=== counter_sweep_ctrl_flat ===
Figure 1. Sequential cells grouped by signal name (counter_sweep_ctrl_flat).
Scale bar: 20 um.
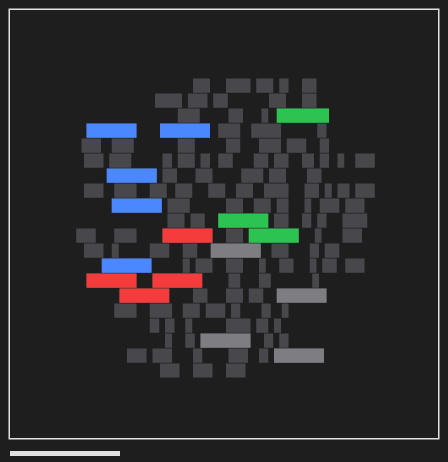

$ cat src/rtl/counter_sweep_ctrl_if.sv
// Control/counter bundle for counter_sweep_ctrl: request and configuration in,
// counter drive and status out.
interface counter_sweep_ctrl_if #(
  parameter int WIDTH  = 5,
  parameter int LAPS_W = 4
);
  logic              start;
  logic              abort;
  logic              cfg_clear;
  logic [WIDTH-1:0]  cfg_target;
  logic [LAPS_W-1:0] cfg_laps;
  logic [WIDTH-1:0]  cnt_val;
  logic              cnt_en;
  logic              cnt_mode;
  logic              cnt_clr;
  logic              busy;
  logic              done;
  logic [LAPS_W-1:0] lap_cnt;

  modport slave (
    input  start, abort, cfg_clear, cfg_target, cfg_laps, cnt_val,
    output cnt_en, cnt_mode, cnt_clr, busy, done, lap_cnt
  );

  modport master (
    output start, abort, cfg_clear, cfg_target, cfg_laps, cnt_val,
    input  cnt_en, cnt_mode, cnt_clr, busy, done, lap_cnt
  );
endinterface

$ cat src/rtl/counter_sweep_ctrl.sv
// Bounce-sweep sequencer for an up/down counter: optional clear, then a
// programmed number of 0 -> target -> 0 laps, ending with a one-cycle done pulse.
module counter_sweep_ctrl #(
  parameter int WIDTH  = 5,
  parameter int LAPS_W = 4
) (
  input  logic                  clk,
  input  logic                  rst,
  counter_sweep_ctrl_if.slave   bus
);

  typedef enum logic [2:0] {IDLE, CLEAR, UP, DOWN, DONE} state_t;

  state_t            state, state_nxt;
  logic [WIDTH-1:0]  target, target_nxt;
  logic [LAPS_W-1:0] laps, laps_nxt;
  logic [LAPS_W-1:0] lap_cnt, lap_cnt_nxt;
  logic              cnt_en, cnt_mode, cnt_clr;

  always_ff @(posedge clk or posedge rst) begin
    if (rst) begin
      state   <= IDLE;
      target  <= '0;
      laps    <= '0;
      lap_cnt <= '0;
    end else begin
      state   <= state_nxt;
      target  <= target_nxt;
      laps    <= laps_nxt;
      lap_cnt <= lap_cnt_nxt;
    end
  end

  always_comb begin
    state_nxt   = state;
    target_nxt  = target;
    laps_nxt    = laps;
    lap_cnt_nxt = lap_cnt;
    cnt_en      = 1'b0;
    cnt_mode    = 1'b0;
    cnt_clr     = 1'b0;
    unique case (state)
      IDLE: begin
        if (bus.start && !bus.abort) begin
          target_nxt  = bus.cfg_target;
          laps_nxt    = (bus.cfg_laps == '0) ? LAPS_W'(1) : bus.cfg_laps;
          lap_cnt_nxt = '0;
          state_nxt   = bus.cfg_clear ? CLEAR : UP;
        end
      end
      // Counter drive is gated by abort so the counter holds its value on the
      // aborting edge.
      CLEAR: begin
        cnt_clr   = !bus.abort;
        state_nxt = UP;
      end
      UP: begin
        cnt_en = (bus.cnt_val != target) && !bus.abort;
        if (bus.cnt_val == target)
          state_nxt = DOWN;
      end
      DOWN: begin
        cnt_mode = 1'b1;
        cnt_en   = (bus.cnt_val != '0) && !bus.abort;
        if (bus.cnt_val == '0) begin
          lap_cnt_nxt = lap_cnt + 1'b1;
          state_nxt   = (lap_cnt_nxt == laps) ? DONE : UP;
        end
      end
      DONE: state_nxt = IDLE;
      default: state_nxt = IDLE;
    endcase
    if (bus.abort && state != IDLE) begin
      state_nxt   = IDLE;
      lap_cnt_nxt = lap_cnt;
    end
  end

  assign bus.cnt_en   = cnt_en;
  assign bus.cnt_mode = cnt_mode;
  assign bus.cnt_clr  = cnt_clr;
  assign bus.busy     = (state != IDLE);
  assign bus.done     = (state == DONE);
  assign bus.lap_cnt  = lap_cnt;

endmodule

$ cat src/flat_wrapper.sv
// flat-port wrapper written by rule: the top's interface ports become plain ports
module counter_sweep_ctrl_flat 
#(
  parameter int WIDTH  = 5,
  parameter int LAPS_W = 4
)
  (clk, rst, bus_start, bus_abort, bus_cfg_clear, bus_cfg_target, bus_cfg_laps, bus_cnt_val, bus_cnt_en, bus_cnt_mode, bus_cnt_clr, bus_busy, bus_done, bus_lap_cnt);
  counter_sweep_ctrl_if #(.WIDTH(WIDTH), .LAPS_W(LAPS_W)) bus_i ();
  input  logic clk;
  input  logic rst;
  input wire logic [$bits(bus_i.start)-1:0] bus_start;
  input wire logic [$bits(bus_i.abort)-1:0] bus_abort;
  input wire logic [$bits(bus_i.cfg_clear)-1:0] bus_cfg_clear;
  input wire logic [$bits(bus_i.cfg_target)-1:0] bus_cfg_target;
  input wire logic [$bits(bus_i.cfg_laps)-1:0] bus_cfg_laps;
  input wire logic [$bits(bus_i.cnt_val)-1:0] bus_cnt_val;
  output wire logic [$bits(bus_i.cnt_en)-1:0] bus_cnt_en;
  output wire logic [$bits(bus_i.cnt_mode)-1:0] bus_cnt_mode;
  output wire logic [$bits(bus_i.cnt_clr)-1:0] bus_cnt_clr;
  output wire logic [$bits(bus_i.busy)-1:0] bus_busy;
  output wire logic [$bits(bus_i.done)-1:0] bus_done;
  output wire logic [$bits(bus_i.lap_cnt)-1:0] bus_lap_cnt;
  assign bus_i.start = bus_start;
  assign bus_i.abort = bus_abort;
  assign bus_i.cfg_clear = bus_cfg_clear;
  assign bus_i.cfg_target = bus_cfg_target;
  assign bus_i.cfg_laps = bus_cfg_laps;
  assign bus_i.cnt_val = bus_cnt_val;
  assign bus_cnt_en = bus_i.cnt_en;
  assign bus_cnt_mode = bus_i.cnt_mode;
  assign bus_cnt_clr = bus_i.cnt_clr;
  assign bus_busy = bus_i.busy;
  assign bus_done = bus_i.done;
  assign bus_lap_cnt = bus_i.lap_cnt;
  counter_sweep_ctrl #(.WIDTH(WIDTH), .LAPS_W(LAPS_W)) u_core (.clk(clk), .rst(rst), .bus(bus_i));
endmodule
$ cat config.mk
export PLATFORM = sky130hd
export DESIGN_NAME = counter_sweep_ctrl_flat
export DESIGN_NICKNAME = d
export VERILOG_FILES = /design/src/rtl/counter_sweep_ctrl_if.sv /design/src/rtl/counter_sweep_ctrl.sv /design/src/flat_wrapper.sv
export SDC_FILE = /design/constraint.sdc
export NUM_CORES = 1
export LEC_CHECK = 0
export CAP_MARGIN = 0
export CELL_PAD_IN_SITES_DETAIL_PLACEMENT = 1
export CELL_PAD_IN_SITES_GLOBAL_PLACEMENT = 2
export CORE_MARGIN = 10
export CORE_UTILIZATION = 27
export DETAILED_ROUTE_END_ITERATION = 10
export PLACE_DENSITY = 0.82
export SLEW_MARGIN = 30
export SYNTH_ARGS = -nofsm -noshare
export SYNTH_HDL_FRONTEND = slang
export SYNTH_SLANG_ARGS = --single-unit
$ cat constraint.sdc
create_clock -name clk -period 2.15 [get_ports clk]
set_input_delay 0.3225 -clock clk [delete_from_list [all_inputs] [get_ports clk]]
set_output_delay 0.3225 -clock clk [all_outputs]
set_load 0.01 [all_outputs]
=== servo_pwm_frame_gen ===
[config.mk]
export PLATFORM = sky130hd
export DESIGN_NAME = servo_pwm_frame_gen
export DESIGN_NICKNAME = d
export VERILOG_FILES = /design/src/rtl/servo_pwm_frame_gen_pkg.sv /design/src/rtl/servo_pwm_frame_gen_us_tick.sv /design/src/rtl/servo_pwm_frame_gen.sv
export SDC_FILE = /design/constraint.sdc
export NUM_CORES = 1
export LEC_CHECK = 0
export ABC_AREA = 1
export CORE_MARGIN = 2
export CORE_UTILIZATION = 45
export CTS_BUF_LIST = sky130_fd_sc_hd__clkbuf_8
export DETAILED_ROUTE_END_ITERATION = 16
export PLACE_DENSITY_LB_ADDON = 0.08
export SLEW_MARGIN = 25
export SYNTH_ARGS = -nofsm -noshare
export SYNTH_HDL_FRONTEND = slang
export SYNTH_SLANG_ARGS = --single-unit
[constraint.sdc]
create_clock -name clk -period 6.1 [get_ports clk]
set_input_delay 1.22 -clock clk [delete_from_list [all_inputs] [get_ports clk]]
set_output_delay 1.22 -clock clk [all_outputs]
set_load 0.05 [all_outputs]
[src/rtl/servo_pwm_frame_gen_pkg.sv]
`default_nettype none
// ============================================================================
//  Module      : servo_pwm_frame_gen_pkg
//  Description : Shared FSM encoding, default timing constants and clog2 helper
//                for the servo PWM frame generator.
//  Revision    : 1.0 - initial release
// ============================================================================
package servo_pwm_frame_gen_pkg;

    localparam int          DEF_CLK_HZ    = 50_000_000;
    localparam int          DEF_FRAME_US  = 20000;
    localparam int          DEF_MIN_US    = 1000;
    localparam int          DEF_MAX_US    = 2000;
    localparam logic [7:0]  DEF_RESET_POS = 8'd128;
    localparam int          POS_W         = 8;

    typedef enum logic [1:0] {
        S_OFF   = 2'd0,
        S_PULSE = 2'd1,
        S_GAP   = 2'd2
    } servo_state_t;

    // Never returns 0 so it can size a counter for any value >= 1.
    function automatic int servo_clog2(input int value);
        int r;
        r = 0;
        while ((1 << r) < value) begin
            r = r + 1;
        end
        return (r < 1) ? 1 : r;
    endfunction

endpackage
`default_nettype wire

[src/rtl/servo_pwm_frame_gen_us_tick.sv]
`default_nettype none
// ============================================================================
//  Module      : servo_pwm_frame_gen_us_tick
//  Description : Microsecond prescaler with synchronous clear; emits a
//                one-clock tick at the terminal count.
//  Revision    : 1.0 - initial release
// ============================================================================
module servo_pwm_frame_gen_us_tick
    import servo_pwm_frame_gen_pkg::*;
#(
    parameter int DIV = 50
) (
    input  logic clk,
    input  logic rst,
    input  logic clear,
    output logic us_tick
);

    localparam int CNT_W = servo_clog2(DIV);

    logic [CNT_W-1:0] r_cnt;
    logic             w_terminal;

    assign w_terminal = (r_cnt == CNT_W'(DIV - 1));
    assign us_tick    = w_terminal && !clear;

    always_ff @(posedge clk) begin
        if (rst || clear) begin
            r_cnt <= '0;
        end else if (w_terminal) begin
            r_cnt <= '0;
        end else begin
            r_cnt <= r_cnt + CNT_W'(1);
        end
    end

endmodule
`default_nettype wire

[src/rtl/servo_pwm_frame_gen.sv]
`default_nettype none
// ============================================================================
//  Module      : servo_pwm_frame_gen
//  Description : Hobby-servo PWM generator; one pulse per frame, width linear in
//                an 8-bit position taken over valid/ready, applied at frame starts.
//  Revision    : 1.0 - initial release
// ============================================================================
module servo_pwm_frame_gen
    import servo_pwm_frame_gen_pkg::*;
#(
    parameter int         CLK_HZ    = DEF_CLK_HZ,
    parameter int         FRAME_US  = DEF_FRAME_US,
    parameter int         MIN_US    = DEF_MIN_US,
    parameter int         MAX_US    = DEF_MAX_US,
    parameter logic [7:0] RESET_POS = DEF_RESET_POS
) (
    input  logic             clk,
    input  logic             rst,
    input  logic             en,
    input  logic [POS_W-1:0] pos_data,
    input  logic             pos_valid,
    output logic             pos_ready,
    output logic             pwm_out,
    output logic             frame_start,
    output logic [POS_W-1:0] active_pos
);

    localparam int DIV    = CLK_HZ / 1_000_000;
    localparam int SPAN   = MAX_US - MIN_US;
    localparam int US_W   = servo_clog2(FRAME_US);
    localparam int PROD_W = POS_W + servo_clog2(SPAN + 1);

    servo_state_t     r_state;
    logic [US_W-1:0]  r_us_cnt;
    logic [US_W-1:0]  r_width;
    logic [POS_W-1:0] r_active;
    logic [POS_W-1:0] r_pending;
    logic             r_pending_full;
    logic             r_pwm;
    logic             r_frame_start;

    logic             w_us_tick;
    logic             w_tick_clear;
    logic             w_frame_end;
    logic             w_boundary;
    logic             w_accept;
    logic [POS_W-1:0] w_next_active;

    // Truncating scale: position 256 would reach MAX_US, 255 stays just short.
    function automatic logic [US_W-1:0] calc_width(input logic [POS_W-1:0] pos);
        logic [PROD_W-1:0] prod;
        prod = PROD_W'(pos) * PROD_W'(SPAN);
        return US_W'(MIN_US) + US_W'(prod >> POS_W);
    endfunction

    servo_pwm_frame_gen_us_tick #(
        .DIV (DIV)
    ) u_us_tick (
        .clk     (clk),
        .rst     (rst),
        .clear   (w_tick_clear),
        .us_tick (w_us_tick)
    );

    // Prescaler is held at zero whenever the frame is not running, so every
    // fresh frame begins on a whole microsecond.
    assign w_tick_clear  = !en || (r_state == S_OFF);
    assign w_frame_end   = w_us_tick && (r_us_cnt == US_W'(FRAME_US - 1));
    assign w_boundary    = en && ((r_state == S_OFF) || w_frame_end);
    assign w_accept      = pos_valid && !r_pending_full;
    assign w_next_active = r_pending_full ? r_pending : r_active;

    always_ff @(posedge clk) begin
        if (rst) begin
            r_state        <= S_OFF;
            r_us_cnt       <= '0;
            r_width        <= calc_width(RESET_POS);
            r_active       <= RESET_POS;
            r_pending      <= '0;
            r_pending_full <= 1'b0;
            r_pwm          <= 1'b0;
            r_frame_start  <= 1'b0;
        end else begin
            r_frame_start <= w_boundary;
            r_pwm         <= en && (r_state == S_PULSE);

            if (w_boundary) begin
                r_active       <= w_next_active;
                r_width        <= calc_width(w_next_active);
                r_pending_full <= 1'b0;
            end

            // Accept is only possible with the buffer empty, so it never
            // races a transfer; a boundary-cycle word lands in pending.
            if (w_accept) begin
                r_pending      <= pos_data;
                r_pending_full <= 1'b1;
            end

            if (!en) begin
                r_state  <= S_OFF;
                r_us_cnt <= '0;
            end else if (w_boundary) begin
                r_state  <= S_PULSE;
                r_us_cnt <= '0;
            end else if (w_us_tick) begin
                r_us_cnt <= r_us_cnt + US_W'(1);
                if ((r_state == S_PULSE) && (r_us_cnt == r_width - US_W'(1))) begin
                    r_state <= S_GAP;
                end
            end
        end
    end

    assign pos_ready   = !r_pending_full;
    assign pwm_out     = r_pwm;
    assign frame_start = r_frame_start;
    assign active_pos  = r_active;

endmodule
`default_nettype wire

Figure 2. Placed cells, one color a class (counter_sweep_ctrl_flat).
Scale bar: 20 um.
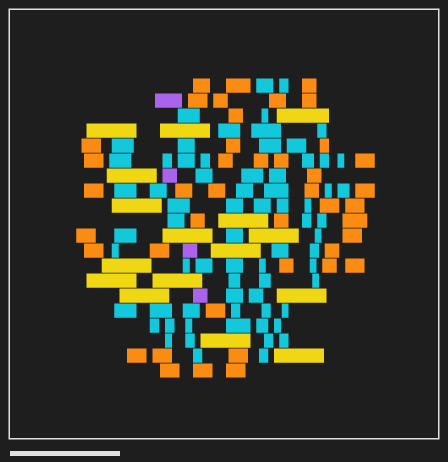
Key: purple = clock drivers and dummy loads [cells 4, share of their area 2.8%]; yellow = registers [cells 16, share of their area 31%]; orange = remaining buffers and delay cells [cells 42, share of their area 29%]; cyan = remaining logic cells [cells 69, share of their area 38%]
sequential portion of the cell area: 0.2937
final core utilization: 0.4372
core area: 3128 um2
final design instance area without fill: 1368 um2
row cnt: 20

## Picture notes: Figure 1
Key: blue = `u_core.target` [flops 5]; red = `u_core.laps` [flops 4]; green = `u_core.state` [flops 3]
Another 4 sequential cells are not colored.
total sequential power: 519 uW
Seq. cell area: 401.6 um2

==> summary.txt, counter_sweep_ctrl_flat <==
Notes from the flow run.

Run status:
- The flow ran to the end, and the final reports show no timing, DRC or antenna violations.

Setup path:
- The run gives the endpoint class of the critical path as a primary output.
- The critical path ends at bus_cnt_en.
- The run gives the cell depth of the worst flop-to-flop path as 6.
- The startpoint identified for the worst register-to-register timing path is u_core.bus.lap_cnt[0].
- The run gives the most repeated library cell on the critical path as a21oi_2.

Final layout:
- The run puts the number of flip-flops in the largest register at 5.
- The run gives the relative area of non-clock buffer cells in the final design as 0.2763.
- Measured on the final layout, the clock distribution area share stands at 0.02653.
- The run gives the count of inserted antenna diode cells as 0.
- The run puts the post-synthesis to final-layout area growth at 52.44%.
- More flip-flops sit in one register than any other, and that register is u_core.target.

Global route:
- The run gives the via count of the first global-routing pass as between 900 and 1000.
- The run gives the global-route track usage on met3 as 0.01037.
- The first global-routing pass estimated around 4.5 mm of wire.

Timing:
- The routed design could run at a clock period as short as about 2.1 ns.
- Post-route period utilization is reported as 0.9711.
- The run puts the final tally of setup violations at 0.
- The run puts the transition time at the pin with the least slew margin at 0.6451 ns.

Route:
- The highest metal layer carrying signal wires in the routed design is met4.
- The run gives the iteration tally of the first detailed-router pass as 3.

Min path:
- The run gives the class of the most critical hold timing path as input port to async pin.

Synthesis:
- The run gives the synthesized area as between 800 and 900 um2.
- The synthesis run shows the most used standard cells to be 16 x dfrtp_1, 9 x mux2_2, 6 x inv_1, 6 x xnor2_1, 5 x xor2_1.
- The run gives the chip area from the yosys synthesis statistics as 897.1 um2.

Run:
- The number of maximum-capacitance violations recorded for the run is 0.

Place:
- The run puts the placed instance area at roughly 1300 um2.

Clock network:
- The run puts the buffer count from post-CTS setup fixing at 0.
[counter_sweep_ctrl_flat: kinds of logic (layout without fill, tap and decap cells)]
family          after synthesis  in the layout  share of synthesized area
compound gates               14             14                    0.08926
simple gates                 27             27                     0.1730
xor+xnor                     11             11                     0.1074
buf+inv                       9             52                    0.04603
mux                          10             10                     0.1241
flops                        16             16                     0.4463
fa+ha+maj                     1              1                    0.01394
[counter_sweep_ctrl_flat: power by group]
part           switching (uW)  internal [uW]
Combinational             246            358
Sequential                108            411
Clock                     103            103
Total                     457            872
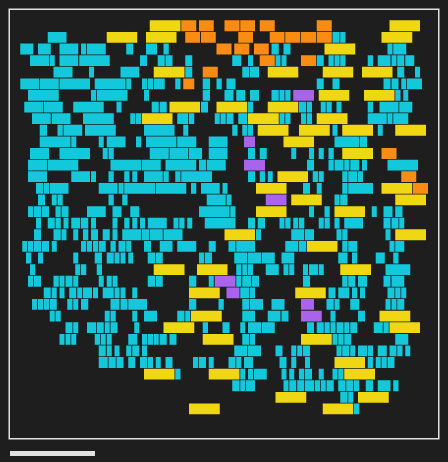
Figure 3: servo_pwm_frame_gen, placed cells, one color a class.
Scale bar: 20 um.
Key: cyan = remaining logic cells [cells 506, share of their area 69%]; yellow = registers [cells 53, share of their area 24%]; orange = remaining buffers and delay cells [cells 23, share of their area 5.1%]; purple = clock drivers and dummy loads [cells 8, share of their area 2.1%]
final core utilization: 0.5022
core area: 9109 um2
sequential portion of the cell area: 0.2319
row cnt: 35
final design instance area without fill: 4574 um2

==> summary.txt, servo_pwm_frame_gen <==
Notes from the flow run.

Power and ir drop:
- The run puts the sequential cell power at 410 uW.
- The run gives the ratio of total power to cell area as 476.3 nW/um2.
- The run gives the design internal power as ~1000 uW.
- The power report attributes to the combinational group a share of 0.716.
- The run puts the switching share of total power at 0.5204.

Setup path:
- The timing report attributes the biggest portion of critical-path delay to adder cells.
- The run gives the buffer-and-inverter tally for the worst setup path as 6.
- The signal on the critical path passes through inv_4 > or2_2 > o21ai_0 > inv_1 > ha_1 > inv_1 > fa_1 > fa_1 > fa_1 > inv_1 > ha_1 > a21oi_1 > o21ai_0 > inv_1 > nand2_1 > nand2_1 > nand2_1 > ha_1 > nor2_1 > nand3_1 > nand2_1 > nand3_1 > nand2_1 > inv_1.
- The worst setup path is of the register to register kind.
- For this run, the slowest stage of the critical path takes about 0.53 ns.

Synthesis:
- The run puts the post-synthesis share of cell area spent on and-or and or-and gates at 0.1050.
- Of the total synthesized cell area, the portion taken by XOR and XNOR cells is 0.05882.
- For reference, the mux area share after synthesis is 0.

Final layout:
- The run gives the register area as roughly 1100 um2.

Run status:
- The flow ran to the end, and the final reports show no timing, DRC or antenna violations.

Run:
- The run puts the count of max-cap constraint violations at 0.
==> servo_pwm_frame_gen: per-layer routing <==
metal,wire [um],part of all wire,track usage
met5,0,0,0
met1,4495,0.51,0.2719
met3,138,0.016,0.02089
met2,4163,0.47,0.3072
met4,78,0.0088,0.03793
==> servo_pwm_frame_gen: cell type report <==
class / count / share of cell area
sequential: 53 / 0.2319
clock buffer: 5 / 0.01504
inverter: 88 / 0.07276
tap: 111 / 0.03036
multi-input combinational: 418 / 0.5946
clock inverter: 3 / 0.005470
timing repair buffer: 23 / 0.04978

=== rf_multiport ===
Figure 4. Sequential cells grouped by signal name (rf_multiport).
Scale bar: 100 um.
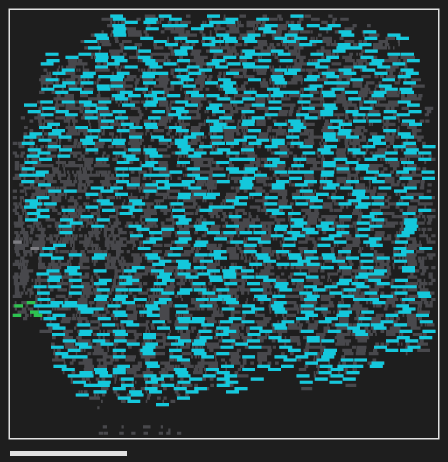

**src/rtl/rf_pkg.sv**
```systemverilog
// Shared types and default constants for the multiport register file.
package rf_pkg;

    typedef enum logic {
        INIT = 1'b0,
        RUN  = 1'b1
    } rf_state_e;

    localparam logic [31:0] SP_INIT_DEF = 32'hF00;
    localparam logic [31:0] GP_INIT_DEF = 32'h100;

    // Reset image: entry 2 gets the stack pointer, entry 3 the global pointer, the rest zero.
    function automatic logic [31:0] init_value(input logic [31:0] idx,
                                               input logic [31:0] sp,
                                               input logic [31:0] gp);
        logic [31:0] val;
        val = 32'h0;
        if (idx == 32'd2) begin
            val = sp;
        end else if (idx == 32'd3) begin
            val = gp;
        end
        return val;
    endfunction

endpackage

```
**src/rtl/rf_init_seq.sv**
```systemverilog
// Post-reset sweep that writes the reset image into every entry, one per cycle.
// state | meaning
// INIT  | sweeping entries 0..DEPTH-1, accesses blocked
// RUN   | image written, register file ready
module rf_init_seq
    import rf_pkg::*;
#(
    parameter int          DWIDTH  = 32,
    parameter int          DEPTH   = 32,
    parameter int          AWIDTH  = $clog2(DEPTH),
    parameter logic [31:0] SP_INIT = SP_INIT_DEF,
    parameter logic [31:0] GP_INIT = GP_INIT_DEF
) (
    input  logic              CLK,
    input  logic              RST,
    output logic              ready,
    output logic              init_we,
    output logic [AWIDTH-1:0] init_addr,
    output logic [DWIDTH-1:0] init_data
);

    localparam logic [AWIDTH-1:0] LAST_IDX = AWIDTH'(DEPTH - 1);

    rf_state_e         state, state_nxt;
    logic [AWIDTH-1:0] idx, idx_nxt;

    always_ff @(posedge CLK) begin
        if (RST) begin
            state <= INIT;
            idx   <= '0;
        end else begin
            state <= state_nxt;
            idx   <= idx_nxt;
        end
    end

    always_comb begin
        state_nxt = state;
        idx_nxt   = idx;
        case (state)
            INIT: begin
                idx_nxt = idx + 1'b1;
                if (idx == LAST_IDX) begin
                    state_nxt = RUN;
                end
            end
            RUN: begin
                state_nxt = RUN;
            end
            default: begin
                state_nxt = INIT;
            end
        endcase
    end

    // A reset cycle never writes, so the sweep only progresses with RST low.
    always_comb begin
        ready     = (state == RUN);
        init_we   = (state == INIT) && !RST;
        init_addr = idx;
        init_data = DWIDTH'(init_value(32'(idx), SP_INIT, GP_INIT));
    end

endmodule

```
**src/rtl/rf_multiport.sv**
```systemverilog
// Two-write, NRD-read register file with hardwired-zero entry 0 and a swept reset image.
// Define RF_BYPASS_EN to forward same-cycle committing write data to matching read ports.
module rf_multiport
    import rf_pkg::*;
#(
    parameter int          DWIDTH  = 32,
    parameter int          DEPTH   = 32,
    parameter int          AWIDTH  = $clog2(DEPTH),
    parameter int          NRD     = 2,
    parameter logic [31:0] SP_INIT = SP_INIT_DEF,
    parameter logic [31:0] GP_INIT = GP_INIT_DEF
) (
    input  logic                    CLK,
    input  logic                    RST,
    input  logic                    WE0,
    input  logic                    WE1,
    input  logic [AWIDTH-1:0]       WA0,
    input  logic [AWIDTH-1:0]       WA1,
    input  logic [DWIDTH-1:0]       WD0,
    input  logic [DWIDTH-1:0]       WD1,
    input  logic [NRD*AWIDTH-1:0]   RA,
    output logic [NRD*DWIDTH-1:0]   RD,
    output logic                    READY,
    output logic                    ERR_COLL
);

    logic [DWIDTH-1:0] mem [DEPTH];

    logic              init_we;
    logic [AWIDTH-1:0] init_addr;
    logic [DWIDTH-1:0] init_data;

    logic wr_ok;
    logic commit0, commit1, coll;

    rf_init_seq #(
        .DWIDTH  (DWIDTH),
        .DEPTH   (DEPTH),
        .AWIDTH  (AWIDTH),
        .SP_INIT (SP_INIT),
        .GP_INIT (GP_INIT)
    ) u_init_seq (
        .CLK       (CLK),
        .RST       (RST),
        .ready     (READY),
        .init_we   (init_we),
        .init_addr (init_addr),
        .init_data (init_data)
    );

    // Port 1 wins a same-address collision; port 0's write is dropped, not merged.
    always_comb begin
        wr_ok   = READY && !RST;
        commit1 = wr_ok && WE1 && (WA1 != '0);
        coll    = wr_ok && WE0 && WE1 && (WA0 == WA1) && (WA0 != '0);
        commit0 = wr_ok && WE0 && (WA0 != '0) && !coll;
    end

    always_ff @(posedge CLK) begin
        if (init_we) begin
            mem[init_addr] <= init_data;
        end else begin
            if (commit0) begin
                mem[WA0] <= WD0;
            end
            if (commit1) begin
                mem[WA1] <= WD1;
            end
        end
    end

    always_ff @(posedge CLK) begin
        if (RST) begin
            ERR_COLL <= 1'b0;
        end else begin
            ERR_COLL <= coll;
        end
    end

    for (genvar k = 0; k < NRD; k++) begin : g_rd
        logic [AWIDTH-1:0] ra_k;
        logic [DWIDTH-1:0] rd_k;

        assign ra_k = RA[k*AWIDTH +: AWIDTH];

        always_comb begin
            rd_k = '0;
            if (READY && (ra_k != '0)) begin
                rd_k = mem[ra_k];
`ifdef RF_BYPASS_EN
                if (commit1 && (WA1 == ra_k)) begin
                    rd_k = WD1;
                end else if (commit0 && (WA0 == ra_k)) begin
                    rd_k = WD0;
                end
`endif
            end
        end

        assign RD[k*DWIDTH +: DWIDTH] = rd_k;
    end

endmodule

```
**config.mk**
```make
export PLATFORM = sky130hd
export DESIGN_NAME = rf_multiport
export DESIGN_NICKNAME = d
export VERILOG_FILES = /design/src/rtl/rf_pkg.sv /design/src/rtl/rf_init_seq.sv /design/src/rtl/rf_multiport.sv
export SDC_FILE = /design/constraint.sdc
export NUM_CORES = 2
export LEC_CHECK = 0
export ABC_AREA = 0
export CORE_MARGIN = 2
export CORE_UTILIZATION = 45
export DETAILED_ROUTE_END_ITERATION = 16
export HOLD_SLACK_MARGIN = 0.12
export SLEW_MARGIN = 20
export SYNTH_ARGS = -nofsm -noshare
export SYNTH_HDL_FRONTEND = slang
export SYNTH_SLANG_ARGS = --single-unit
```
**constraint.sdc**
```tcl
create_clock -name CLK -period 5.3 [get_ports CLK]
set_input_delay 1.06 -clock CLK [delete_from_list [all_inputs] [get_ports CLK]]
set_output_delay 1.06 -clock CLK [all_outputs]
set_load 0.005 [all_outputs]
```
=== hamming_secded_rx ===
<file path="config.mk">
export PLATFORM = sky130hd
export DESIGN_NAME = hamming_secded_rx
export DESIGN_NICKNAME = d
export VERILOG_FILES = /design/src/rtl/hamming_pkg.sv /design/src/rtl/hamming_secded_check.sv /design/src/rtl/hamming_secded_rx.sv
export SDC_FILE = /design/constraint.sdc
export NUM_CORES = 1
export LEC_CHECK = 0
export ABC_AREA = 1
export CAP_MARGIN = 20
export CORE_AREA = 4 4 90 92
export CTS_CLUSTER_DIAMETER = 40
export DETAILED_ROUTE_END_ITERATION = 8
export DIE_AREA = 0 0 94 96
export GPL_ROUTABILITY_DRIVEN = 1
export GPL_TIMING_DRIVEN = 0
export PLACE_DENSITY = 0.72
export SLEW_MARGIN = 5
export SYNTH_ARGS = -nofsm -noshare
export SYNTH_HDL_FRONTEND = slang
export SYNTH_SLANG_ARGS = --single-unit
export TNS_END_PERCENT = 30
</file>
<file path="constraint.sdc">
create_clock -name clk -period 2.5 [get_ports clk]
set_input_delay 0.375 -clock clk [delete_from_list [all_inputs] [get_ports clk]]
set_output_delay 0.375 -clock clk [all_outputs]
set_load 0.02 [all_outputs]
</file>
<file path="src/rtl/hamming_pkg.sv">
// rtl/hamming_pkg.sv - SECDED(16,11) widths, data-position table and receiver FSM states
package hamming_pkg;

  localparam int DATA_W = 11;
  localparam int CODE_W = 16;

  // Hamming position of data bit d[i]; positions 1,2,4,8 carry parity, index 0 holds p0
  localparam int DATA_POS [DATA_W] = '{3, 5, 6, 7, 9, 10, 11, 12, 13, 14, 15};

  typedef enum logic [1:0] {
    IDLE   = 2'd0,
    SHIFT  = 2'd1,
    DECODE = 2'd2
  } state_t;

endpackage

</file>
<file path="src/rtl/hamming_secded_check.sv">
// rtl/hamming_secded_check.sv - combinational SECDED syndrome, correction and data extraction
module hamming_secded_check
  import hamming_pkg::*;
(
  input  logic [CODE_W-1:0] code,
  output logic [DATA_W-1:0] data,
  output logic [3:0]        syndrome,
  output logic              err_corr,
  output logic              err_uncorr
);

  logic              parity;
  logic [CODE_W-1:0] fixed;

  always_comb begin
    syndrome = '0;
    for (int k = 1; k < CODE_W; k++) begin
      if (code[k]) syndrome = syndrome ^ 4'(k);
    end
  end

  assign parity = ^code;

  // Odd overall parity means a single error; syndrome 0 then points at p0 itself
  always_comb begin
    fixed = code;
    if (parity && (syndrome != 4'd0)) fixed[syndrome] = ~code[syndrome];
  end

  always_comb begin
    data = '0;
    for (int i = 0; i < DATA_W; i++) data[i] = fixed[DATA_POS[i]];
  end

  assign err_corr   = parity;
  assign err_uncorr = !parity && (syndrome != 4'd0);

endmodule

</file>
<file path="src/rtl/hamming_secded_rx.sv">
// rtl/hamming_secded_rx.sv - serial SECDED(16,11) frame receiver with saturating error counters
module hamming_secded_rx
  import hamming_pkg::*;
#(
  parameter int CNT_W = 8
) (
  input  logic              clk,
  input  logic              rst_n,
  input  logic              bit_in,
  input  logic              bit_valid,
  input  logic              bit_sof,
  output logic [DATA_W-1:0] dout,
  output logic              dout_valid,
  output logic              err_corr,
  output logic              err_uncorr,
  output logic [3:0]        syndrome,
  output logic [CNT_W-1:0]  corr_cnt,
  output logic [CNT_W-1:0]  uncorr_cnt
);

  state_t            state, state_nxt;
  logic [3:0]        bit_cnt;
  logic [CODE_W-1:0] shreg;
  logic [CODE_W-1:0] shreg_nxt;
  logic [CODE_W-1:0] code_nxt;
  logic              start;
  logic              accept_last;

  logic [DATA_W-1:0] chk_data;
  logic [3:0]        chk_syndrome;
  logic              chk_corr;
  logic              chk_uncorr;

  assign start       = bit_valid && bit_sof;
  assign accept_last = (state == SHIFT) && bit_valid && !bit_sof && (bit_cnt == 4'd15);

  // Bits shift in from the top, so after 16 bits position 1 sits at [0] and p0 at [15]
  assign shreg_nxt = {bit_in, shreg[CODE_W-1:1]};
  assign code_nxt  = {shreg_nxt[CODE_W-2:0], shreg_nxt[CODE_W-1]};

  hamming_secded_check u_check (
    .code       (code_nxt),
    .data       (chk_data),
    .syndrome   (chk_syndrome),
    .err_corr   (chk_corr),
    .err_uncorr (chk_uncorr)
  );

  always_ff @(posedge clk or negedge rst_n) begin
    if (!rst_n) state <= IDLE;
    else        state <= state_nxt;
  end

  always_comb begin
    state_nxt = state;
    case (state)
      IDLE, DECODE: state_nxt = start ? SHIFT : IDLE;
      SHIFT: begin
        if (start)            state_nxt = SHIFT;
        else if (accept_last) state_nxt = DECODE;
      end
      default:                state_nxt = IDLE;
    endcase
  end

  always_comb begin
    dout_valid = (state == DECODE);
  end

  // sof always restarts the frame, whichever state it arrives in
  always_ff @(posedge clk or negedge rst_n) begin
    if (!rst_n) begin
      shreg   <= '0;
      bit_cnt <= 4'd0;
    end else if (start) begin
      shreg   <= {bit_in, {(CODE_W-1){1'b0}}};
      bit_cnt <= 4'd1;
    end else if ((state == SHIFT) && bit_valid) begin
      shreg   <= shreg_nxt;
      bit_cnt <= bit_cnt + 4'd1;
    end
  end

  always_ff @(posedge clk or negedge rst_n) begin
    if (!rst_n) begin
      dout       <= '0;
      err_corr   <= 1'b0;
      err_uncorr <= 1'b0;
      syndrome   <= 4'd0;
    end else if (accept_last) begin
      dout       <= chk_data;
      err_corr   <= chk_corr;
      err_uncorr <= chk_uncorr;
      syndrome   <= chk_syndrome;
    end
  end

  always_ff @(posedge clk or negedge rst_n) begin
    if (!rst_n) begin
      corr_cnt   <= '0;
      uncorr_cnt <= '0;
    end else if (dout_valid) begin
      if (err_corr && (corr_cnt != {CNT_W{1'b1}}))     corr_cnt   <= corr_cnt + 1'b1;
      if (err_uncorr && (uncorr_cnt != {CNT_W{1'b1}})) uncorr_cnt <= uncorr_cnt + 1'b1;
    end
  end

endmodule

</file>
=== id_ex_stage_reg ===
File: src/rtl/id_ex_stage_reg_pkg.sv
// Shared constants for the ID/EX pipeline register: field widths, control-bit
// positions inside the WB/M groups and the ALUOp encodings seen by execute.
package id_ex_pkg;

  localparam int unsigned DATA_W  = 32;
  localparam int unsigned REG_W   = 5;
  localparam int unsigned WB_W    = 2;
  localparam int unsigned M_W     = 3;
  localparam int unsigned ALUOP_W = 4;

  // WB group: {RegWrite, MemtoReg}
  localparam int unsigned WB_REGWRITE_BIT = 1;
  localparam int unsigned WB_MEMTOREG_BIT = 0;

  // M group: {Branch, MemRead, MemWrite}
  localparam int unsigned M_BRANCH_BIT   = 2;
  localparam int unsigned M_MEMREAD_BIT  = 1;
  localparam int unsigned M_MEMWRITE_BIT = 0;

  typedef enum logic [ALUOP_W-1:0] {
    ALUOP_AND = 4'h0,
    ALUOP_OR  = 4'h1,
    ALUOP_ADD = 4'h2,
    ALUOP_SUB = 4'h6,
    ALUOP_SLT = 4'h7,
    ALUOP_NOR = 4'hC
  } alu_op_e;

endpackage

File: src/rtl/id_ex_stage_reg_pipe_field_reg.sv
// Generic pipeline field register: async reset, hold enable, synchronous clear.
// Clear takes priority over hold so a flush can bubble a stalled stage.
module pipe_field_reg
#(
  parameter int unsigned W = 1
)
(
  input  logic         clk,
  input  logic         rst,
  input  logic         en,
  input  logic         clr,
  input  logic [W-1:0] d,
  output logic [W-1:0] q
);
  import id_ex_pkg::*;

  logic [W-1:0] field_q;
  logic [W-1:0] field_d;

  always_comb begin
    field_d = field_q;
    if (clr) begin
      field_d = '0;
    end else if (en) begin
      field_d = d;
    end
  end

  always_ff @(posedge clk or posedge rst) begin
    if (rst) begin
      field_q <= '0;
    end else begin
      field_q <= field_d;
    end
  end

  assign q = field_q;

endmodule

File: src/rtl/id_ex_stage_reg.sv
// ID/EX pipeline register with stall/flush, valid bit and split EX control.
// Optional saturating stall/flush counters when ID_EX_PERF_CNT_EN is defined.
module id_ex_stage_reg
#(
  parameter int unsigned DATA_W  = id_ex_pkg::DATA_W,
  parameter int unsigned REG_W   = id_ex_pkg::REG_W,
  parameter int unsigned WB_W    = id_ex_pkg::WB_W,
  parameter int unsigned M_W     = id_ex_pkg::M_W,
  parameter int unsigned ALUOP_W = id_ex_pkg::ALUOP_W
)
(
  input  logic               Clk,
  input  logic               Rst,
  input  logic               Stall,
  input  logic               Flush,
  input  logic               ValidIn,
  input  logic [DATA_W-1:0]  PCIn,
  input  logic [DATA_W-1:0]  ReadData1In,
  input  logic [DATA_W-1:0]  ReadData2In,
  input  logic [DATA_W-1:0]  SignExtIn,
  input  logic [REG_W-1:0]   RsIn,
  input  logic [REG_W-1:0]   RtIn,
  input  logic [REG_W-1:0]   RdIn,
  input  logic [WB_W-1:0]    WBCtrlIn,
  input  logic [M_W-1:0]     MCtrlIn,
  input  logic               RegDstIn,
  input  logic               ALUSrcIn,
  input  logic [ALUOP_W-1:0] ALUOpIn,
  output logic [DATA_W-1:0]  PCOut,
  output logic [DATA_W-1:0]  ReadData1Out,
  output logic [DATA_W-1:0]  ReadData2Out,
  output logic [DATA_W-1:0]  SignExtOut,
  output logic [REG_W-1:0]   RsOut,
  output logic [REG_W-1:0]   RtOut,
  output logic [REG_W-1:0]   RdOut,
  output logic [WB_W-1:0]    WBCtrlOut,
  output logic [M_W-1:0]     MCtrlOut,
  output logic               RegDstOut,
  output logic               ALUSrcOut,
  output logic [ALUOP_W-1:0] ALUOpOut,
`ifdef ID_EX_PERF_CNT_EN
  output logic [31:0]        StallCount,
  output logic [31:0]        FlushCount,
`endif
  output logic               ValidOut
);
  import id_ex_pkg::*;

  localparam int unsigned DATA_GRP_W = 4*DATA_W + 3*REG_W;
  localparam int unsigned CTRL_GRP_W = WB_W + M_W + 2 + ALUOP_W;

  logic                  data_en;
  logic                  ctrl_en;
  logic [DATA_GRP_W-1:0] data_d;
  logic [DATA_GRP_W-1:0] data_q;
  logic [CTRL_GRP_W-1:0] ctrl_d;
  logic [CTRL_GRP_W-1:0] ctrl_q;
  logic                  valid_q;

  // Data fields hold on flush; control and valid are cleared by it instead.
  always_comb begin
    data_en = !Stall && !Flush;
    ctrl_en = !Stall;
    data_d  = {PCIn, ReadData1In, ReadData2In, SignExtIn, RsIn, RtIn, RdIn};
    ctrl_d  = '0;
    if (ValidIn) begin
      ctrl_d = {WBCtrlIn, MCtrlIn, RegDstIn, ALUSrcIn, ALUOpIn};
    end
  end

  pipe_field_reg #(.W(DATA_GRP_W)) u_data_reg (
    .clk (Clk),
    .rst (Rst),
    .en  (data_en),
    .clr (1'b0),
    .d   (data_d),
    .q   (data_q)
  );

  pipe_field_reg #(.W(CTRL_GRP_W)) u_ctrl_reg (
    .clk (Clk),
    .rst (Rst),
    .en  (ctrl_en),
    .clr (Flush),
    .d   (ctrl_d),
    .q   (ctrl_q)
  );

  pipe_field_reg #(.W(1)) u_valid_reg (
    .clk (Clk),
    .rst (Rst),
    .en  (ctrl_en),
    .clr (Flush),
    .d   (ValidIn),
    .q   (valid_q)
  );

  assign {PCOut, ReadData1Out, ReadData2Out, SignExtOut, RsOut, RtOut, RdOut} = data_q;
  assign {WBCtrlOut, MCtrlOut, RegDstOut, ALUSrcOut, ALUOpOut}               = ctrl_q;
  assign ValidOut = valid_q;

`ifdef ID_EX_PERF_CNT_EN
  logic [31:0] stall_cnt_q;
  logic [31:0] stall_cnt_d;
  logic [31:0] flush_cnt_q;
  logic [31:0] flush_cnt_d;

  // A flush that coincides with a stall is counted only as a flush.
  always_comb begin
    stall_cnt_d = stall_cnt_q;
    flush_cnt_d = flush_cnt_q;
    if (Flush) begin
      if (flush_cnt_q != '1) flush_cnt_d = flush_cnt_q + 32'd1;
    end else if (Stall) begin
      if (stall_cnt_q != '1) stall_cnt_d = stall_cnt_q + 32'd1;
    end
  end

  always_ff @(posedge Clk or posedge Rst) begin
    if (Rst) begin
      stall_cnt_q <= '0;
      flush_cnt_q <= '0;
    end else begin
      stall_cnt_q <= stall_cnt_d;
      flush_cnt_q <= flush_cnt_d;
    end
  end

  assign StallCount = stall_cnt_q;
  assign FlushCount = flush_cnt_q;
`endif

endmodule
File: config.mk
export PLATFORM = sky130hd
export DESIGN_NAME = id_ex_stage_reg
export DESIGN_NICKNAME = d
export VERILOG_FILES = /design/src/rtl/id_ex_stage_reg_pkg.sv /design/src/rtl/id_ex_stage_reg_pipe_field_reg.sv /design/src/rtl/id_ex_stage_reg.sv
export SDC_FILE = /design/constraint.sdc
export NUM_CORES = 1
export LEC_CHECK = 0
export ABC_CLOCK_PERIOD_IN_PS = 4700
export CORE_MARGIN = 2
export CORE_UTILIZATION = 30
export CTS_CLUSTER_SIZE = 12
export DETAILED_ROUTE_END_ITERATION = 6
export PLACE_DENSITY = 0.65
export SLEW_MARGIN = 20
export SYNTH_ARGS = -nofsm -noshare
export SYNTH_HDL_FRONTEND = slang
export SYNTH_HIERARCHICAL = 1
export SYNTH_SLANG_ARGS = --single-unit
File: constraint.sdc
create_clock -name Clk -period 4.7 [get_ports Clk]
set_input_delay 0.705 -clock Clk [delete_from_list [all_inputs] [get_ports Clk]]
set_output_delay 0.705 -clock Clk [all_outputs]
set_load 0.01 [all_outputs]
=== out_uart ===
<file path="src/rtl/out_uart_defs.sv">
`default_nettype none
// ============================================================================
// Module      : out_uart_defs (package)
// Description : Shared definitions for the output-port serialiser:
//               transmitter state encodings, data width, frame lengths and
//               the parity helper.
//               Optional feature macro: OUT_UART_PARITY_EN (adds an even
//               parity bit after the data bits).
// Revision    : 1.0 - initial release
// ============================================================================
package out_uart_defs;

    // Transmitter state encodings
    localparam logic [2:0] c_st_idle   = 3'd0;
    localparam logic [2:0] c_st_start  = 3'd1;
    localparam logic [2:0] c_st_data   = 3'd2;
    localparam logic [2:0] c_st_parity = 3'd3;
    localparam logic [2:0] c_st_stop   = 3'd4;

    // Frame geometry, in bit periods
    localparam int unsigned c_data_bits       = 8;
    localparam int unsigned c_frame_bits_base = 10;  // start + 8 data + stop
    localparam int unsigned c_frame_bits_par  = 11;  // start + 8 data + parity + stop

    // Even parity: the parity bit makes the total count of ones even.
    function automatic logic even_parity(input logic [7:0] data);
        return ^data;
    endfunction

endpackage
`default_nettype wire

</file>
<file path="src/rtl/out_fifo.sv">
`default_nettype none
// ============================================================================
// Module      : out_fifo
// Description : Synchronous circular-buffer FIFO with show-ahead head output.
//               A push while full is accepted only if a pop happens on the
//               same edge. Pointers wrap modulo DEPTH (power of two).
// Ports       : clk, reset (async, active-low), push, pop, din -> dout (head),
//               full, empty, count
// Revision    : 1.0 - initial release
// ============================================================================
module out_fifo
    import out_uart_defs::*;
#(
    parameter int WIDTH = c_data_bits,
    parameter int DEPTH = 4
) (
    input  logic                     clk,
    input  logic                     reset,
    input  logic                     push,
    input  logic                     pop,
    input  logic [WIDTH-1:0]         din,
    output logic [WIDTH-1:0]         dout,
    output logic                     full,
    output logic                     empty,
    output logic [$clog2(DEPTH):0]   count
);

    localparam int AW = $clog2(DEPTH);
    localparam logic [AW:0] c_depth = (AW+1)'(DEPTH);

    logic [WIDTH-1:0] r_mem [DEPTH];
    logic [AW-1:0]    r_wr_ptr;
    logic [AW-1:0]    r_rd_ptr;
    logic [AW:0]      r_count;

    logic w_wr;
    logic w_rd;

    assign full  = (r_count == c_depth);
    assign empty = (r_count == '0);
    assign count = r_count;
    assign dout  = r_mem[r_rd_ptr];

    assign w_rd = pop && !empty;
    // The slot freed by a same-edge pop makes room for the incoming byte.
    assign w_wr = push && (!full || w_rd);

    always_ff @(posedge clk) begin
        if (w_wr) begin
            r_mem[r_wr_ptr] <= din;
        end
    end

    always_ff @(posedge clk or negedge reset) begin
        if (!reset) begin
            r_wr_ptr <= '0;
            r_rd_ptr <= '0;
            r_count  <= '0;
        end else begin
            if (w_wr) begin
                r_wr_ptr <= r_wr_ptr + 1'b1;
            end
            if (w_rd) begin
                r_rd_ptr <= r_rd_ptr + 1'b1;
            end
            case ({w_wr, w_rd})
                2'b10:   r_count <= r_count + 1'b1;
                2'b01:   r_count <= r_count - 1'b1;
                default: r_count <= r_count;
            endcase
        end
    end

endmodule
`default_nettype wire

</file>
<file path="src/rtl/out_uart.sv">
`default_nettype none
// ============================================================================
// Module      : out_uart
// Description : Output-port serialiser. Bytes strobed by doOut are queued in
//               a FIFO and sent as asynchronous serial frames (start bit,
//               8 data bits LSB first, optional even parity, stop bit).
//               Never stalls the writer; a dropped byte sets sticky overflow.
//               Optional feature macro: OUT_UART_PARITY_EN.
// Ports       : clk, reset (async, active-low), doOut, dbus[7:0]
//               -> tx, busy, full, overflow
// Revision    : 1.0 - initial release
// ============================================================================
module out_uart
    import out_uart_defs::*;
#(
    parameter int CLKS_PER_BIT = 4,
    parameter int DEPTH        = 4
) (
    input  logic       clk,
    input  logic       reset,
    input  logic       doOut,
    input  logic [7:0] dbus,
    output logic       tx,
    output logic       busy,
    output logic       full,
    output logic       overflow
);

    localparam int              c_cw   = $clog2(CLKS_PER_BIT);
    localparam logic [c_cw-1:0] c_last = c_cw'(CLKS_PER_BIT - 1);

    logic [2:0]              r_state;
    logic [c_cw-1:0]         r_clk_cnt;
    logic [2:0]              r_bit_cnt;
    logic [7:0]              r_shift;
    logic                    r_tx;
    logic                    r_overflow;
`ifdef OUT_UART_PARITY_EN
    logic                    r_parity;
`endif

    logic [7:0]              w_head;
    logic                    w_full;
    logic                    w_empty;
    logic [$clog2(DEPTH):0]  w_count;
    logic                    w_bit_end;
    logic                    w_pop;

    assign w_bit_end = (r_clk_cnt == c_last);
    // Pops only from a registered empty flag, so a byte pushed into an empty
    // FIFO is popped on the following edge, never the same one.
    assign w_pop = !w_empty &&
                   ((r_state == c_st_idle) ||
                    ((r_state == c_st_stop) && w_bit_end));

    out_fifo #(
        .WIDTH (8),
        .DEPTH (DEPTH)
    ) u_fifo (
        .clk   (clk),
        .reset (reset),
        .push  (doOut),
        .pop   (w_pop),
        .din   (dbus),
        .dout  (w_head),
        .full  (w_full),
        .empty (w_empty),
        .count (w_count)
    );

    assign tx       = r_tx;
    assign busy     = (r_state != c_st_idle) || (w_count != '0);
    assign full     = w_full;
    assign overflow = r_overflow;

    always_ff @(posedge clk or negedge reset) begin
        if (!reset) begin
            r_overflow <= 1'b0;
        end else if (doOut && w_full && !w_pop) begin
            r_overflow <= 1'b1;
        end
    end

    always_ff @(posedge clk or negedge reset) begin
        if (!reset) begin
            r_state   <= c_st_idle;
            r_clk_cnt <= '0;
            r_bit_cnt <= '0;
            r_shift   <= '0;
            r_tx      <= 1'b1;
`ifdef OUT_UART_PARITY_EN
            r_parity  <= 1'b0;
`endif
        end else begin
            // A pop (from IDLE or at the last STOP cycle) always starts a frame.
            if (w_pop) begin
                r_shift   <= w_head;
`ifdef OUT_UART_PARITY_EN
                r_parity  <= even_parity(w_head);
`endif
                r_bit_cnt <= '0;
                r_clk_cnt <= '0;
                r_state   <= c_st_start;
                r_tx      <= 1'b0;
            end else begin
                case (r_state)
                    c_st_idle: begin
                        r_tx      <= 1'b1;
                        r_clk_cnt <= '0;
                    end
                    c_st_start: begin
                        if (w_bit_end) begin
                            r_clk_cnt <= '0;
                            r_state   <= c_st_data;
                            r_tx      <= r_shift[0];
                        end else begin
                            r_clk_cnt <= r_clk_cnt + 1'b1;
                        end
                    end
                    c_st_data: begin
                        if (w_bit_end) begin
                            r_clk_cnt <= '0;
                            r_shift   <= {1'b0, r_shift[7:1]};
                            if (r_bit_cnt == 3'd7) begin
`ifdef OUT_UART_PARITY_EN
                                r_state <= c_st_parity;
                                r_tx    <= r_parity;
`else
                                r_state <= c_st_stop;
                                r_tx    <= 1'b1;
`endif
                            end else begin
                                r_bit_cnt <= r_bit_cnt + 1'b1;
                                // Next bit is shift[1] before this edge's shift.
                                r_tx      <= r_shift[1];
                            end
                        end else begin
                            r_clk_cnt <= r_clk_cnt + 1'b1;
                        end
                    end
`ifdef OUT_UART_PARITY_EN
                    c_st_parity: begin
                        if (w_bit_end) begin
                            r_clk_cnt <= '0;
                            r_state   <= c_st_stop;
                            r_tx      <= 1'b1;
                        end else begin
                            r_clk_cnt <= r_clk_cnt + 1'b1;
                        end
                    end
`endif
                    c_st_stop: begin
                        // Final cycle with data waiting was handled by the pop.
                        if (w_bit_end) begin
                            r_clk_cnt <= '0;
                            r_state   <= c_st_idle;
                            r_tx      <= 1'b1;
                        end else begin
                            r_clk_cnt <= r_clk_cnt + 1'b1;
                        end
                    end
                    default: begin
                        r_state   <= c_st_idle;
                        r_clk_cnt <= '0;
                        r_tx      <= 1'b1;
                    end
                endcase
            end
        end
    end

endmodule
`default_nettype wire
</file>
<file path="config.mk">
export PLATFORM = sky130hd
export DESIGN_NAME = out_uart
export DESIGN_NICKNAME = d
export VERILOG_FILES = /design/src/rtl/out_uart_defs.sv /design/src/rtl/out_fifo.sv /design/src/rtl/out_uart.sv
export SDC_FILE = /design/constraint.sdc
export NUM_CORES = 1
export LEC_CHECK = 0
export ABC_AREA = 1
export CELL_PAD_IN_SITES_DETAIL_PLACEMENT = 1
export CELL_PAD_IN_SITES_GLOBAL_PLACEMENT = 1
export CORE_MARGIN = 5
export CORE_UTILIZATION = 50
export CTS_CLUSTER_DIAMETER = 100
export CTS_CLUSTER_SIZE = 12
export DETAILED_ROUTE_END_ITERATION = 10
export PLACE_DENSITY_LB_ADDON = 0.25
export SLEW_MARGIN = 30
export SYNTH_ARGS = -nofsm -noshare
export SYNTH_HDL_FRONTEND = slang
export SYNTH_SLANG_ARGS = --single-unit
</file>
<file path="constraint.sdc">
create_clock -name clk -period 4.66 [get_ports clk]
set_input_delay 0.699 -clock clk [delete_from_list [all_inputs] [get_ports clk]]
set_output_delay 0.699 -clock clk [all_outputs]
set_load 0.005 [all_outputs]
</file>

==> gallery <==
Placed cells, one color a class.
image #1
Scale bar: 50 um.
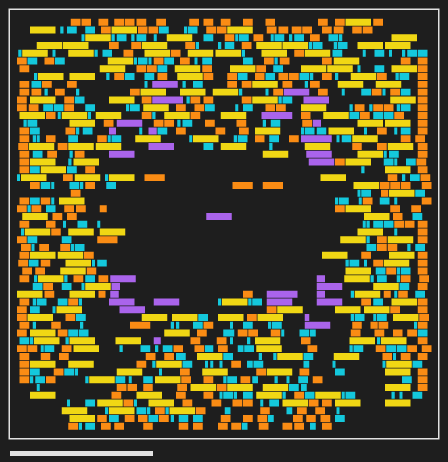
image #2
Scale bar: 20 um.
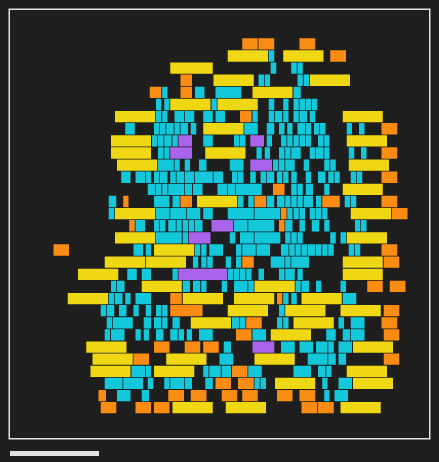
image #3
Scale bar: 20 um.
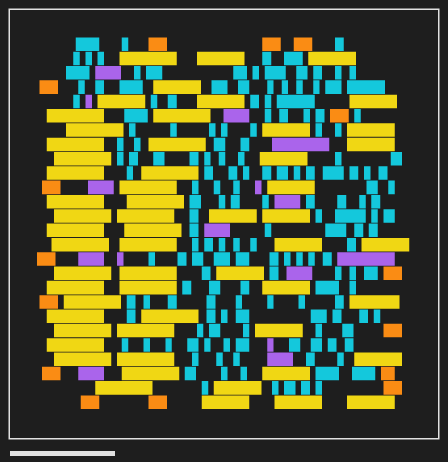
image #4
Scale bar: 100 um.
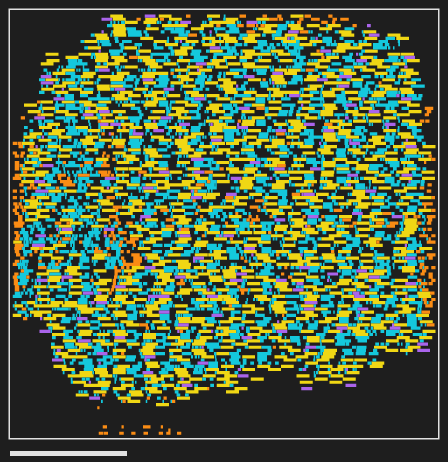
- most sequential cells: image #4
- most cells: image #4
Image #2 comes from hamming_secded_rx.
Image #3 comes from out_uart.
Image #1 comes from id_ex_stage_reg.
Image #4 comes from rf_multiport.

Key to image #4:
Key: orange = remaining buffers and delay cells [cells 363, share of their area 5.8%]; purple = clock drivers and dummy loads [cells 204, share of their area 5.6%]; cyan = remaining logic cells [cells 3150, share of their area 40%]; yellow = registers [cells 1031, share of their area 48%]

Figure 5. Gate families picked out (hamming_secded_rx).
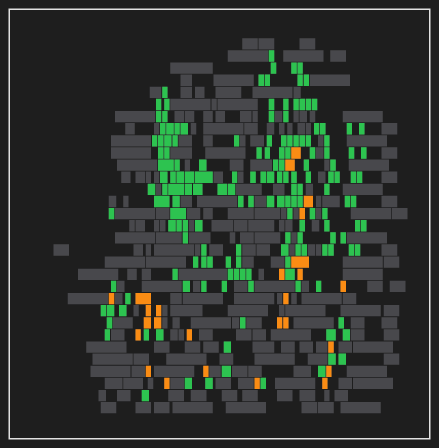
Key: green = nand cells [cells 163, most used nand2_1]; orange = nor cells [cells 26, most used nor2_1]
number of standard cells in the layout, taps in and fillers out: 518
logic share of the area: 0.3881
highest-count logic cell in the final layout: nand2_1

==> summary.txt, hamming_secded_rx <==
Notes from the flow run.

Run status:
- The run finished with clean final reports.

Timing:
- In this build the clock could be raised as far as 434.5 MHz.
- Endpoints with negative setup slack in the final report add up to 0.
- The run gives the final total negative setup slack as 0 ns.

Synthesis:
- The run gives the simple-gate share of the synthesized area as 0.2672.
- The run gives the post-synthesis cell count from yosys as about 360.
- Ranked by total cell area, the synthesized netlist is headed by dfrtp_1 47%, nand2_1 16%, nand3_1 5.6%.
- The run puts the parity-gate share of the synthesized area counting xor and xnor cells at 0.1106.
- Per the post-synthesis stats, the area per cell is ~8 um2.

Power and ir drop:
- The run gives the ratio of total power to cell area as 529.2 nW/um2.
- The run puts the standby leakage power at approximately 0.0018 uW.
- The run gives the maximum vdd ir drop as approximately 0.28 mV.

Route:
- In this run the top signal layer used is met4.
- The violation tally recorded at the end of detailed-routing iteration 0 is ~120.

Clock network:
- The run gives the TritonCTS clock tree as done.
- The run gives the insertion delay of the later-clocked pin in the worst-skew pair as roughly 0.31 ns.
- In this run, CTS created clock tree buffers numbering 5.

Place:
- The run puts the total half-perimeter wirelength after legalization and detailed placement at 4.866 mm.
- The run puts the quantity of I/O buffers inserted on ports at 38.
- The run puts the post-place setup slack at -0.1838 ns.

Die:
- The run gives the number of well taps as between 90 and 100.
- 39 I/O pins were placed.
- The region available for standard cell placement spans around 7200 um2.

Setup path:
- For reference, the critical path cell chain is inv_1 > nand2_1 > nand2_1 > nand2_1 > nand2_1 > inv_1 > nand2_1 > nand3_1 > nand3_1 > nand2_2 > nand2_1 > nand2_1 > nand2_1 > nand2_1 > nand2_1 > nand2_1 > nor2_2 > buf_6 > nand2_1 > nand2_1 > nand2_1.
- STA lists the endpoint of the worst register-to-register path as dout[1].
- For reference, the most critical setup path is categorized as register to register.
- The run gives the end point of the critical path as dout[1].
- STA classifies the critical path startpoint as a register.

Final layout:
- The run puts the count of plain and timing-repair buffers at between 50 and 60.

Global route:
- Per the GRT log, the top usage layer is met2.
- The run gives the via count of the first global-routing pass as around 2400.

Run:
- The number of maximum-capacitance violations recorded for the run is 0.
-- hamming_secded_rx: flip-flops by register name, summed over array words and instances, names as in the netlist --
signal	count
shreg	15
dout	11
corr_cnt	8
uncorr_cnt	8
bit_cnt	4
syndrome	4
state	2
err_corr	1
err_uncorr	1
-- hamming_secded_rx: worst reg2reg max path, delay by kind of cell (launching register included) --
kind,cells,cell delay (ns)
buffers and inverters,3,0.32
flip-flops,1,0.41
AND/OR/NAND/NOR,18,1.47
-- hamming_secded_rx: report_power, final --
group          internal (uW)  switching, uW
clock network            304            302
logic                    150            266
registers                898           21.8
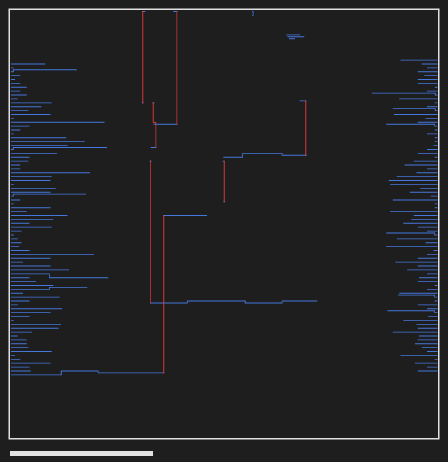
Figure 6: id_ex_stage_reg, metal layers overlaid.
Scale bar: 50 um. Only two layers are drawn.
Key: blue = M3 [wire length 1630 um]; red = M4 [wire length 226 um]
via count: 4781
post-detailed-route wirelength per cell: 15.82 um
global-route usage over all layers: 0.1562
routed wire length: 17.56 mm

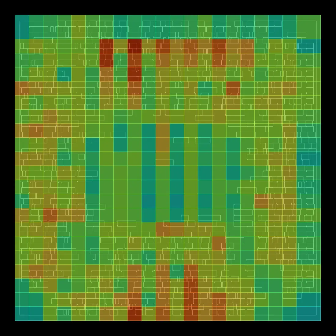
Figure 7: id_ex_stage_reg, routing congestion.
M1 GR Usage: 0.1953
met2 usage in global routing: 0.2502
global routing's busiest layer: met2
final core utilization: 0.4939

==> summary.txt, id_ex_stage_reg <==
Notes from the flow run.

Setup path:
- The run puts the cell depth of the worst flop-to-flop path at 2.
- The data arrival time reported for the critical path is slightly below 3 ns.
- The run gives the data required time at the worst endpoint as about 5 ns.

Run:
- The run gives the count of max-cap constraint violations as 0.

Power and ir drop:
- Power attributed to sequential cells is 1430 uW.
- The run gives the power dissipated in the clock network as around 1500 uW.
- The run gives the power of the combinational group as around 500 uW.

Final layout:
- Leaving out the clock tree, the finished layout contains an inverter count of 4.
- The run gives the clock-cell share of area as 0.05973.
- After filler insertion, the fill cell instance count of the layout stands at about 1900.

Place:
- In this run the cell area measured after placement is 9731 um2.
- The run puts the quantity of I/O buffers inserted on ports at 313.
- The run gives the placed instance count as around 1100.

Run status:
- The run finished with clean final reports.

Clock network:
- The run puts the number of buffers inserted by hold repair at cts at 0.
- The clock tree synthesis step divided the H-tree into 4 levels.
- The run gives the maximum clock path buffer count as 2.

Timing:
- Across all setup checks in the final design, the least slack found is approximately 2.1 ns.
- The run gives the final period demand of the worst path as between 2 and 3 ns.

Synthesis:
- The most used flip-flop cell after synthesis is dfrtp_1.
- In the Yosys stats the netlist draws on 11 distinct library cells.
- The run puts the number of register bits inferred by synthesis at 155.
- The run puts the simple-gate share of the synthesized area at 0.1026.

Route:
- The run puts the iteration tally of the first detailed-router pass at 5.
- After detailed routing, the number of vias per cell comes to approximately 4.3.

Global route:
- The run gives the total grt overflow as 0.

Min path:
- Note that the worst hold path type here is register to register.
## id_ex_stage_reg: cell usage in the layout (no fill, tap or decap)
cell             Yosys  routed
and2_1              11      11
buf_12               0       5
buf_4                8       5
bufinv_16            0       4
clkbuf_16            0      17
clkdlybuf4s50_1      0     313
clkinv_2             0       1
clkinv_4             0       3
clkinvlp_4           0       2
conb_1               1       1
dfrtp_1            155     155
inv_1                4       3
inv_6                0       4
mux2i_1            155     155
nor2_1             156     155
nor2_4               0       1
## id_ex_stage_reg: state kept, by name (all words and copies together), names as in the netlist
signal,cells
u_valid_reg/q,1
u_data_reg/q,143
u_ctrl_reg/q,11
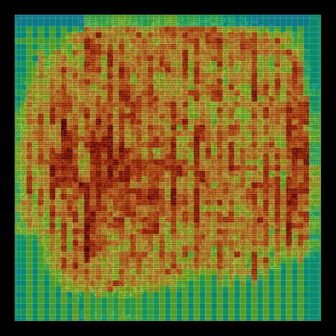
Figure 8: rf_multiport, routing congestion.
global routing's busiest layer: met2
post-detailed-route wirelength per cell: 32.91 um
met2 usage in global routing: 0.4923

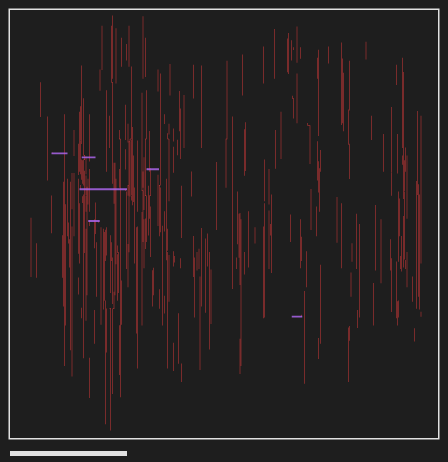
Figure 9: rf_multiport, metal layers overlaid.
Scale bar: 100 um. Only two layers are drawn.
Key: red = M4 [wire length 11700 um]; purple = M5 [wire length 85.8 um]
via count: 42900
routed wire length: 213.8 mm
global-route usage over all layers: 0.3210

About Figure 4:
Key: cyan = `mem` [flops 1024, where spread over the die]; green = `u_init_seq.init_addr` [flops 5]
Another 2 sequential cells are not colored.
sequential portion of the cell area: 0.4656
final core utilization: 0.5117
total sequential power: 8960 uW
Seq. cell area: 30890 um2

==> summary.txt, rf_multiport <==
Notes from the flow run.

Place:
- The run puts the weighted congestion reported at the end of routability-driven placement at ~0.92.
- The run gives the placed instance area as 62830 um2.
- The placement report lists the number of port buffers as 153.

Die:
- The run puts the floorplan core density at 0.4537.
- The die covers 133600 um2.

Clock network:
- CTS placed an instance of clkbuf_16 at the clock tree root.
- The number of setup buffers added after CTS is 0.

Synthesis:
- The run puts the number of register bits inferred by synthesis at approximately 1000.
- The main area contributors are edfxtp_1 52%, mux4_2 20%, o21ai_0 7.4%.
- The cell-mix breakdown from Yosys lists the simple-gate area share as 0.07789.
- The run gives the most frequent cell after synthesis as edfxtp_1.
- The run gives the count of library flops with an enable pin as ~1000.
- The run puts the instance tally after logic synthesis at roughly 4800.
- The run puts the post-synthesis cell count from yosys at approximately 4800.
- The cell-mix breakdown from Yosys lists the XOR/XNOR area share as 0.001191.
- Of all cell types, the one taking the most synthesized area is edfxtp_1.
- Post-synth the commonest register cell is edfxtp_1.
- When the netlist entered floorplanning its net count stood at approximately 4800.

Power and ir drop:
- The run gives the sequential cell fraction of total power as 0.494.
- The share of total power dissipated in combinational logic is 0.075.
- In the power breakdown, the biggest contributor is registers.
- The run puts the standby leakage power at between 0.02 and 0.025 uW.

Min path:
- In the hold report, the worst path ends at u_init_seq.init_addr[0].

Setup path:
- Per STA, the worst path accumulates the most delay in the family flip-flops.
- Per the timing report, the most critical flop-to-flop path finishes at mem[18][21].
- Data on the critical path is required at its endpoint by 4.24 ns.
- Per STA, the worst path is made up of or4b_2 > buf_12 > o22a_1 > o221ai_1 > clkdlybuf4s50_1.
- The run gives the biggest cell delay along the critical path as roughly 1 ns.
- The worst setup path is launched from a register.

Timing:
- The run gives the relative slew slack as 0.2511.
- The run gives the transition time at the pin with the least slew margin as about 1.1 ns.
- Setup repair after global routing left no endpoint under its margin.
- For the final routed database, the setup TNS stands at 0 ns.

Final layout:
- The run gives the largest register by flop count as mem.
- The run gives the post-synthesis to final-layout area growth as 12.79%.
- The run puts the non-clock inverter total of the final layout at 35.
- For this run, the post-layout net count is about 4800.
- Per the layout report, the design carries approximately 130 clock buffers.

Run:
- The run puts the count of max-cap constraint violations at 0.

Run status:
- The run finished with clean final reports.

Route:
- The run puts the routed length on met1 at approximately 78 mm.
- The pre-antenna-repair detailed-routing pass consisted of 9 iterations.

Global route:
- On met1, the global router reports a usage of 0.4341.
==> rf_multiport: worst max-delay path by stage <==
stage           endpoint        startpoint  slack (ns)  depth (start not counted)
2_1_floorplan  mem[5][0]            WA1[4]        0.23                          9
3_3_place_gp      RD[35]             RA[9]        0.38                          6
3_5_place_dp      RD[35]             RA[9]        0.39                          6
4_1_cts           RD[35]  u_init_seq.ready        0.30                          5
5_1_grt           RD[33]  u_init_seq.ready        0.21                          4
6_report           RD[1]  u_init_seq.ready        0.14                          5
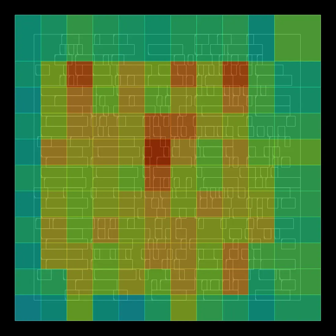
Figure 10: out_uart, routing congestion.
met3 capacity usage during global routing: 0.03659
M1 GR Usage: 0.2109
final core utilization: 0.5864
met2 usage in global routing: 0.2940

==> summary.txt, out_uart <==
Notes from the flow run.

Final layout:
- The run puts the multi-input combinational area share at 0.2760.
- The run gives the clock-cell share of area as 0.06772.
- The run puts the number of flip-flops in the largest register at 32.
- The run puts the post-synthesis to final-layout area growth at 15.61%.

Timing:
- At the pin with the least slew margin, the transition time is 0.6584 ns.
- The run puts the least setup slack across all paths after layout at between 2 and 2.5 ns.

Setup path:
- The run puts the biggest cell delay along the critical path at between 0.4 and 0.5 ns.
- The run gives the cell type group with the largest total delay on the critical path as buffers and inverters.

Synthesis:
- The run gives the simple-gate share of the synthesized area as 0.1635.
- Per the synthesis report, the adder-cell share of the synthesized area is 0.04234.
- Synthesis instantiated 28 different standard cells from the library.

Run status:
- The flow ran to the end, and the final reports show no timing, DRC or antenna violations.

Clock network:
- The run gives the clock root buffer as clkbuf_8.

Power and ir drop:
- In the power breakdown, the internal column shows around 1200 uW.

Route:
- The run puts the iteration tally of the first detailed-router pass at 4.
out_uart: per-stage QoR:
step                area [um2]  hold slack [ns]
global placement          2739           0.4662
global route              2938           0.5169
CTS                       2938           0.4888
finish                    2938           0.4774
detailed placement        2739           0.4727
floorplan                 2541           0.4034
out_uart: worst max path at each step:
stage	endpoint	depth (start not counted)
floorplan	u_fifo.count[2]	11
global placement	u_fifo.count[2]	10
detailed placement	u_fifo.count[2]	10
CTS	busy	5
global route	busy	5
finish	busy	5

=== dmem_access_unit ===
Figure 11. Metal layers overlaid (dmem_access_unit).
Scale bar: 50 um. Only two layers are drawn.
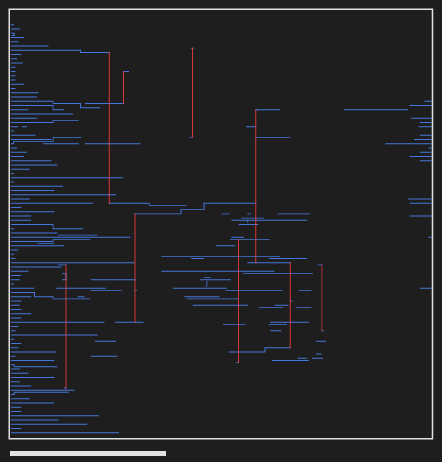

`config.mk`:
```
export PLATFORM = sky130hd
export DESIGN_NAME = dmem_access_unit
export DESIGN_NICKNAME = d
export VERILOG_FILES = /design/src/rtl/dmem_access_unit_pkg.sv /design/src/rtl/dmem_access_unit_store_align.sv /design/src/rtl/dmem_access_unit.sv
export SDC_FILE = /design/constraint.sdc
export NUM_CORES = 1
export LEC_CHECK = 0
export CAP_MARGIN = 30
export CORE_AREA = 2 2 133 135
export CTS_BUF_LIST = sky130_fd_sc_hd__clkbuf_2
export CTS_CLUSTER_DIAMETER = 100
export DETAILED_ROUTE_END_ITERATION = 8
export DIE_AREA = 0 0 135 137
export GPL_TIMING_DRIVEN = 0
export PLACE_DENSITY = 0.75
export SYNTH_ARGS = -nofsm -noshare
export SYNTH_HDL_FRONTEND = slang
export SYNTH_SLANG_ARGS = --single-unit
```
`constraint.sdc`:
```
create_clock -name clk_in -period 5.2 [get_ports clk_in]
set_input_delay 0.52 -clock clk_in [delete_from_list [all_inputs] [get_ports clk_in]]
set_output_delay 0.52 -clock clk_in [all_outputs]
set_load 0.03 [all_outputs]
```
`src/rtl/dmem_access_unit_pkg.sv`:
```
// Shared definitions for the MEM-stage data-memory access controller:
// access-size encodings, FSM states and the alignment check.
package dmem_access_unit_pkg;

  localparam logic [1:0] SIZE_BYTE = 2'b00;
  localparam logic [1:0] SIZE_HALF = 2'b01;
  localparam logic [1:0] SIZE_WORD = 2'b10;

  typedef enum logic [1:0] {
    ST_IDLE  = 2'b00,
    ST_BUSY  = 2'b01,
    ST_RESP  = 2'b10,
    ST_FAULT = 2'b11
  } state_t;

  // Sizes 10 and 11 both decode as word.
  function automatic logic is_misaligned(input logic [1:0] size, input logic [1:0] addr_lo);
    if (size == SIZE_BYTE) return 1'b0;
    if (size == SIZE_HALF) return addr_lo[0];
    return addr_lo != 2'b00;
  endfunction

endpackage

```
`src/rtl/dmem_access_unit_store_align.sv`:
```
// Store-data lane replication and byte-strobe generation for one request.
module store_align
  import dmem_access_unit_pkg::*;
(
  input  logic [1:0]  addr_lo,
  input  logic [1:0]  size,
  input  logic [31:0] wdata,
  output logic [31:0] data,
  output logic [3:0]  mask
);

  always_comb begin
    data = wdata;
    mask = 4'b1111;
    case (size)
      SIZE_BYTE: begin
        data = {4{wdata[7:0]}};
        mask = 4'b0001 << addr_lo;
      end
      SIZE_HALF: begin
        data = {2{wdata[15:0]}};
        mask = addr_lo[1] ? 4'b1100 : 4'b0011;
      end
      default: ;
    endcase
  end

endmodule

```
`src/rtl/dmem_access_unit.sv`:
```
// Sequential load/store controller: runs one valid/ready bus transaction per
// accepted request, stalls the pipeline meanwhile, and registers load results.
module dmem_access_unit
  import dmem_access_unit_pkg::*;
#(
  parameter int unsigned TIMEOUT_CYCLES = 255
) (
  input  logic        clk_in,
  input  logic        rst_in,
  input  logic        req_valid_in,
  input  logic        req_load_in,
  input  logic        req_store_in,
  input  logic [31:0] req_addr_in,
  input  logic [31:0] req_wdata_in,
  input  logic [1:0]  req_size_in,
  input  logic        req_unsigned_in,
  output logic        stall_out,
  output logic        done_out,
  output logic        misaligned_out,
  output logic        timeout_out,
  output logic        dm_valid_out,
  input  logic        dm_ready_in,
  output logic        dm_wr_out,
  output logic [31:0] dm_addr_out,
  output logic [31:0] dm_wdata_out,
  output logic [3:0]  dm_wmask_out,
  input  logic [31:0] dm_rdata_in,
  output logic [31:0] dmdata_out,
  output logic [1:0]  addr_1_to_0_out,
  output logic        load_unsigned_out,
  output logic [1:0]  load_size_out
);

  state_t      state;
  logic [31:0] tmo_cnt;
  logic [1:0]  addr_lo_q;
  logic [1:0]  size_q;
  logic        uns_q;
  logic [31:0] al_data;
  logic [3:0]  al_mask;
  logic        accept;

  // Gated by reset so stall_out reads 0 while reset is held.
  assign accept    = !rst_in && (state != ST_BUSY) && req_valid_in && (req_load_in || req_store_in);
  assign stall_out = (state == ST_BUSY) || accept;

  store_align u_store_align (
    .addr_lo (req_addr_in[1:0]),
    .size    (req_size_in),
    .wdata   (req_wdata_in),
    .data    (al_data),
    .mask    (al_mask)
  );

  always_ff @(posedge clk_in or posedge rst_in) begin
    if (rst_in) begin
      state             <= ST_IDLE;
      tmo_cnt           <= '0;
      addr_lo_q         <= '0;
      size_q            <= '0;
      uns_q             <= 1'b0;
      done_out          <= 1'b0;
      misaligned_out    <= 1'b0;
      timeout_out       <= 1'b0;
      dm_valid_out      <= 1'b0;
      dm_wr_out         <= 1'b0;
      dm_addr_out       <= '0;
      dm_wdata_out      <= '0;
      dm_wmask_out      <= '0;
      dmdata_out        <= '0;
      addr_1_to_0_out   <= '0;
      load_unsigned_out <= 1'b0;
      load_size_out     <= '0;
    end else begin
      done_out       <= 1'b0;
      misaligned_out <= 1'b0;
      timeout_out    <= 1'b0;
      case (state)
        ST_BUSY: begin
          // Ready wins over timeout when both land in the same cycle.
          if (dm_ready_in) begin
            state        <= ST_RESP;
            dm_valid_out <= 1'b0;
            done_out     <= 1'b1;
            if (!dm_wr_out) begin
              dmdata_out        <= dm_rdata_in;
              addr_1_to_0_out   <= addr_lo_q;
              load_size_out     <= size_q;
              load_unsigned_out <= uns_q;
            end
          end else if (TIMEOUT_CYCLES != 0 && tmo_cnt == TIMEOUT_CYCLES - 1) begin
            state        <= ST_FAULT;
            dm_valid_out <= 1'b0;
            timeout_out  <= 1'b1;
          end else begin
            tmo_cnt <= tmo_cnt + 32'd1;
          end
        end
        default: begin
          if (accept) begin
            if (is_misaligned(req_size_in, req_addr_in[1:0])) begin
              state          <= ST_FAULT;
              misaligned_out <= 1'b1;
            end else begin
              state        <= ST_BUSY;
              tmo_cnt      <= '0;
              dm_valid_out <= 1'b1;
              dm_wr_out    <= !req_load_in;
              dm_addr_out  <= {req_addr_in[31:2], 2'b00};
              dm_wdata_out <= al_data;
              dm_wmask_out <= req_load_in ? 4'b0000 : al_mask;
              addr_lo_q    <= req_addr_in[1:0];
              size_q       <= req_size_in;
              uns_q        <= req_unsigned_in;
            end
          end else begin
            state <= ST_IDLE;
          end
        end
      endcase
    end
  end

endmodule

```
=== mem_port_arbiter ===
**src/rtl/mem_port_arbiter.sv**
```systemverilog
// mem_port_arbiter
//   Shares one single-port byte SRAM between instruction fetch and the
//   load/store unit. Fetch always reads a word. The load/store unit reads
//   or writes a byte or a word. A word access takes two byte cycles: the
//   low byte at A, then the high byte at A+1, with the address wrapping.
//   Read data is returned as an assembled word.
//
//   Build option: define MEM_ARB_RR_EN for round-robin arbitration when both
//   ports request together. Without it the data port always wins.
//
// Ports
//   clk, rst            clock (rising edge); async active-high reset
//   f_req/f_addr        fetch request and byte address, held until f_ack
//   f_flush             abandons the in-flight fetch (no f_ack)
//   f_rdata/f_ack       fetched word {mem[A+1],mem[A]}; 1-cycle ack pulse
//   d_req/d_we/d_size   data request, 1=write, 0=byte/1=word
//   d_addr/d_wdata      data byte address and write data
//   d_rdata/d_ack       read data (byte reads zero-extended); 1-cycle ack
//   mem_en/mem_we       SRAM enable and write enable (registered)
//   mem_addr/mem_wdata  SRAM byte address and write byte (registered)
//   mem_rdata           SRAM read byte, valid the cycle after a read enable
//   busy                transaction in progress
module mem_port_arbiter #(
  parameter int unsigned ADDR_W = 16,
  parameter int unsigned BYTE_W = 8
) (
  input  logic                clk,
  input  logic                rst,
  input  logic                f_req,
  input  logic [ADDR_W-1:0]   f_addr,
  input  logic                f_flush,
  output logic [2*BYTE_W-1:0] f_rdata,
  output logic                f_ack,
  input  logic                d_req,
  input  logic                d_we,
  input  logic                d_size,
  input  logic [ADDR_W-1:0]   d_addr,
  input  logic [2*BYTE_W-1:0] d_wdata,
  output logic [2*BYTE_W-1:0] d_rdata,
  output logic                d_ack,
  output logic                mem_en,
  output logic                mem_we,
  output logic [ADDR_W-1:0]   mem_addr,
  output logic [BYTE_W-1:0]   mem_wdata,
  input  logic [BYTE_W-1:0]   mem_rdata,
  output logic                busy
);

  localparam int unsigned WORD_W = 2 * BYTE_W;

  typedef enum logic [1:0] {
    IDLE = 2'd0,
    LO   = 2'd1,
    HI   = 2'd2,
    DONE = 2'd3
  } state_t;

  state_t state, state_d;

  // Command latched when the winner is granted
  logic              sel_data_q, sel_data_d;
  logic              we_q, we_d;
  logic              word_q, word_d;
  logic [ADDR_W-1:0] addr_q, addr_d;
  logic [BYTE_W-1:0] wdata_hi_q, wdata_hi_d;
  logic [BYTE_W-1:0] lo_q, lo_d;
  logic              flushed_q, flushed_d;

  logic              mem_en_d, mem_we_d;
  logic [ADDR_W-1:0] mem_addr_d;
  logic [BYTE_W-1:0] mem_wdata_d;

  logic [WORD_W-1:0] f_rdata_q, f_rdata_d;
  logic [WORD_W-1:0] d_rdata_q, d_rdata_d;
  logic [WORD_W-1:0] rd_word;

  // A flush in the same cycle cancels the fetch request
  logic f_live;
  logic grant_data;
  assign f_live = f_req && !f_flush;

`ifdef MEM_ARB_RR_EN
  // last_grant: 0 = fetch, 1 = data; on contention the other port wins
  logic last_grant_q;
  assign grant_data = d_req && (!f_live || !last_grant_q);

  always_ff @(posedge clk or posedge rst) begin
    if (rst) begin
      last_grant_q <= 1'b0;
    end else if (state == IDLE && (d_req || f_live)) begin
      last_grant_q <= grant_data;
    end
  end
`else
  assign grant_data = d_req;
`endif

  // State and datapath registers
  always_ff @(posedge clk or posedge rst) begin
    if (rst) begin
      state      <= IDLE;
      sel_data_q <= 1'b0;
      we_q       <= 1'b0;
      word_q     <= 1'b0;
      addr_q     <= '0;
      wdata_hi_q <= '0;
      lo_q       <= '0;
      flushed_q  <= 1'b0;
      mem_en     <= 1'b0;
      mem_we     <= 1'b0;
      mem_addr   <= '0;
      mem_wdata  <= '0;
      f_rdata_q  <= '0;
      d_rdata_q  <= '0;
    end else begin
      state      <= state_d;
      sel_data_q <= sel_data_d;
      we_q       <= we_d;
      word_q     <= word_d;
      addr_q     <= addr_d;
      wdata_hi_q <= wdata_hi_d;
      lo_q       <= lo_d;
      flushed_q  <= flushed_d;
      mem_en     <= mem_en_d;
      mem_we     <= mem_we_d;
      mem_addr   <= mem_addr_d;
      mem_wdata  <= mem_wdata_d;
      f_rdata_q  <= f_rdata_d;
      d_rdata_q  <= d_rdata_d;
    end
  end

  // Next state, latched command and next SRAM command
  always_comb begin
    state_d     = state;
    sel_data_d  = sel_data_q;
    we_d        = we_q;
    word_d      = word_q;
    addr_d      = addr_q;
    wdata_hi_d  = wdata_hi_q;
    lo_d        = lo_q;
    flushed_d   = flushed_q;
    mem_en_d    = mem_en;
    mem_we_d    = mem_we;
    mem_addr_d  = mem_addr;
    mem_wdata_d = mem_wdata;
    f_rdata_d   = f_ack ? f_rdata : f_rdata_q;
    d_rdata_d   = d_ack ? d_rdata : d_rdata_q;

    case (state)
      IDLE: begin
        flushed_d = 1'b0;
        mem_en_d  = 1'b0;
        mem_we_d  = 1'b0;
        if (grant_data) begin
          state_d     = LO;
          sel_data_d  = 1'b1;
          we_d        = d_we;
          word_d      = d_size;
          addr_d      = d_addr;
          wdata_hi_d  = d_wdata[WORD_W-1:BYTE_W];
          mem_en_d    = 1'b1;
          mem_we_d    = d_we;
          mem_addr_d  = d_addr;
          mem_wdata_d = d_wdata[BYTE_W-1:0];
        end else if (f_live) begin
          state_d     = LO;
          sel_data_d  = 1'b0;
          we_d        = 1'b0;
          word_d      = 1'b1;
          addr_d      = f_addr;
          mem_en_d    = 1'b1;
          mem_we_d    = 1'b0;
          mem_addr_d  = f_addr;
        end
      end
      LO: begin
        if (word_q) begin
          state_d     = HI;
          mem_addr_d  = addr_q + ADDR_W'(1);
          mem_wdata_d = wdata_hi_q;
        end else begin
          state_d  = DONE;
          mem_en_d = 1'b0;
          mem_we_d = 1'b0;
        end
      end
      HI: begin
        // Low read byte arrives this cycle
        state_d  = DONE;
        mem_en_d = 1'b0;
        mem_we_d = 1'b0;
        lo_d     = mem_rdata;
      end
      DONE: begin
        state_d = IDLE;
      end
      default: begin
        state_d = IDLE;
      end
    endcase

    // Remember a flush seen at any point of an in-flight fetch
    if (state != IDLE && !sel_data_q && f_flush) begin
      flushed_d = 1'b1;
    end
  end

  // Acks, returned data and busy
  always_comb begin
    f_ack   = 1'b0;
    d_ack   = 1'b0;
    f_rdata = f_rdata_q;
    d_rdata = d_rdata_q;
    busy    = (state != IDLE);
    rd_word = word_q ? {mem_rdata, lo_q} : WORD_W'(mem_rdata);
    if (state == DONE) begin
      if (sel_data_q) begin
        d_ack = 1'b1;
        if (!we_q) begin
          d_rdata = rd_word;
        end
      end else if (!flushed_q && !f_flush) begin
        f_ack   = 1'b1;
        f_rdata = rd_word;
      end
    end
  end

endmodule

```
**config.mk**
```make
export PLATFORM = sky130hd
export DESIGN_NAME = mem_port_arbiter
export DESIGN_NICKNAME = d
export VERILOG_FILES = /design/src/rtl/mem_port_arbiter.sv
export SDC_FILE = /design/constraint.sdc
export NUM_CORES = 1
export LEC_CHECK = 0
export ABC_AREA = 1
export CORE_MARGIN = 5
export CORE_UTILIZATION = 53
export CTS_CLUSTER_DIAMETER = 60
export DETAILED_ROUTE_END_ITERATION = 10
export GPL_TIMING_DRIVEN = 0
export PLACE_DENSITY = 0.86
export SETUP_SLACK_MARGIN = 0.15
export SLEW_MARGIN = 20
export SYNTH_ARGS = -nofsm -noshare
export SYNTH_HDL_FRONTEND = slang
export SYNTH_SLANG_ARGS = --single-unit
```
**constraint.sdc**
```tcl
create_clock -name clk -period 5.6 [get_ports clk]
set_input_delay 0.84 -clock clk [delete_from_list [all_inputs] [get_ports clk]]
set_output_delay 0.84 -clock clk [all_outputs]
set_load 0.01 [all_outputs]
```
=== atm_txn_ctrl ===
**src/rtl/atm_txn_ctrl.sv**
```systemverilog
// ATM transaction sequencer: PIN authentication, deposit/withdraw request,
// outcome prediction against the current balance, session timeout and lockout.
module atm_txn_ctrl #(
    parameter logic [3:0] PIN_CODE    = 4'd5,
    parameter int         MAX_TRIES   = 3,
    parameter int         TIMEOUT_CYC = 1000
) (
    input  logic       clk,
    input  logic       res,
    input  logic       card_in,
    input  logic [3:0] pin_in,
    input  logic       pin_enter,
    input  logic       dep_req,
    input  logic       with_req,
    input  logic [6:0] amount_in,
    input  logic       confirm,
    input  logic       cancel,
    input  logic [7:0] balance,
    output logic       dep_en,
    output logic       with_en,
    output logic [6:0] price,
    output logic       txn_ok,
    output logic       txn_fail,
    output logic       locked,
    output logic [2:0] state_o
);

    localparam int TW = $clog2(TIMEOUT_CYC + 1);

    typedef enum logic [2:0] {
        S_IDLE   = 3'd0,
        S_PIN    = 3'd1,
        S_MENU   = 3'd2,
        S_AMOUNT = 3'd3,
        S_EXEC   = 3'd4,
        S_DONE   = 3'd5,
        S_LOCK   = 3'd6
    } state_t;

    state_t          state_reg, state_next;
    logic [2:0]      tries_reg, tries_next;
    logic [TW-1:0]   tmo_cnt_reg, tmo_cnt_next;
    logic [6:0]      price_reg, price_next;
    logic            op_wdr_reg, op_wdr_next;
    logic            dep_en_reg, dep_en_next;
    logic            with_en_reg, with_en_next;
    logic            txn_ok_reg, txn_ok_next;
    logic            txn_fail_reg, txn_fail_next;
    logic            locked_reg, locked_next;

    logic            any_strobe;
    logic            in_session;
    logic            tmo_hit;
    logic [2:0]      tries_inc;
    logic [8:0]      dep_sum;
    logic            dep_legal;
    logic            wdr_legal;

    assign any_strobe = pin_enter | dep_req | with_req | confirm | cancel;
    assign in_session = (state_reg == S_PIN) || (state_reg == S_MENU) ||
                        (state_reg == S_AMOUNT) || (state_reg == S_DONE);
    // Fires on the TIMEOUT_CYC-th consecutive strobe-free cycle in a state.
    assign tmo_hit    = in_session && !any_strobe &&
                        (tmo_cnt_reg == TW'(TIMEOUT_CYC - 1));
    assign tries_inc  = tries_reg + 3'd1;
    assign dep_sum    = {1'b0, balance} + {2'b00, price_reg};
    assign dep_legal  = (price_reg != 7'd0) && (dep_sum <= 9'd255);
    assign wdr_legal  = ({1'b0, price_reg} < balance);

    always_comb begin
        state_next    = state_reg;
        tries_next    = tries_reg;
        price_next    = price_reg;
        op_wdr_next   = op_wdr_reg;
        dep_en_next   = 1'b0;
        with_en_next  = 1'b0;
        txn_ok_next   = 1'b0;
        txn_fail_next = 1'b0;

        case (state_reg)
            S_IDLE: begin
                if (card_in) begin
                    state_next = S_PIN;
                    tries_next = 3'd0;
                end
            end
            S_PIN: begin
                if (!card_in)        state_next = S_IDLE;
                else if (cancel)     state_next = S_DONE;
                else if (tmo_hit)    state_next = S_IDLE;
                else if (pin_enter) begin
                    if (pin_in == PIN_CODE) begin
                        state_next = S_MENU;
                    end else begin
                        tries_next = tries_inc;
                        if (tries_inc == 3'(MAX_TRIES))
                            state_next = S_LOCK;
                    end
                end
            end
            S_MENU: begin
                if (!card_in)        state_next = S_IDLE;
                else if (cancel)     state_next = S_DONE;
                else if (tmo_hit)    state_next = S_IDLE;
                else if (dep_req && !with_req) begin
                    state_next  = S_AMOUNT;
                    op_wdr_next = 1'b0;
                end else if (with_req && !dep_req) begin
                    state_next  = S_AMOUNT;
                    op_wdr_next = 1'b1;
                end
            end
            S_AMOUNT: begin
                if (!card_in)        state_next = S_IDLE;
                else if (cancel)     state_next = S_DONE;
                else if (tmo_hit) begin
                    state_next    = S_IDLE;
                    txn_fail_next = 1'b1;
                end else if (confirm) begin
                    price_next = amount_in;
                    state_next = S_EXEC;
                end
            end
            S_EXEC: begin
                // Always completes; a removed card only redirects the exit.
                if (op_wdr_reg) begin
                    with_en_next  = wdr_legal;
                    txn_ok_next   = wdr_legal;
                    txn_fail_next = !wdr_legal;
                end else begin
                    dep_en_next   = dep_legal;
                    txn_ok_next   = dep_legal;
                    txn_fail_next = !dep_legal;
                end
                state_next = card_in ? S_DONE : S_IDLE;
            end
            S_DONE: begin
                if (!card_in)        state_next = S_IDLE;
                else if (tmo_hit)    state_next = S_IDLE;
                else if (confirm)    state_next = S_MENU;
            end
            S_LOCK: state_next = S_LOCK;
            default: state_next = S_IDLE;
        endcase

        if (in_session && !any_strobe && (state_next == state_reg))
            tmo_cnt_next = tmo_cnt_reg + TW'(1);
        else
            tmo_cnt_next = '0;

        locked_next = (state_next == S_LOCK);
    end

    always_ff @(posedge clk) begin
        if (res) begin
            state_reg    <= S_IDLE;
            tries_reg    <= 3'd0;
            tmo_cnt_reg  <= '0;
            price_reg    <= 7'd0;
            op_wdr_reg   <= 1'b0;
            dep_en_reg   <= 1'b0;
            with_en_reg  <= 1'b0;
            txn_ok_reg   <= 1'b0;
            txn_fail_reg <= 1'b0;
            locked_reg   <= 1'b0;
        end else begin
            state_reg    <= state_next;
            tries_reg    <= tries_next;
            tmo_cnt_reg  <= tmo_cnt_next;
            price_reg    <= price_next;
            op_wdr_reg   <= op_wdr_next;
            dep_en_reg   <= dep_en_next;
            with_en_reg  <= with_en_next;
            txn_ok_reg   <= txn_ok_next;
            txn_fail_reg <= txn_fail_next;
            locked_reg   <= locked_next;
        end
    end

    assign dep_en   = dep_en_reg;
    assign with_en  = with_en_reg;
    assign price    = price_reg;
    assign txn_ok   = txn_ok_reg;
    assign txn_fail = txn_fail_reg;
    assign locked   = locked_reg;
    assign state_o  = state_reg;

endmodule

```
**config.mk**
```make
export PLATFORM = sky130hd
export DESIGN_NAME = atm_txn_ctrl
export DESIGN_NICKNAME = d
export VERILOG_FILES = /design/src/rtl/atm_txn_ctrl.sv
export SDC_FILE = /design/constraint.sdc
export NUM_CORES = 1
export LEC_CHECK = 0
export CAP_MARGIN = 20
export CELL_PAD_IN_SITES_DETAIL_PLACEMENT = 0
export CELL_PAD_IN_SITES_GLOBAL_PLACEMENT = 1
export CORE_UTILIZATION = 29
export DETAILED_ROUTE_END_ITERATION = 10
export GPL_TIMING_DRIVEN = 1
export PLACE_DENSITY = 0.64
export SLEW_MARGIN = 20
export SYNTH_ARGS = -nofsm -noshare
export SYNTH_HDL_FRONTEND = slang
export SYNTH_SLANG_ARGS = --single-unit
```
**constraint.sdc**
```tcl
create_clock -name clk -period 1.84 [get_ports clk]
set_clock_uncertainty 0.15 [all_clocks]
set_input_delay 0.368 -clock clk [delete_from_list [all_inputs] [get_ports clk]]
set_output_delay 0.368 -clock clk [all_outputs]
set_load 0.01 [all_outputs]
```
=== csi2_pkt_framer ===
--- src/rtl/csi2_pkg.sv ---
// Shared types, constants and the CRC-16 byte update for the CSI-2 lane packet framer.
package csi2_pkg;

    localparam logic [7:0]  SYNC_BYTE    = 8'hB8;
    localparam logic [5:0]  SHORT_DT_MAX = 6'h0F;
    // x^16+x^12+x^5+1 in reflected (LSB-first) form
    localparam logic [15:0] CRC_POLY     = 16'h8408;
    localparam logic [15:0] CRC_INIT     = 16'hFFFF;

    typedef enum logic [2:0] {
        ST_IDLE = 3'd0,
        ST_SYNC = 3'd1,
        ST_HDR  = 3'd2,
        ST_PLD  = 3'd3,
        ST_CRC  = 3'd4
    } state_t;

    typedef struct packed {
        logic [1:0]  vc;
        logic [5:0]  dt;
        logic [15:0] wc;
    } hdr_t;

    function automatic logic [15:0] crc16_byte(input logic [15:0] crc, input logic [7:0] data);
        logic [15:0] c;
        c = crc;
        for (int i = 0; i < 8; i++) begin
            if (c[0] ^ data[i]) begin
                c = (c >> 1) ^ CRC_POLY;
            end else begin
                c = c >> 1;
            end
        end
        return c;
    endfunction

endpackage

--- src/rtl/csi2_hdr_ecc.sv ---
// Combinational CSI-2 header Hamming parity: 24 data bits {WC_MSB, WC_LSB, DI} to 6 ECC bits.
module csi2_hdr_ecc (
    input  logic [23:0] data,
    output logic [5:0]  ecc
);

    localparam logic [23:0] MASK_P0 = 24'hF12CB7;
    localparam logic [23:0] MASK_P1 = 24'hF2555B;
    localparam logic [23:0] MASK_P2 = 24'h749A6D;
    localparam logic [23:0] MASK_P3 = 24'hB8E38E;
    localparam logic [23:0] MASK_P4 = 24'hDF03F0;
    localparam logic [23:0] MASK_P5 = 24'hEFFC00;

    assign ecc = {^(data & MASK_P5), ^(data & MASK_P4), ^(data & MASK_P3),
                  ^(data & MASK_P2), ^(data & MASK_P1), ^(data & MASK_P0)};

endmodule

--- src/rtl/csi2_pkt_framer.sv ---
// Per-lane CSI-2 packet framer: sync hunt, header ECC check, payload forwarding and CRC-16 check.
module csi2_pkt_framer
    import csi2_pkg::*;
#(
    parameter logic [15:0] MAX_WC = 16'hFFFF
) (
    input  logic        clk_i,
    input  logic        rst_i,
    input  logic        enable_i,
    input  logic        byte_valid_i,
    input  logic [7:0]  byte_i,
    output logic        wait_for_sync_o,
    output logic        packet_done_o,
    output logic        hdr_valid_o,
    output logic [1:0]  hdr_vc_o,
    output logic [5:0]  hdr_dt_o,
    output logic [15:0] hdr_wc_o,
    output logic        pld_valid_o,
    output logic [7:0]  pld_data_o,
    output logic        pld_sop_o,
    output logic        pld_eop_o,
    output logic        crc_valid_o,
    output logic        crc_err_o,
    output logic        hdr_err_o
);

    state_t      state_r, state_n;
    logic [1:0]  hdr_cnt_r, hdr_cnt_n;
    logic [23:0] hdr_bytes_r, hdr_bytes_n;
    logic [15:0] rem_r, rem_n;
    logic        sop_pend_r, sop_pend_n;
    logic [15:0] crc_r, crc_n;
    logic [7:0]  crc_lo_r, crc_lo_n;
    logic        crc_cnt_r, crc_cnt_n;
    hdr_t        hdr_r, hdr_n;
    logic        wait_r, wait_n, done_r, done_n;
    logic        hdr_valid_r, hdr_valid_n, hdr_err_r, hdr_err_n;
    logic        pld_valid_r, pld_valid_n, sop_r, sop_n, eop_r, eop_n;
    logic [7:0]  pld_data_r, pld_data_n;
    logic        crc_valid_r, crc_valid_n, crc_err_r, crc_err_n;
    logic [5:0]  ecc_calc_s, syndrome_s;
    logic [7:0]  di_s;
    logic [15:0] wc_s;

    // Header bytes are complete by the time the ECC byte arrives, so parity runs on the stored copy
    csi2_hdr_ecc u_ecc (
        .data (hdr_bytes_r),
        .ecc  (ecc_calc_s)
    );

    assign di_s       = hdr_bytes_r[7:0];
    assign wc_s       = hdr_bytes_r[23:8];
    assign syndrome_s = ecc_calc_s ^ byte_i[5:0];

    // Next-state and next-output decode
    always_comb begin
        state_n     = state_r;
        hdr_cnt_n   = hdr_cnt_r;
        hdr_bytes_n = hdr_bytes_r;
        rem_n       = rem_r;
        sop_pend_n  = sop_pend_r;
        crc_n       = crc_r;
        crc_lo_n    = crc_lo_r;
        crc_cnt_n   = crc_cnt_r;
        hdr_n       = hdr_r;
        done_n      = 1'b0;
        hdr_valid_n = 1'b0;
        hdr_err_n   = 1'b0;
        pld_valid_n = 1'b0;
        pld_data_n  = pld_data_r;
        sop_n       = 1'b0;
        eop_n       = 1'b0;
        crc_valid_n = 1'b0;
        crc_err_n   = crc_err_r;
        if (!enable_i) begin
            state_n    = ST_IDLE;
            hdr_cnt_n  = 2'd0;
            rem_n      = 16'd0;
            sop_pend_n = 1'b0;
            crc_cnt_n  = 1'b0;
            done_n     = (state_r == ST_HDR) || (state_r == ST_PLD) || (state_r == ST_CRC);
        end else begin
            case (state_r)
                ST_IDLE: state_n = ST_SYNC;
                ST_SYNC: begin
                    if (byte_valid_i && (byte_i == SYNC_BYTE)) begin
                        state_n   = ST_HDR;
                        hdr_cnt_n = 2'd0;
                    end else begin
                        state_n = ST_SYNC;
                    end
                end
                ST_HDR: begin
                    if (!byte_valid_i) begin
                        state_n = ST_HDR;
                    end else if (hdr_cnt_r != 2'd3) begin
                        case (hdr_cnt_r)
                            2'd0:    hdr_bytes_n[7:0]   = byte_i;
                            2'd1:    hdr_bytes_n[15:8]  = byte_i;
                            default: hdr_bytes_n[23:16] = byte_i;
                        endcase
                        hdr_cnt_n = hdr_cnt_r + 2'd1;
                    end else begin
                        hdr_cnt_n = 2'd0;
                        if ((syndrome_s != 6'd0) || ({1'b0, wc_s} > {1'b0, MAX_WC})) begin
                            hdr_err_n = 1'b1;
                            done_n    = 1'b1;
                            state_n   = ST_SYNC;
                        end else begin
                            hdr_valid_n = 1'b1;
                            hdr_n       = '{vc: di_s[7:6], dt: di_s[5:0], wc: wc_s};
                            crc_n       = CRC_INIT;
                            crc_cnt_n   = 1'b0;
                            if (di_s[5:0] <= SHORT_DT_MAX) begin
                                done_n  = 1'b1;
                                state_n = ST_SYNC;
                            end else if (wc_s == 16'd0) begin
                                state_n = ST_CRC;
                            end else begin
                                state_n    = ST_PLD;
                                rem_n      = wc_s;
                                sop_pend_n = 1'b1;
                            end
                        end
                    end
                end
                ST_PLD: begin
                    if (byte_valid_i) begin
                        pld_valid_n = 1'b1;
                        pld_data_n  = byte_i;
                        sop_n       = sop_pend_r;
                        sop_pend_n  = 1'b0;
                        crc_n       = crc16_byte(crc_r, byte_i);
                        rem_n       = rem_r - 16'd1;
                        if (rem_r == 16'd1) begin
                            eop_n   = 1'b1;
                            state_n = ST_CRC;
                        end else begin
                            state_n = ST_PLD;
                        end
                    end else begin
                        state_n = ST_PLD;
                    end
                end
                ST_CRC: begin
                    if (!byte_valid_i) begin
                        state_n = ST_CRC;
                    end else if (!crc_cnt_r) begin
                        crc_lo_n  = byte_i;
                        crc_cnt_n = 1'b1;
                    end else begin
                        crc_valid_n = 1'b1;
                        crc_err_n   = ({byte_i, crc_lo_r} != crc_r);
                        done_n      = 1'b1;
                        crc_cnt_n   = 1'b0;
                        state_n     = ST_SYNC;
                    end
                end
                default: state_n = ST_IDLE;
            endcase
        end
        wait_n = (state_n == ST_IDLE) || (state_n == ST_SYNC);
    end

    // State, counters and registered outputs
    always_ff @(posedge clk_i) begin
        if (rst_i) begin
            state_r     <= ST_IDLE;
            hdr_cnt_r   <= 2'd0;
            hdr_bytes_r <= 24'd0;
            rem_r       <= 16'd0;
            sop_pend_r  <= 1'b0;
            crc_r       <= CRC_INIT;
            crc_lo_r    <= 8'd0;
            crc_cnt_r   <= 1'b0;
            hdr_r       <= '0;
            wait_r      <= 1'b1;
            done_r      <= 1'b0;
            hdr_valid_r <= 1'b0;
            hdr_err_r   <= 1'b0;
            pld_valid_r <= 1'b0;
            pld_data_r  <= 8'd0;
            sop_r       <= 1'b0;
            eop_r       <= 1'b0;
            crc_valid_r <= 1'b0;
            crc_err_r   <= 1'b0;
        end else begin
            state_r     <= state_n;
            hdr_cnt_r   <= hdr_cnt_n;
            hdr_bytes_r <= hdr_bytes_n;
            rem_r       <= rem_n;
            sop_pend_r  <= sop_pend_n;
            crc_r       <= crc_n;
            crc_lo_r    <= crc_lo_n;
            crc_cnt_r   <= crc_cnt_n;
            hdr_r       <= hdr_n;
            wait_r      <= wait_n;
            done_r      <= done_n;
            hdr_valid_r <= hdr_valid_n;
            hdr_err_r   <= hdr_err_n;
            pld_valid_r <= pld_valid_n;
            pld_data_r  <= pld_data_n;
            sop_r       <= sop_n;
            eop_r       <= eop_n;
            crc_valid_r <= crc_valid_n;
            crc_err_r   <= crc_err_n;
        end
    end

    assign wait_for_sync_o = wait_r;
    assign packet_done_o   = done_r;
    assign hdr_valid_o     = hdr_valid_r;
    assign hdr_vc_o        = hdr_r.vc;
    assign hdr_dt_o        = hdr_r.dt;
    assign hdr_wc_o        = hdr_r.wc;
    assign hdr_err_o       = hdr_err_r;
    assign pld_valid_o     = pld_valid_r;
    assign pld_data_o      = pld_data_r;
    assign pld_sop_o       = sop_r;
    assign pld_eop_o       = eop_r;
    assign crc_valid_o     = crc_valid_r;
    assign crc_err_o       = crc_err_r;

endmodule

--- config.mk ---
export PLATFORM = sky130hd
export DESIGN_NAME = csi2_pkt_framer
export DESIGN_NICKNAME = d
export VERILOG_FILES = /design/src/rtl/csi2_pkg.sv /design/src/rtl/csi2_hdr_ecc.sv /design/src/rtl/csi2_pkt_framer.sv
export SDC_FILE = /design/constraint.sdc
export NUM_CORES = 1
export LEC_CHECK = 0
export CORE_MARGIN = 2
export CORE_UTILIZATION = 58
export DETAILED_ROUTE_END_ITERATION = 8
export PLACE_DENSITY = 0.82
export SYNTH_ARGS = -nofsm -noshare
export SYNTH_HDL_FRONTEND = slang
export SYNTH_SLANG_ARGS = --single-unit
--- constraint.sdc ---
create_clock -name clk_i -period 3.3 [get_ports clk_i]
set_input_delay 0.33 -clock clk_i [delete_from_list [all_inputs] [get_ports clk_i]]
set_output_delay 0.33 -clock clk_i [all_outputs]
set_load 0.05 [all_outputs]
Figure 12. Gate families picked out (mem_port_arbiter).
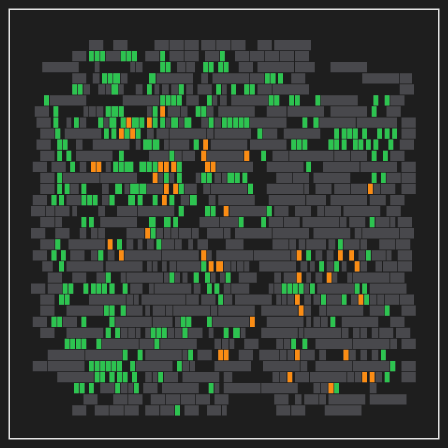
Key: green = nand cells [cells 256, most used nand2_1, where spread over the die]; orange = nor cells [cells 45, most used nor2_1]
highest-count logic cell in the final layout: nand2_1
logic share of the area: 0.3207
number of standard cells in the layout, taps in and fillers out: 866

==> summary.txt, mem_port_arbiter <==
Notes from the flow run.

Min path:
- Hold analysis shows the worst path with a depth of 2.
- The run gives the sink of the worst hold path as f_rdata_q[2].
- The min-delay analysis places its worst path in the category register to register.

Synthesis:
- The cell-mix breakdown from Yosys lists the compound-gate area share as 0.1172.
- The run puts the count of library flops with an enable pin at 0.
- The run puts the mux contribution to synthesized area at 0.03960.
- The run gives the number of distinct library cell variants in the gate-level netlist after synthesis as 30.
- The run puts the mean post-synth cell area at roughly 7.8 um2.
- By count the netlist is led by 235 x nand2_1, 96 x dfrtp_1, 59 x o21ai_0.
- Among all cell types in the netlist, the one instantiated most often is nand2_1.

Final layout:
- The run gives the area of the multi-input gates as roughly 2100 um2.
- The run puts the final core utilization at 0.7333.
- With fillers left out, the area of the finished cells amounts to roughly 6400 um2.

Clock network:
- The run puts the TritonCTS sink count at between 90 and 100.
- The run gives the buffer count from post-CTS setup fixing as 0.

Run:
- Across all stage logs, warnings added up to 29.

Power and ir drop:
- The run gives the sequential cell power as 1220 uW.
- The share of total power dissipated in sequential elements is 0.328.

Route:
- The run gives the initial detailed-routing violation count as around 250.

Die:
- The run puts the total die area at 11060 um2.

Place:
- After legalization and detailed placement, the total HPWL measured just under 10 mm.
- The run puts the weighted congestion reported at the end of routability-driven placement at a little under 0.9.

Run status:
- The flow ran to the end, and the final reports show no timing, DRC or antenna violations.
-- mem_port_arbiter: routing by layer --
layer,vias to the layer above,share of wire,GRT usage
met3,21,0.073,0.04562
met1,2129,0.41,0.3096
met5,-,0,0
met2,196,0.50,0.4017
met4,0,0.017,0.07215
li1,2228,-,-
-- mem_port_arbiter: critical path, delay by kind of cell --
kind | cells | cell delay, ns
buf+inv | 3 | 1.45
simple gates | 4 | 0.53
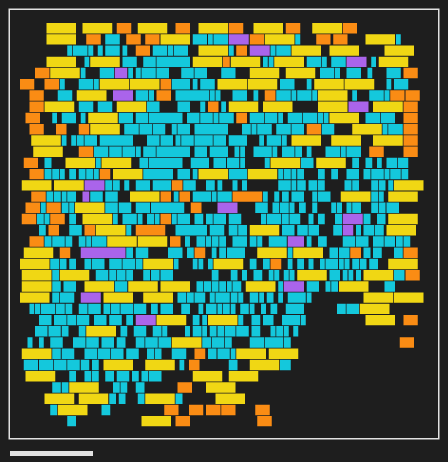
Figure 13: csi2_pkt_framer, placed cells, one color a class.
Scale bar: 20 um.
Key: purple = clock drivers and dummy loads [cells 16, share of their area 3.3%]; yellow = registers [cells 112, share of their area 34%]; orange = remaining buffers and delay cells [cells 76, share of their area 11%]; cyan = remaining logic cells [cells 499, share of their area 51%]
row cnt: 36
core area: 9729 um2
final design instance area without fill: 6693 um2

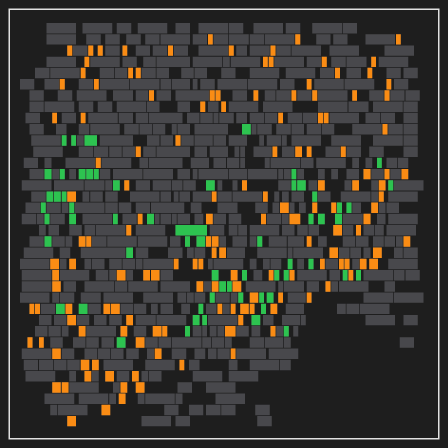
Figure 14: csi2_pkt_framer, gate families picked out.
Key: orange = nor cells [cells 145, most used nor2_1, where spread over the die]; green = nand cells [cells 61, most used nand2_1]
logic share of the area: 0.4864
highest-count logic cell in the final layout: dfxtp_1
number of standard cells in the layout, taps in and fillers out: 836

==> summary.txt, csi2_pkt_framer <==
Notes from the flow run.

Route:
- The run puts the initial detailed-routing violation count at ~380.
- The run puts the routed length on met1 at approximately 5.9 mm.
- The highest metal layer carrying signal wires in the routed design is met4.

Setup path:
- The run puts the cell depth of the worst flop-to-flop path at 10.
- The run gives the data required time at the worst endpoint as between 3 and 4 ns.
- The worst register-to-register path begins at hdr_bytes_r[8].
- The data arrival time reported for the critical path is ~3.4 ns.
- The run puts the flop-to-flop setup slack at 0.20 ns.
- The worst setup path is launched from a register.

Place:
- Routability-driven placement finished with a final weighted congestion of ~0.90.
- Detailed placement ended at an HPWL of 10.67 mm.
- The run gives the placed instance area as between 6000 and 7000 um2.

Synthesis:
- For reference, the mux area share after synthesis is 0.1007.
- The run puts the fraction of registers with async set or reset after synthesis at 0.
- The run puts the fraction of the yosys area taken by sequential cells at 0.3891.
- For reference, the top cells by area after synthesis are dfxtp_1 39%, mux2i_1 10%, xnor2_1 7.6%.
- After synthesis the cells add up to between 5000 and 6000 um2.
- The run puts the count of library flops with an enable pin at 0.
- The run gives the area share of the largest cell type after synthesis as 0.3891.
- In this run, synthesis produced a sequential element count of between 100 and 150.

Clock network:
- The run puts the TritonCTS sink count at around 110.
- In this run the post-CTS setup repair buffer count came out at 0.
- The run puts the insertion delay of the later-clocked pin in the worst-skew pair at roughly 0.40 ns.
- The run gives the maximum clock path buffer count as 2.
- Looking at the clock tree report, the root buffer type is clkbuf_8.

Timing:
- Checking max transition, the worst relative margin is 0.4543.

Run:
- Per the run summary, max-cap violations total 0.

Final layout:
- The run puts the area of the multi-input gates at around 3300 um2.
- In the final design, more cell area goes to multi-input combinational cells than to any other class.
- Leaving out the clock tree, the finished layout contains a buffer count of approximately 76.
- The top cell types in the final layout, fill and taps aside, are 112 x dfxtp_1, 86 x nor2_1, 58 x mux2i_1.
- The layout contains a multi-input combinational cell count of roughly 470.

Power and ir drop:
- The run gives the standby leakage power as 0.002795 uW.

Global route:
- On met2, the global router reports a usage of 0.4688.
- Per the GRT log, the top usage layer is met2.

Run status:
- The run finished with clean final reports.

Die:
- The run gives the floorplan core density as 0.5923.

Min path:
- In the hold timing report, the worst path depth is 2.
## csi2_pkt_framer: worst max-delay path, delay by kind of cell, from the launching register on
kind            cells  cell delay (ns)
compound gates      3             0.75
xor+xnor            2             0.58
fa+ha+maj           1             0.34
buf+inv             2             0.30
flops               1             0.41
simple gates        2             0.56
## csi2_pkt_framer: power by group
group	leakage, uW	internal (uW)	switching (uW)
Sequential	0.000903	1350	1.82
Clock	0.000108	399	470
Combinational	0.00178	52.8	86.1
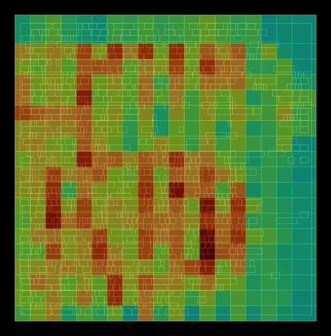
Figure 15: dmem_access_unit, routing congestion.
global routing's busiest layer: met2
global-route usage over all layers: 0.2204

## Picture notes: Figure 11
Key: blue = M3 [wire length 1710 um]; red = M4 [wire length 298 um]
via count: 5959
post-detailed-route wirelength per cell: 17.63 um
routed wire length: 20.15 mm

==> summary.txt, dmem_access_unit <==
Notes from the flow run.

Final layout:
- Among logic cells in the layout, the one with the most instances is clkdlybuf4s50_1.
- Measured on the final layout, buffering overhead outside the clock network stands at 0.2524.
- The run puts the number of nets in the layout at 1013.
- Per the area breakdown, the dominant cell category is flip-flops and latches.
- In the final layout, the registers with the most flip-flops are dm_wdata_out x32, dmdata_out x32, tmo_cnt x32.
- The run gives the filler-free cell count of the finished design as around 1100.

Clock network:
- TritonCTS built the clock tree.
- The run puts the insertion delay of the later-clocked pin in the worst-skew pair at between 0.7 and 0.8 ns.
- The run gives the number of buffers inserted by hold repair at cts as 0.

Route:
- TritonRoute reported its final design rule violation total as 0.
- The run gives the top routing layer in use as met4.
- The run gives the iteration tally of the first detailed-router pass as 5.

Die:
- According to the floorplan report, the die width is 135 um.
- The run gives the vertical die dimension as about 140 um.
- The run gives the core area as around 17000 um2.
- The run gives the number of primary I/O pins as approximately 220.
- The run gives the total die area as around 18000 um2.
- The run puts the number of well taps at 225.

Setup path:
- The critical path endpoint has a required time of between 4 and 5 ns.
- For reference, the most critical setup path is categorized as input port to primary output.
- The worst setup path is captured at a primary output.
- The critical path ends at stall_out.

Synthesis:
- The run gives the chip area from the yosys synthesis statistics as 6693 um2.
- The run puts the mux contribution to synthesized area at 0.09964.
- For this run, the leading register cell type out of synthesis is dfrtp_1.
- Counting instances in the post-synthesis netlist gives the leading cell types as 174 x nand2_1, 147 x dfrtp_1, 41 x o21ai_0.
- Ranked by total cell area, the synthesized netlist is headed by dfrtp_1 55%, nand2_1 9.8%, mux2_2 6.2%.
- The run puts the parity-gate share of the synthesized area counting xor and xnor cells at 0.
- In this run, synthesis inferred 0 flip-flops with an integrated enable.
- The cell type that accounts for the most area after synthesis is dfrtp_1.
- The run gives the arithmetic-cell share of the synthesized area counting full adders, half adders and majority gates as 0.003739.
- In the Yosys report the total cell count is ~670.
- The run gives the simple-gate share of the synthesized area as 0.2051.
- Counting the warning lines in the Yosys log gives 0.

Run status:
- The run finished with clean final reports.

Min path:
- In this run the worst hold path is classified as input port to async pin.

Run:
- The run puts the total number of warnings across the stage logs at 27.

Timing:
- The run gives the least setup slack across all paths after layout as a little under 2 ns.
dmem_access_unit: worst max-delay path, stage by stage:
cell             delay (ns)
clkdlybuf4s50_1        0.51
clkinvlp_4             0.37
buf_12                 0.32
o2111ai_1              0.24
nand2_1                0.10
clkdlybuf4s50_1        0.62
dmem_access_unit: power breakdown:
group / switching [uW] / leakage, uW / internal, uW
Sequential: 198 / 0.00187 / 1460
Clock: 434 / 0.000145 / 271
Combinational: 1020 / 0.00217 / 771
Total: 1650 / 0.00419 / 2500
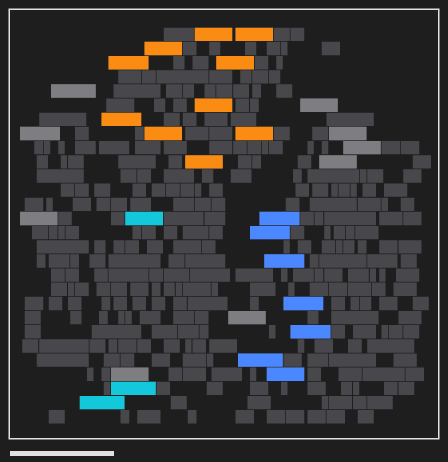
Figure 16: atm_txn_ctrl, sequential cells grouped by signal name.
Scale bar: 20 um.
Key: blue = `price` [flops 7]; orange = `tmo_cnt_reg` [flops 10, where north]; cyan = `state_o` [flops 3]
total sequential power: 630 uW
sequential portion of the cell area: 0.1743

==> summary.txt, atm_txn_ctrl <==
Notes from the flow run.

Run status:
- The run finished, with violations left.
- The final reports fail on negative setup slack.

Timing:
- The final timing report derives a shortest allowable period of slightly below 2 ns.
- Per the finish-stage timing summary, setup violations number 20.
- In the final report, the number of hold violations comes to 0.
- After layout, the worst setup slack is -0.1334 ns.

Route:
- Wire segments on met2 add up to about 2.8 mm in the final route.
- Nets still carrying antenna violations after routing amount to 0.
- The run gives the detailed-route DRC error count as 0.

Final layout:
- The fraction of final cell area spent on non-clock buffers in this run is 0.2852.
- The run gives the register area as between 600 and 700 um2.
- The run gives the count of plain and timing-repair buffers as between 100 and 150.
- Counting the inverters off the clock network in the layout gives 15.
- The run gives the number of clock buffers in the layout as 5.

Global route:
- The first global-routing pass estimated about 9 mm of wire.
- The run gives the busiest metal layer after global routing as met2.

Die:
- The run gives the floorplan core density as 0.3078.
- According to the floorplan report, the total die area is ~6800 um2.
- The run puts the x dimension of the die at roughly 80 um.
- The run gives the number of well taps as between 70 and 80.

Clock network:
- Once the clock tree was built, the setup fixing pass inserted 7 buffers.
- The run puts the maximum clock path buffer count at 2.
- The run gives the insertion delay of the later-clocked pin in the worst-skew pair as 0.29 ns.
- The run puts the post-cts resize count at between 70 and 80.
- The run gives the number of buffers inserted by hold repair at cts as 0.

Synthesis:
- Ranked by instance count, the synthesized netlist is headed by 29 x dfxtp_1, 20 x nor2_1, 18 x ha_1.
- The cell type that accounts for the most area after synthesis is dfxtp_1.
- Synthesis produced between 200 and 250 cells.

Min path:
- The run gives the class of the most critical hold timing path as register to register.

Power and ir drop:
- The run puts the switching power total at between 300 and 400 uW.
- The run gives the power dissipated in the clock network as between 500 and 600 uW.
- The run gives the ratio of total power to cell area as 410.3 nW/um2.
- The run gives the part of the total power dissipated in combinational logic as 0.191.

Setup path:
- Per the timing report, the biggest fanout along the worst path comes to 5.
==> atm_txn_ctrl: worst max-delay path: cells and delay by family (launching register included) <==
kind | cells | cell delay (ns)
buf+inv | 1 | 0.14
compound gates | 3 | 0.68
flops | 1 | 0.38
simple gates | 2 | 0.53
==> atm_txn_ctrl: worst paths after layout <==
kind / to / slack (ns) / startpoint
worst min register to register: tries_reg[1] / 0.35 / tries_reg[1]
worst max-delay path: tmo_cnt_reg[7] / -0.13 / state_o[1]
worst min-delay path: tries_reg[1] / 0.35 / tries_reg[1]
worst max register to register: tmo_cnt_reg[7] / -0.13 / state_o[1]

=== placement_cost_eval ===
==> config.mk <==
export PLATFORM = sky130hd
export DESIGN_NAME = placement_cost_eval
export DESIGN_NICKNAME = d
export VERILOG_FILES = /design/src/rtl/placement_cost_eval.sv
export SDC_FILE = /design/constraint.sdc
export NUM_CORES = 1
export LEC_CHECK = 0
export ABC_AREA = 1
export CELL_PAD_IN_SITES_DETAIL_PLACEMENT = 0
export CELL_PAD_IN_SITES_GLOBAL_PLACEMENT = 1
export CORE_MARGIN = 2
export CORE_UTILIZATION = 41
export CTS_CLUSTER_DIAMETER = 120
export DETAILED_ROUTE_END_ITERATION = 8
export DONT_BUFFER_PORTS = 1
export PLACE_DENSITY = 0.74
export SLEW_MARGIN = 20
export SYNTH_ARGS = -nofsm -noshare
export SYNTH_HDL_FRONTEND = slang
export SYNTH_SLANG_ARGS = --single-unit
==> constraint.sdc <==
create_clock -name clk -period 12.1 [get_ports clk]
set_input_delay 1.815 -clock clk [delete_from_list [all_inputs] [get_ports clk]]
set_output_delay 1.815 -clock clk [all_outputs]
set_load 0.05 [all_outputs]
==> src/rtl/placement_cost_eval.sv <==
// placement_cost_eval: walks the edge list and node position memories after
// placement and accumulates Manhattan, 1-hop and Chebyshev wirelength costs.
// Each edge costs 8 cycles: RD_E..ACC. Memory reads are registered and the
// returned data is consumed two states after the issuing RD_* state.
module placement_cost_eval #(
    parameter int unsigned N_EDGE = 22,
    parameter int unsigned ADDR_W = 32,
    parameter int unsigned DATA_W = 32
) (
    input  logic              clk,
    input  logic              reset,
    input  logic              start,
    output logic              busy,
    output logic              done,
    output logic              edge_re,
    output logic [ADDR_W-1:0] edge_addr,
    input  logic [DATA_W-1:0] edge_a,
    input  logic [DATA_W-1:0] edge_b,
    output logic              pos_re,
    output logic [ADDR_W-1:0] pos_addr,
    input  logic [DATA_W-1:0] pos_x,
    input  logic [DATA_W-1:0] pos_y,
    output logic [DATA_W-1:0] cost_man,
    output logic [DATA_W-1:0] cost_1hop,
    output logic [DATA_W-1:0] cost_cheb,
    output logic              unplaced
);

    typedef enum logic [3:0] {
        IDLE, RD_E, WT_E, RD_A, WT_A, RD_B, WT_B, CALC, ACC, FIN
    } state_t;

    localparam logic [ADDR_W-1:0] LAST_EDGE = (N_EDGE == 0) ? '0 : ADDR_W'(N_EDGE - 1);
    localparam logic [ADDR_W-1:0] A_ONE     = ADDR_W'(1);
    localparam logic [DATA_W-1:0] D_ONE     = DATA_W'(1);

    state_t            r_state;
    logic [ADDR_W-1:0] r_cnt;
    logic [ADDR_W-1:0] r_b;
    logic [DATA_W-1:0] r_xa;
    logic [DATA_W-1:0] r_ya;
    logic [DATA_W-1:0] r_xb;
    logic [DATA_W-1:0] r_dx;
    logic [DATA_W-1:0] r_dy;

    logic              r_busy;
    logic              r_done;
    logic              r_edge_re;
    logic [ADDR_W-1:0] r_edge_addr;
    logic              r_pos_re;
    logic [ADDR_W-1:0] r_pos_addr;
    logic [DATA_W-1:0] r_cost_man;
    logic [DATA_W-1:0] r_cost_1hop;
    logic [DATA_W-1:0] r_cost_cheb;
    logic              r_unplaced;

    logic [DATA_W-1:0] w_ddx;
    logic [DATA_W-1:0] w_ddy;
    logic [DATA_W-1:0] w_adx;
    logic [DATA_W-1:0] w_ady;
    logic [DATA_W-1:0] w_man;
    logic [DATA_W-1:0] w_hop;
    logic [DATA_W-1:0] w_cheb;
    logic              w_skip;

    // Absolute coordinate differences (B's position arrives on pos_x/pos_y in CALC)
    // and the three per-edge cost terms derived from the latched distances.
    always_comb begin
        w_ddx  = r_xa - pos_x;
        w_ddy  = r_ya - pos_y;
        w_adx  = w_ddx[DATA_W-1] ? -w_ddx : w_ddx;
        w_ady  = w_ddy[DATA_W-1] ? -w_ddy : w_ddy;
        w_man  = r_dx + r_dy - D_ONE;
        w_hop  = (r_dx >> 1) + DATA_W'(r_dx[0]) + (r_dy >> 1) + DATA_W'(r_dy[0]) - D_ONE;
        w_cheb = ((r_dx > r_dy) ? r_dx : r_dy) - D_ONE;
        w_skip = (r_xa == '1) || (r_xb == '1);
    end

    // Controller: sequences memory reads per edge, accumulates costs, and
    // drives all handshake and memory-interface outputs from registers.
    always_ff @(posedge clk) begin
        if (reset) begin
            r_state     <= IDLE;
            r_cnt       <= '0;
            r_b         <= '0;
            r_xa        <= '0;
            r_ya        <= '0;
            r_xb        <= '0;
            r_dx        <= '0;
            r_dy        <= '0;
            r_busy      <= 1'b0;
            r_done      <= 1'b0;
            r_edge_re   <= 1'b0;
            r_edge_addr <= '0;
            r_pos_re    <= 1'b0;
            r_pos_addr  <= '0;
            r_cost_man  <= '0;
            r_cost_1hop <= '0;
            r_cost_cheb <= '0;
            r_unplaced  <= 1'b0;
        end else begin
            r_done    <= 1'b0;
            r_edge_re <= 1'b0;
            r_pos_re  <= 1'b0;
            case (r_state)
                IDLE: begin
                    if (start) begin
                        r_cost_man  <= '0;
                        r_cost_1hop <= '0;
                        r_cost_cheb <= '0;
                        r_unplaced  <= 1'b0;
                        r_cnt       <= '0;
                        r_busy      <= 1'b1;
                        r_state     <= (N_EDGE == 0) ? FIN : RD_E;
                    end
                end
                RD_E: begin
                    r_edge_re   <= 1'b1;
                    r_edge_addr <= r_cnt;
                    r_state     <= WT_E;
                end
                WT_E: r_state <= RD_A;
                RD_A: begin
                    r_b        <= ADDR_W'(edge_b);
                    r_pos_re   <= 1'b1;
                    r_pos_addr <= ADDR_W'(edge_a);
                    r_state    <= WT_A;
                end
                WT_A: r_state <= RD_B;
                RD_B: begin
                    r_xa       <= pos_x;
                    r_ya       <= pos_y;
                    r_pos_re   <= 1'b1;
                    r_pos_addr <= r_b;
                    r_state    <= WT_B;
                end
                WT_B: r_state <= CALC;
                CALC: begin
                    r_xb    <= pos_x;
                    r_dx    <= w_adx;
                    r_dy    <= w_ady;
                    r_state <= ACC;
                end
                ACC: begin
                    if (w_skip) begin
                        r_unplaced <= 1'b1;
                    end else begin
                        r_cost_man  <= r_cost_man + w_man;
                        r_cost_1hop <= r_cost_1hop + w_hop;
                        r_cost_cheb <= r_cost_cheb + w_cheb;
                    end
                    r_cnt   <= r_cnt + A_ONE;
                    r_state <= (r_cnt == LAST_EDGE) ? FIN : RD_E;
                end
                FIN: begin
                    r_done  <= 1'b1;
                    r_busy  <= 1'b0;
                    r_state <= IDLE;
                end
                default: r_state <= IDLE;
            endcase
        end
    end

    assign busy      = r_busy;
    assign done      = r_done;
    assign edge_re   = r_edge_re;
    assign edge_addr = r_edge_addr;
    assign pos_re    = r_pos_re;
    assign pos_addr  = r_pos_addr;
    assign cost_man  = r_cost_man;
    assign cost_1hop = r_cost_1hop;
    assign cost_cheb = r_cost_cheb;
    assign unplaced  = r_unplaced;

endmodule

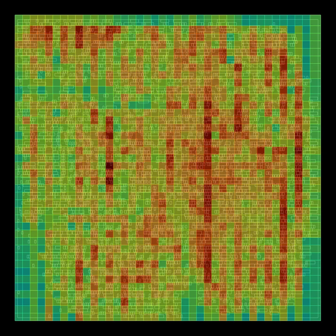
Figure 17: placement_cost_eval, routing congestion.
met2 usage in global routing: 0.4213
global-route usage over all layers: 0.2622
final core utilization: 0.4478

==> summary.txt <==
Notes from the flow run.

Route:
- The pre-antenna-repair detailed-routing pass consisted of 6 iterations.
- The run gives the final wirelength as between 100 and 150 mm.

Power and ir drop:
- The run puts the switching share of total power at 0.4218.
- The run gives the sequential cell fraction of total power as 0.295.
- The run puts the design internal power at 2908 uW.
- The run gives the top power group as combinational logic.
- The run gives the ratio of total power to cell area as approximately 150 nW/um2.

Final layout:
- The run puts the post-synthesis to final-layout area growth at 7.829%.

Synthesis:
- The run gives the number of distinct library cell variants in the gate-level netlist after synthesis as ~60.
- The run puts the post-synthesis cell count from yosys at ~4800.
- The run gives the predominant post-synthesis flop cell as dfxtp_1.
- The run gives the number of register bits inferred by synthesis as 393.

Timing:
- On the final layout, the worst hold slack is between 0.4 and 0.5 ns.
- The run puts the final count of pins violating max slew at 0.

Place:
- The run puts the total half-perimeter wirelength after legalization and detailed placement at about 82 mm.

Clock network:
- The run gives the TritonCTS clock tree as done.

Run status:
- The run finished with clean final reports.

Die:
- The floorplan step defined a die boundary enclosing 77750 um2.
- The run puts the number of primary I/O pins at about 300.

Run:
- OpenROAD emitted warnings numbering 35.

Setup path:
- The run gives the buffer-and-inverter tally for the worst setup path as 3.
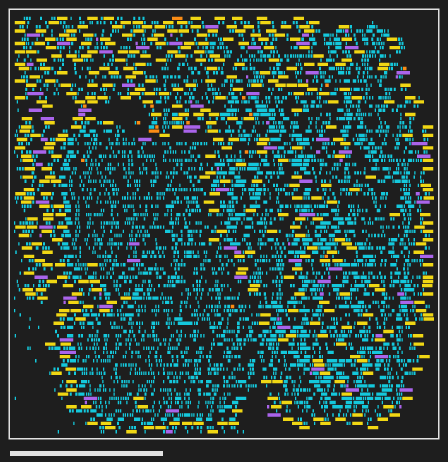
Figure 18: placement_cost_eval, placed cells, one color a class.
Scale bar: 100 um.
Key: yellow = registers [cells 393, share of their area 24%]; orange = remaining buffers and delay cells [cells 15, share of their area 0.43%]; purple = clock drivers and dummy loads [cells 89, share of their area 5.1%]; cyan = remaining logic cells [cells 4259, share of their area 70%]
core area: 74570 um2
final design instance area without fill: 33400 um2
sequential portion of the cell area: 0.2356
row cnt: 100

[final cells by class]
cell class	count	share of cell area
clock inverters	20	0.007755
repair buffers	15	0.004121
flip-flops and latches	393	0.2356
well taps	969	0.03630
clock buffers	69	0.04166
multi-input cells	3394	0.5772
inverters	865	0.09737
[per-stage QoR]
| step | utilization | instances |
|---|---|---|
| 2_1_floorplan | - | 4795 |
| 3_3_place_gp | 0.4254 | 5635 |
| 3_5_place_dp | 0.4254 | 5635 |
| 4_1_cts | 0.4476 | 5724 |
| 5_1_grt | 0.4478 | 5725 |
| 6_report | 0.4478 | 5725 |


==> notes/layouts.md <==
Pictures saved along the way, in no particular order.

Gate families picked out.
Plate I
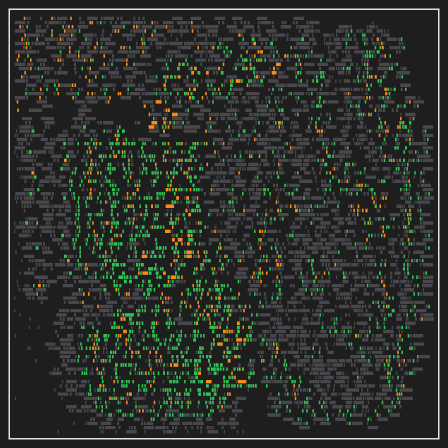
Plate II
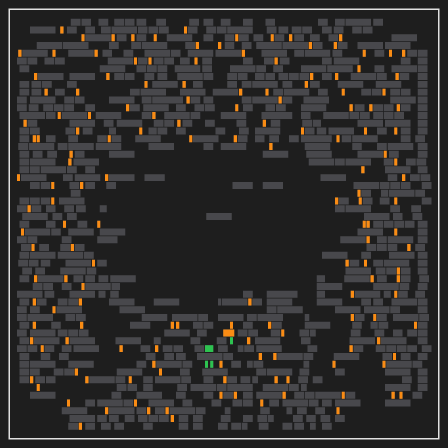
Plate III
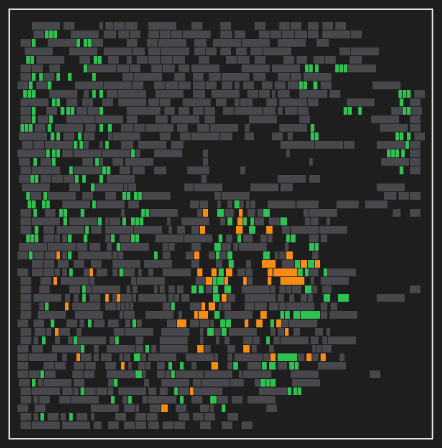
Plate IV
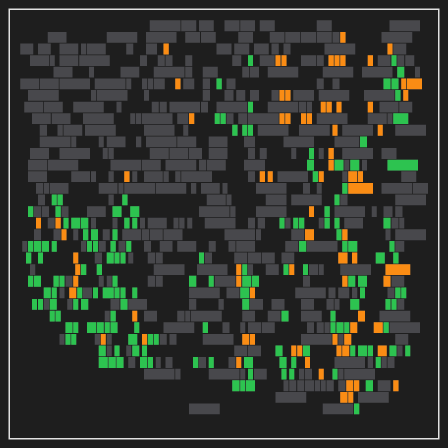
Plate V
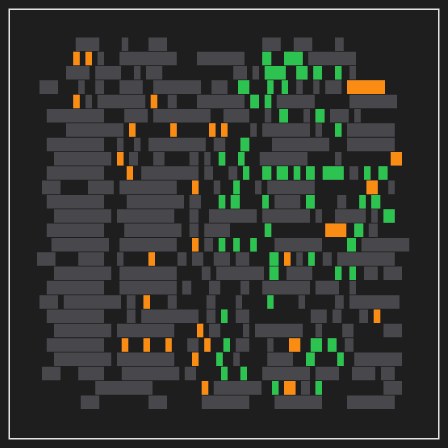
Plate VI
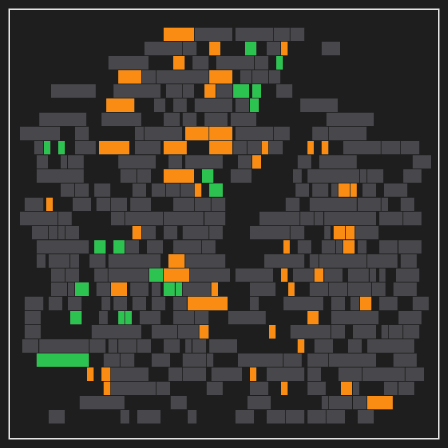
- id_ex_stage_reg = Plate II
- out_uart = Plate V
- servo_pwm_frame_gen = Plate IV
- atm_txn_ctrl = Plate VI
- dmem_access_unit = Plate III
- placement_cost_eval = Plate I


==> gallery <==
Routing congestion.
picture 1
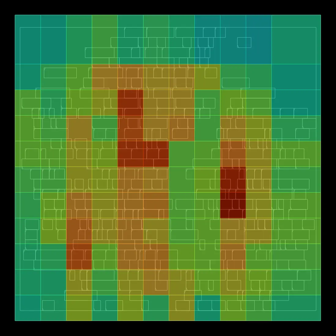
picture 2
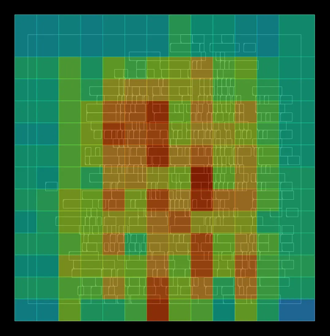
picture 3
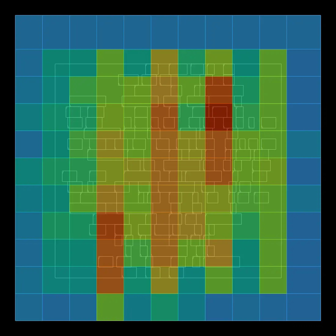
picture 4
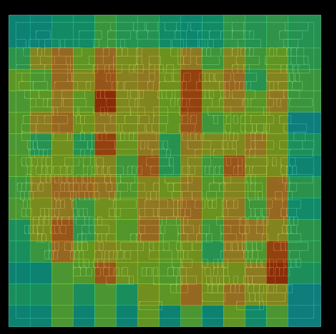
picture 5
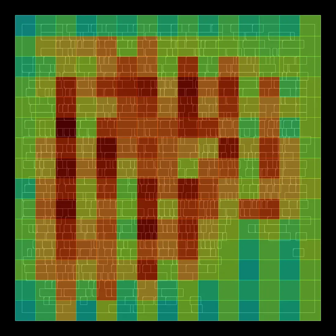
picture 6
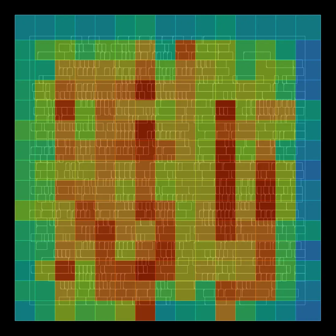
counter_sweep_ctrl_flat: picture 3
mem_port_arbiter: picture 6
atm_txn_ctrl: picture 1
servo_pwm_frame_gen: picture 4
csi2_pkt_framer: picture 5
hamming_secded_rx: picture 2

Power figures rest on the tool's default switching activity, not on a simulated workload.
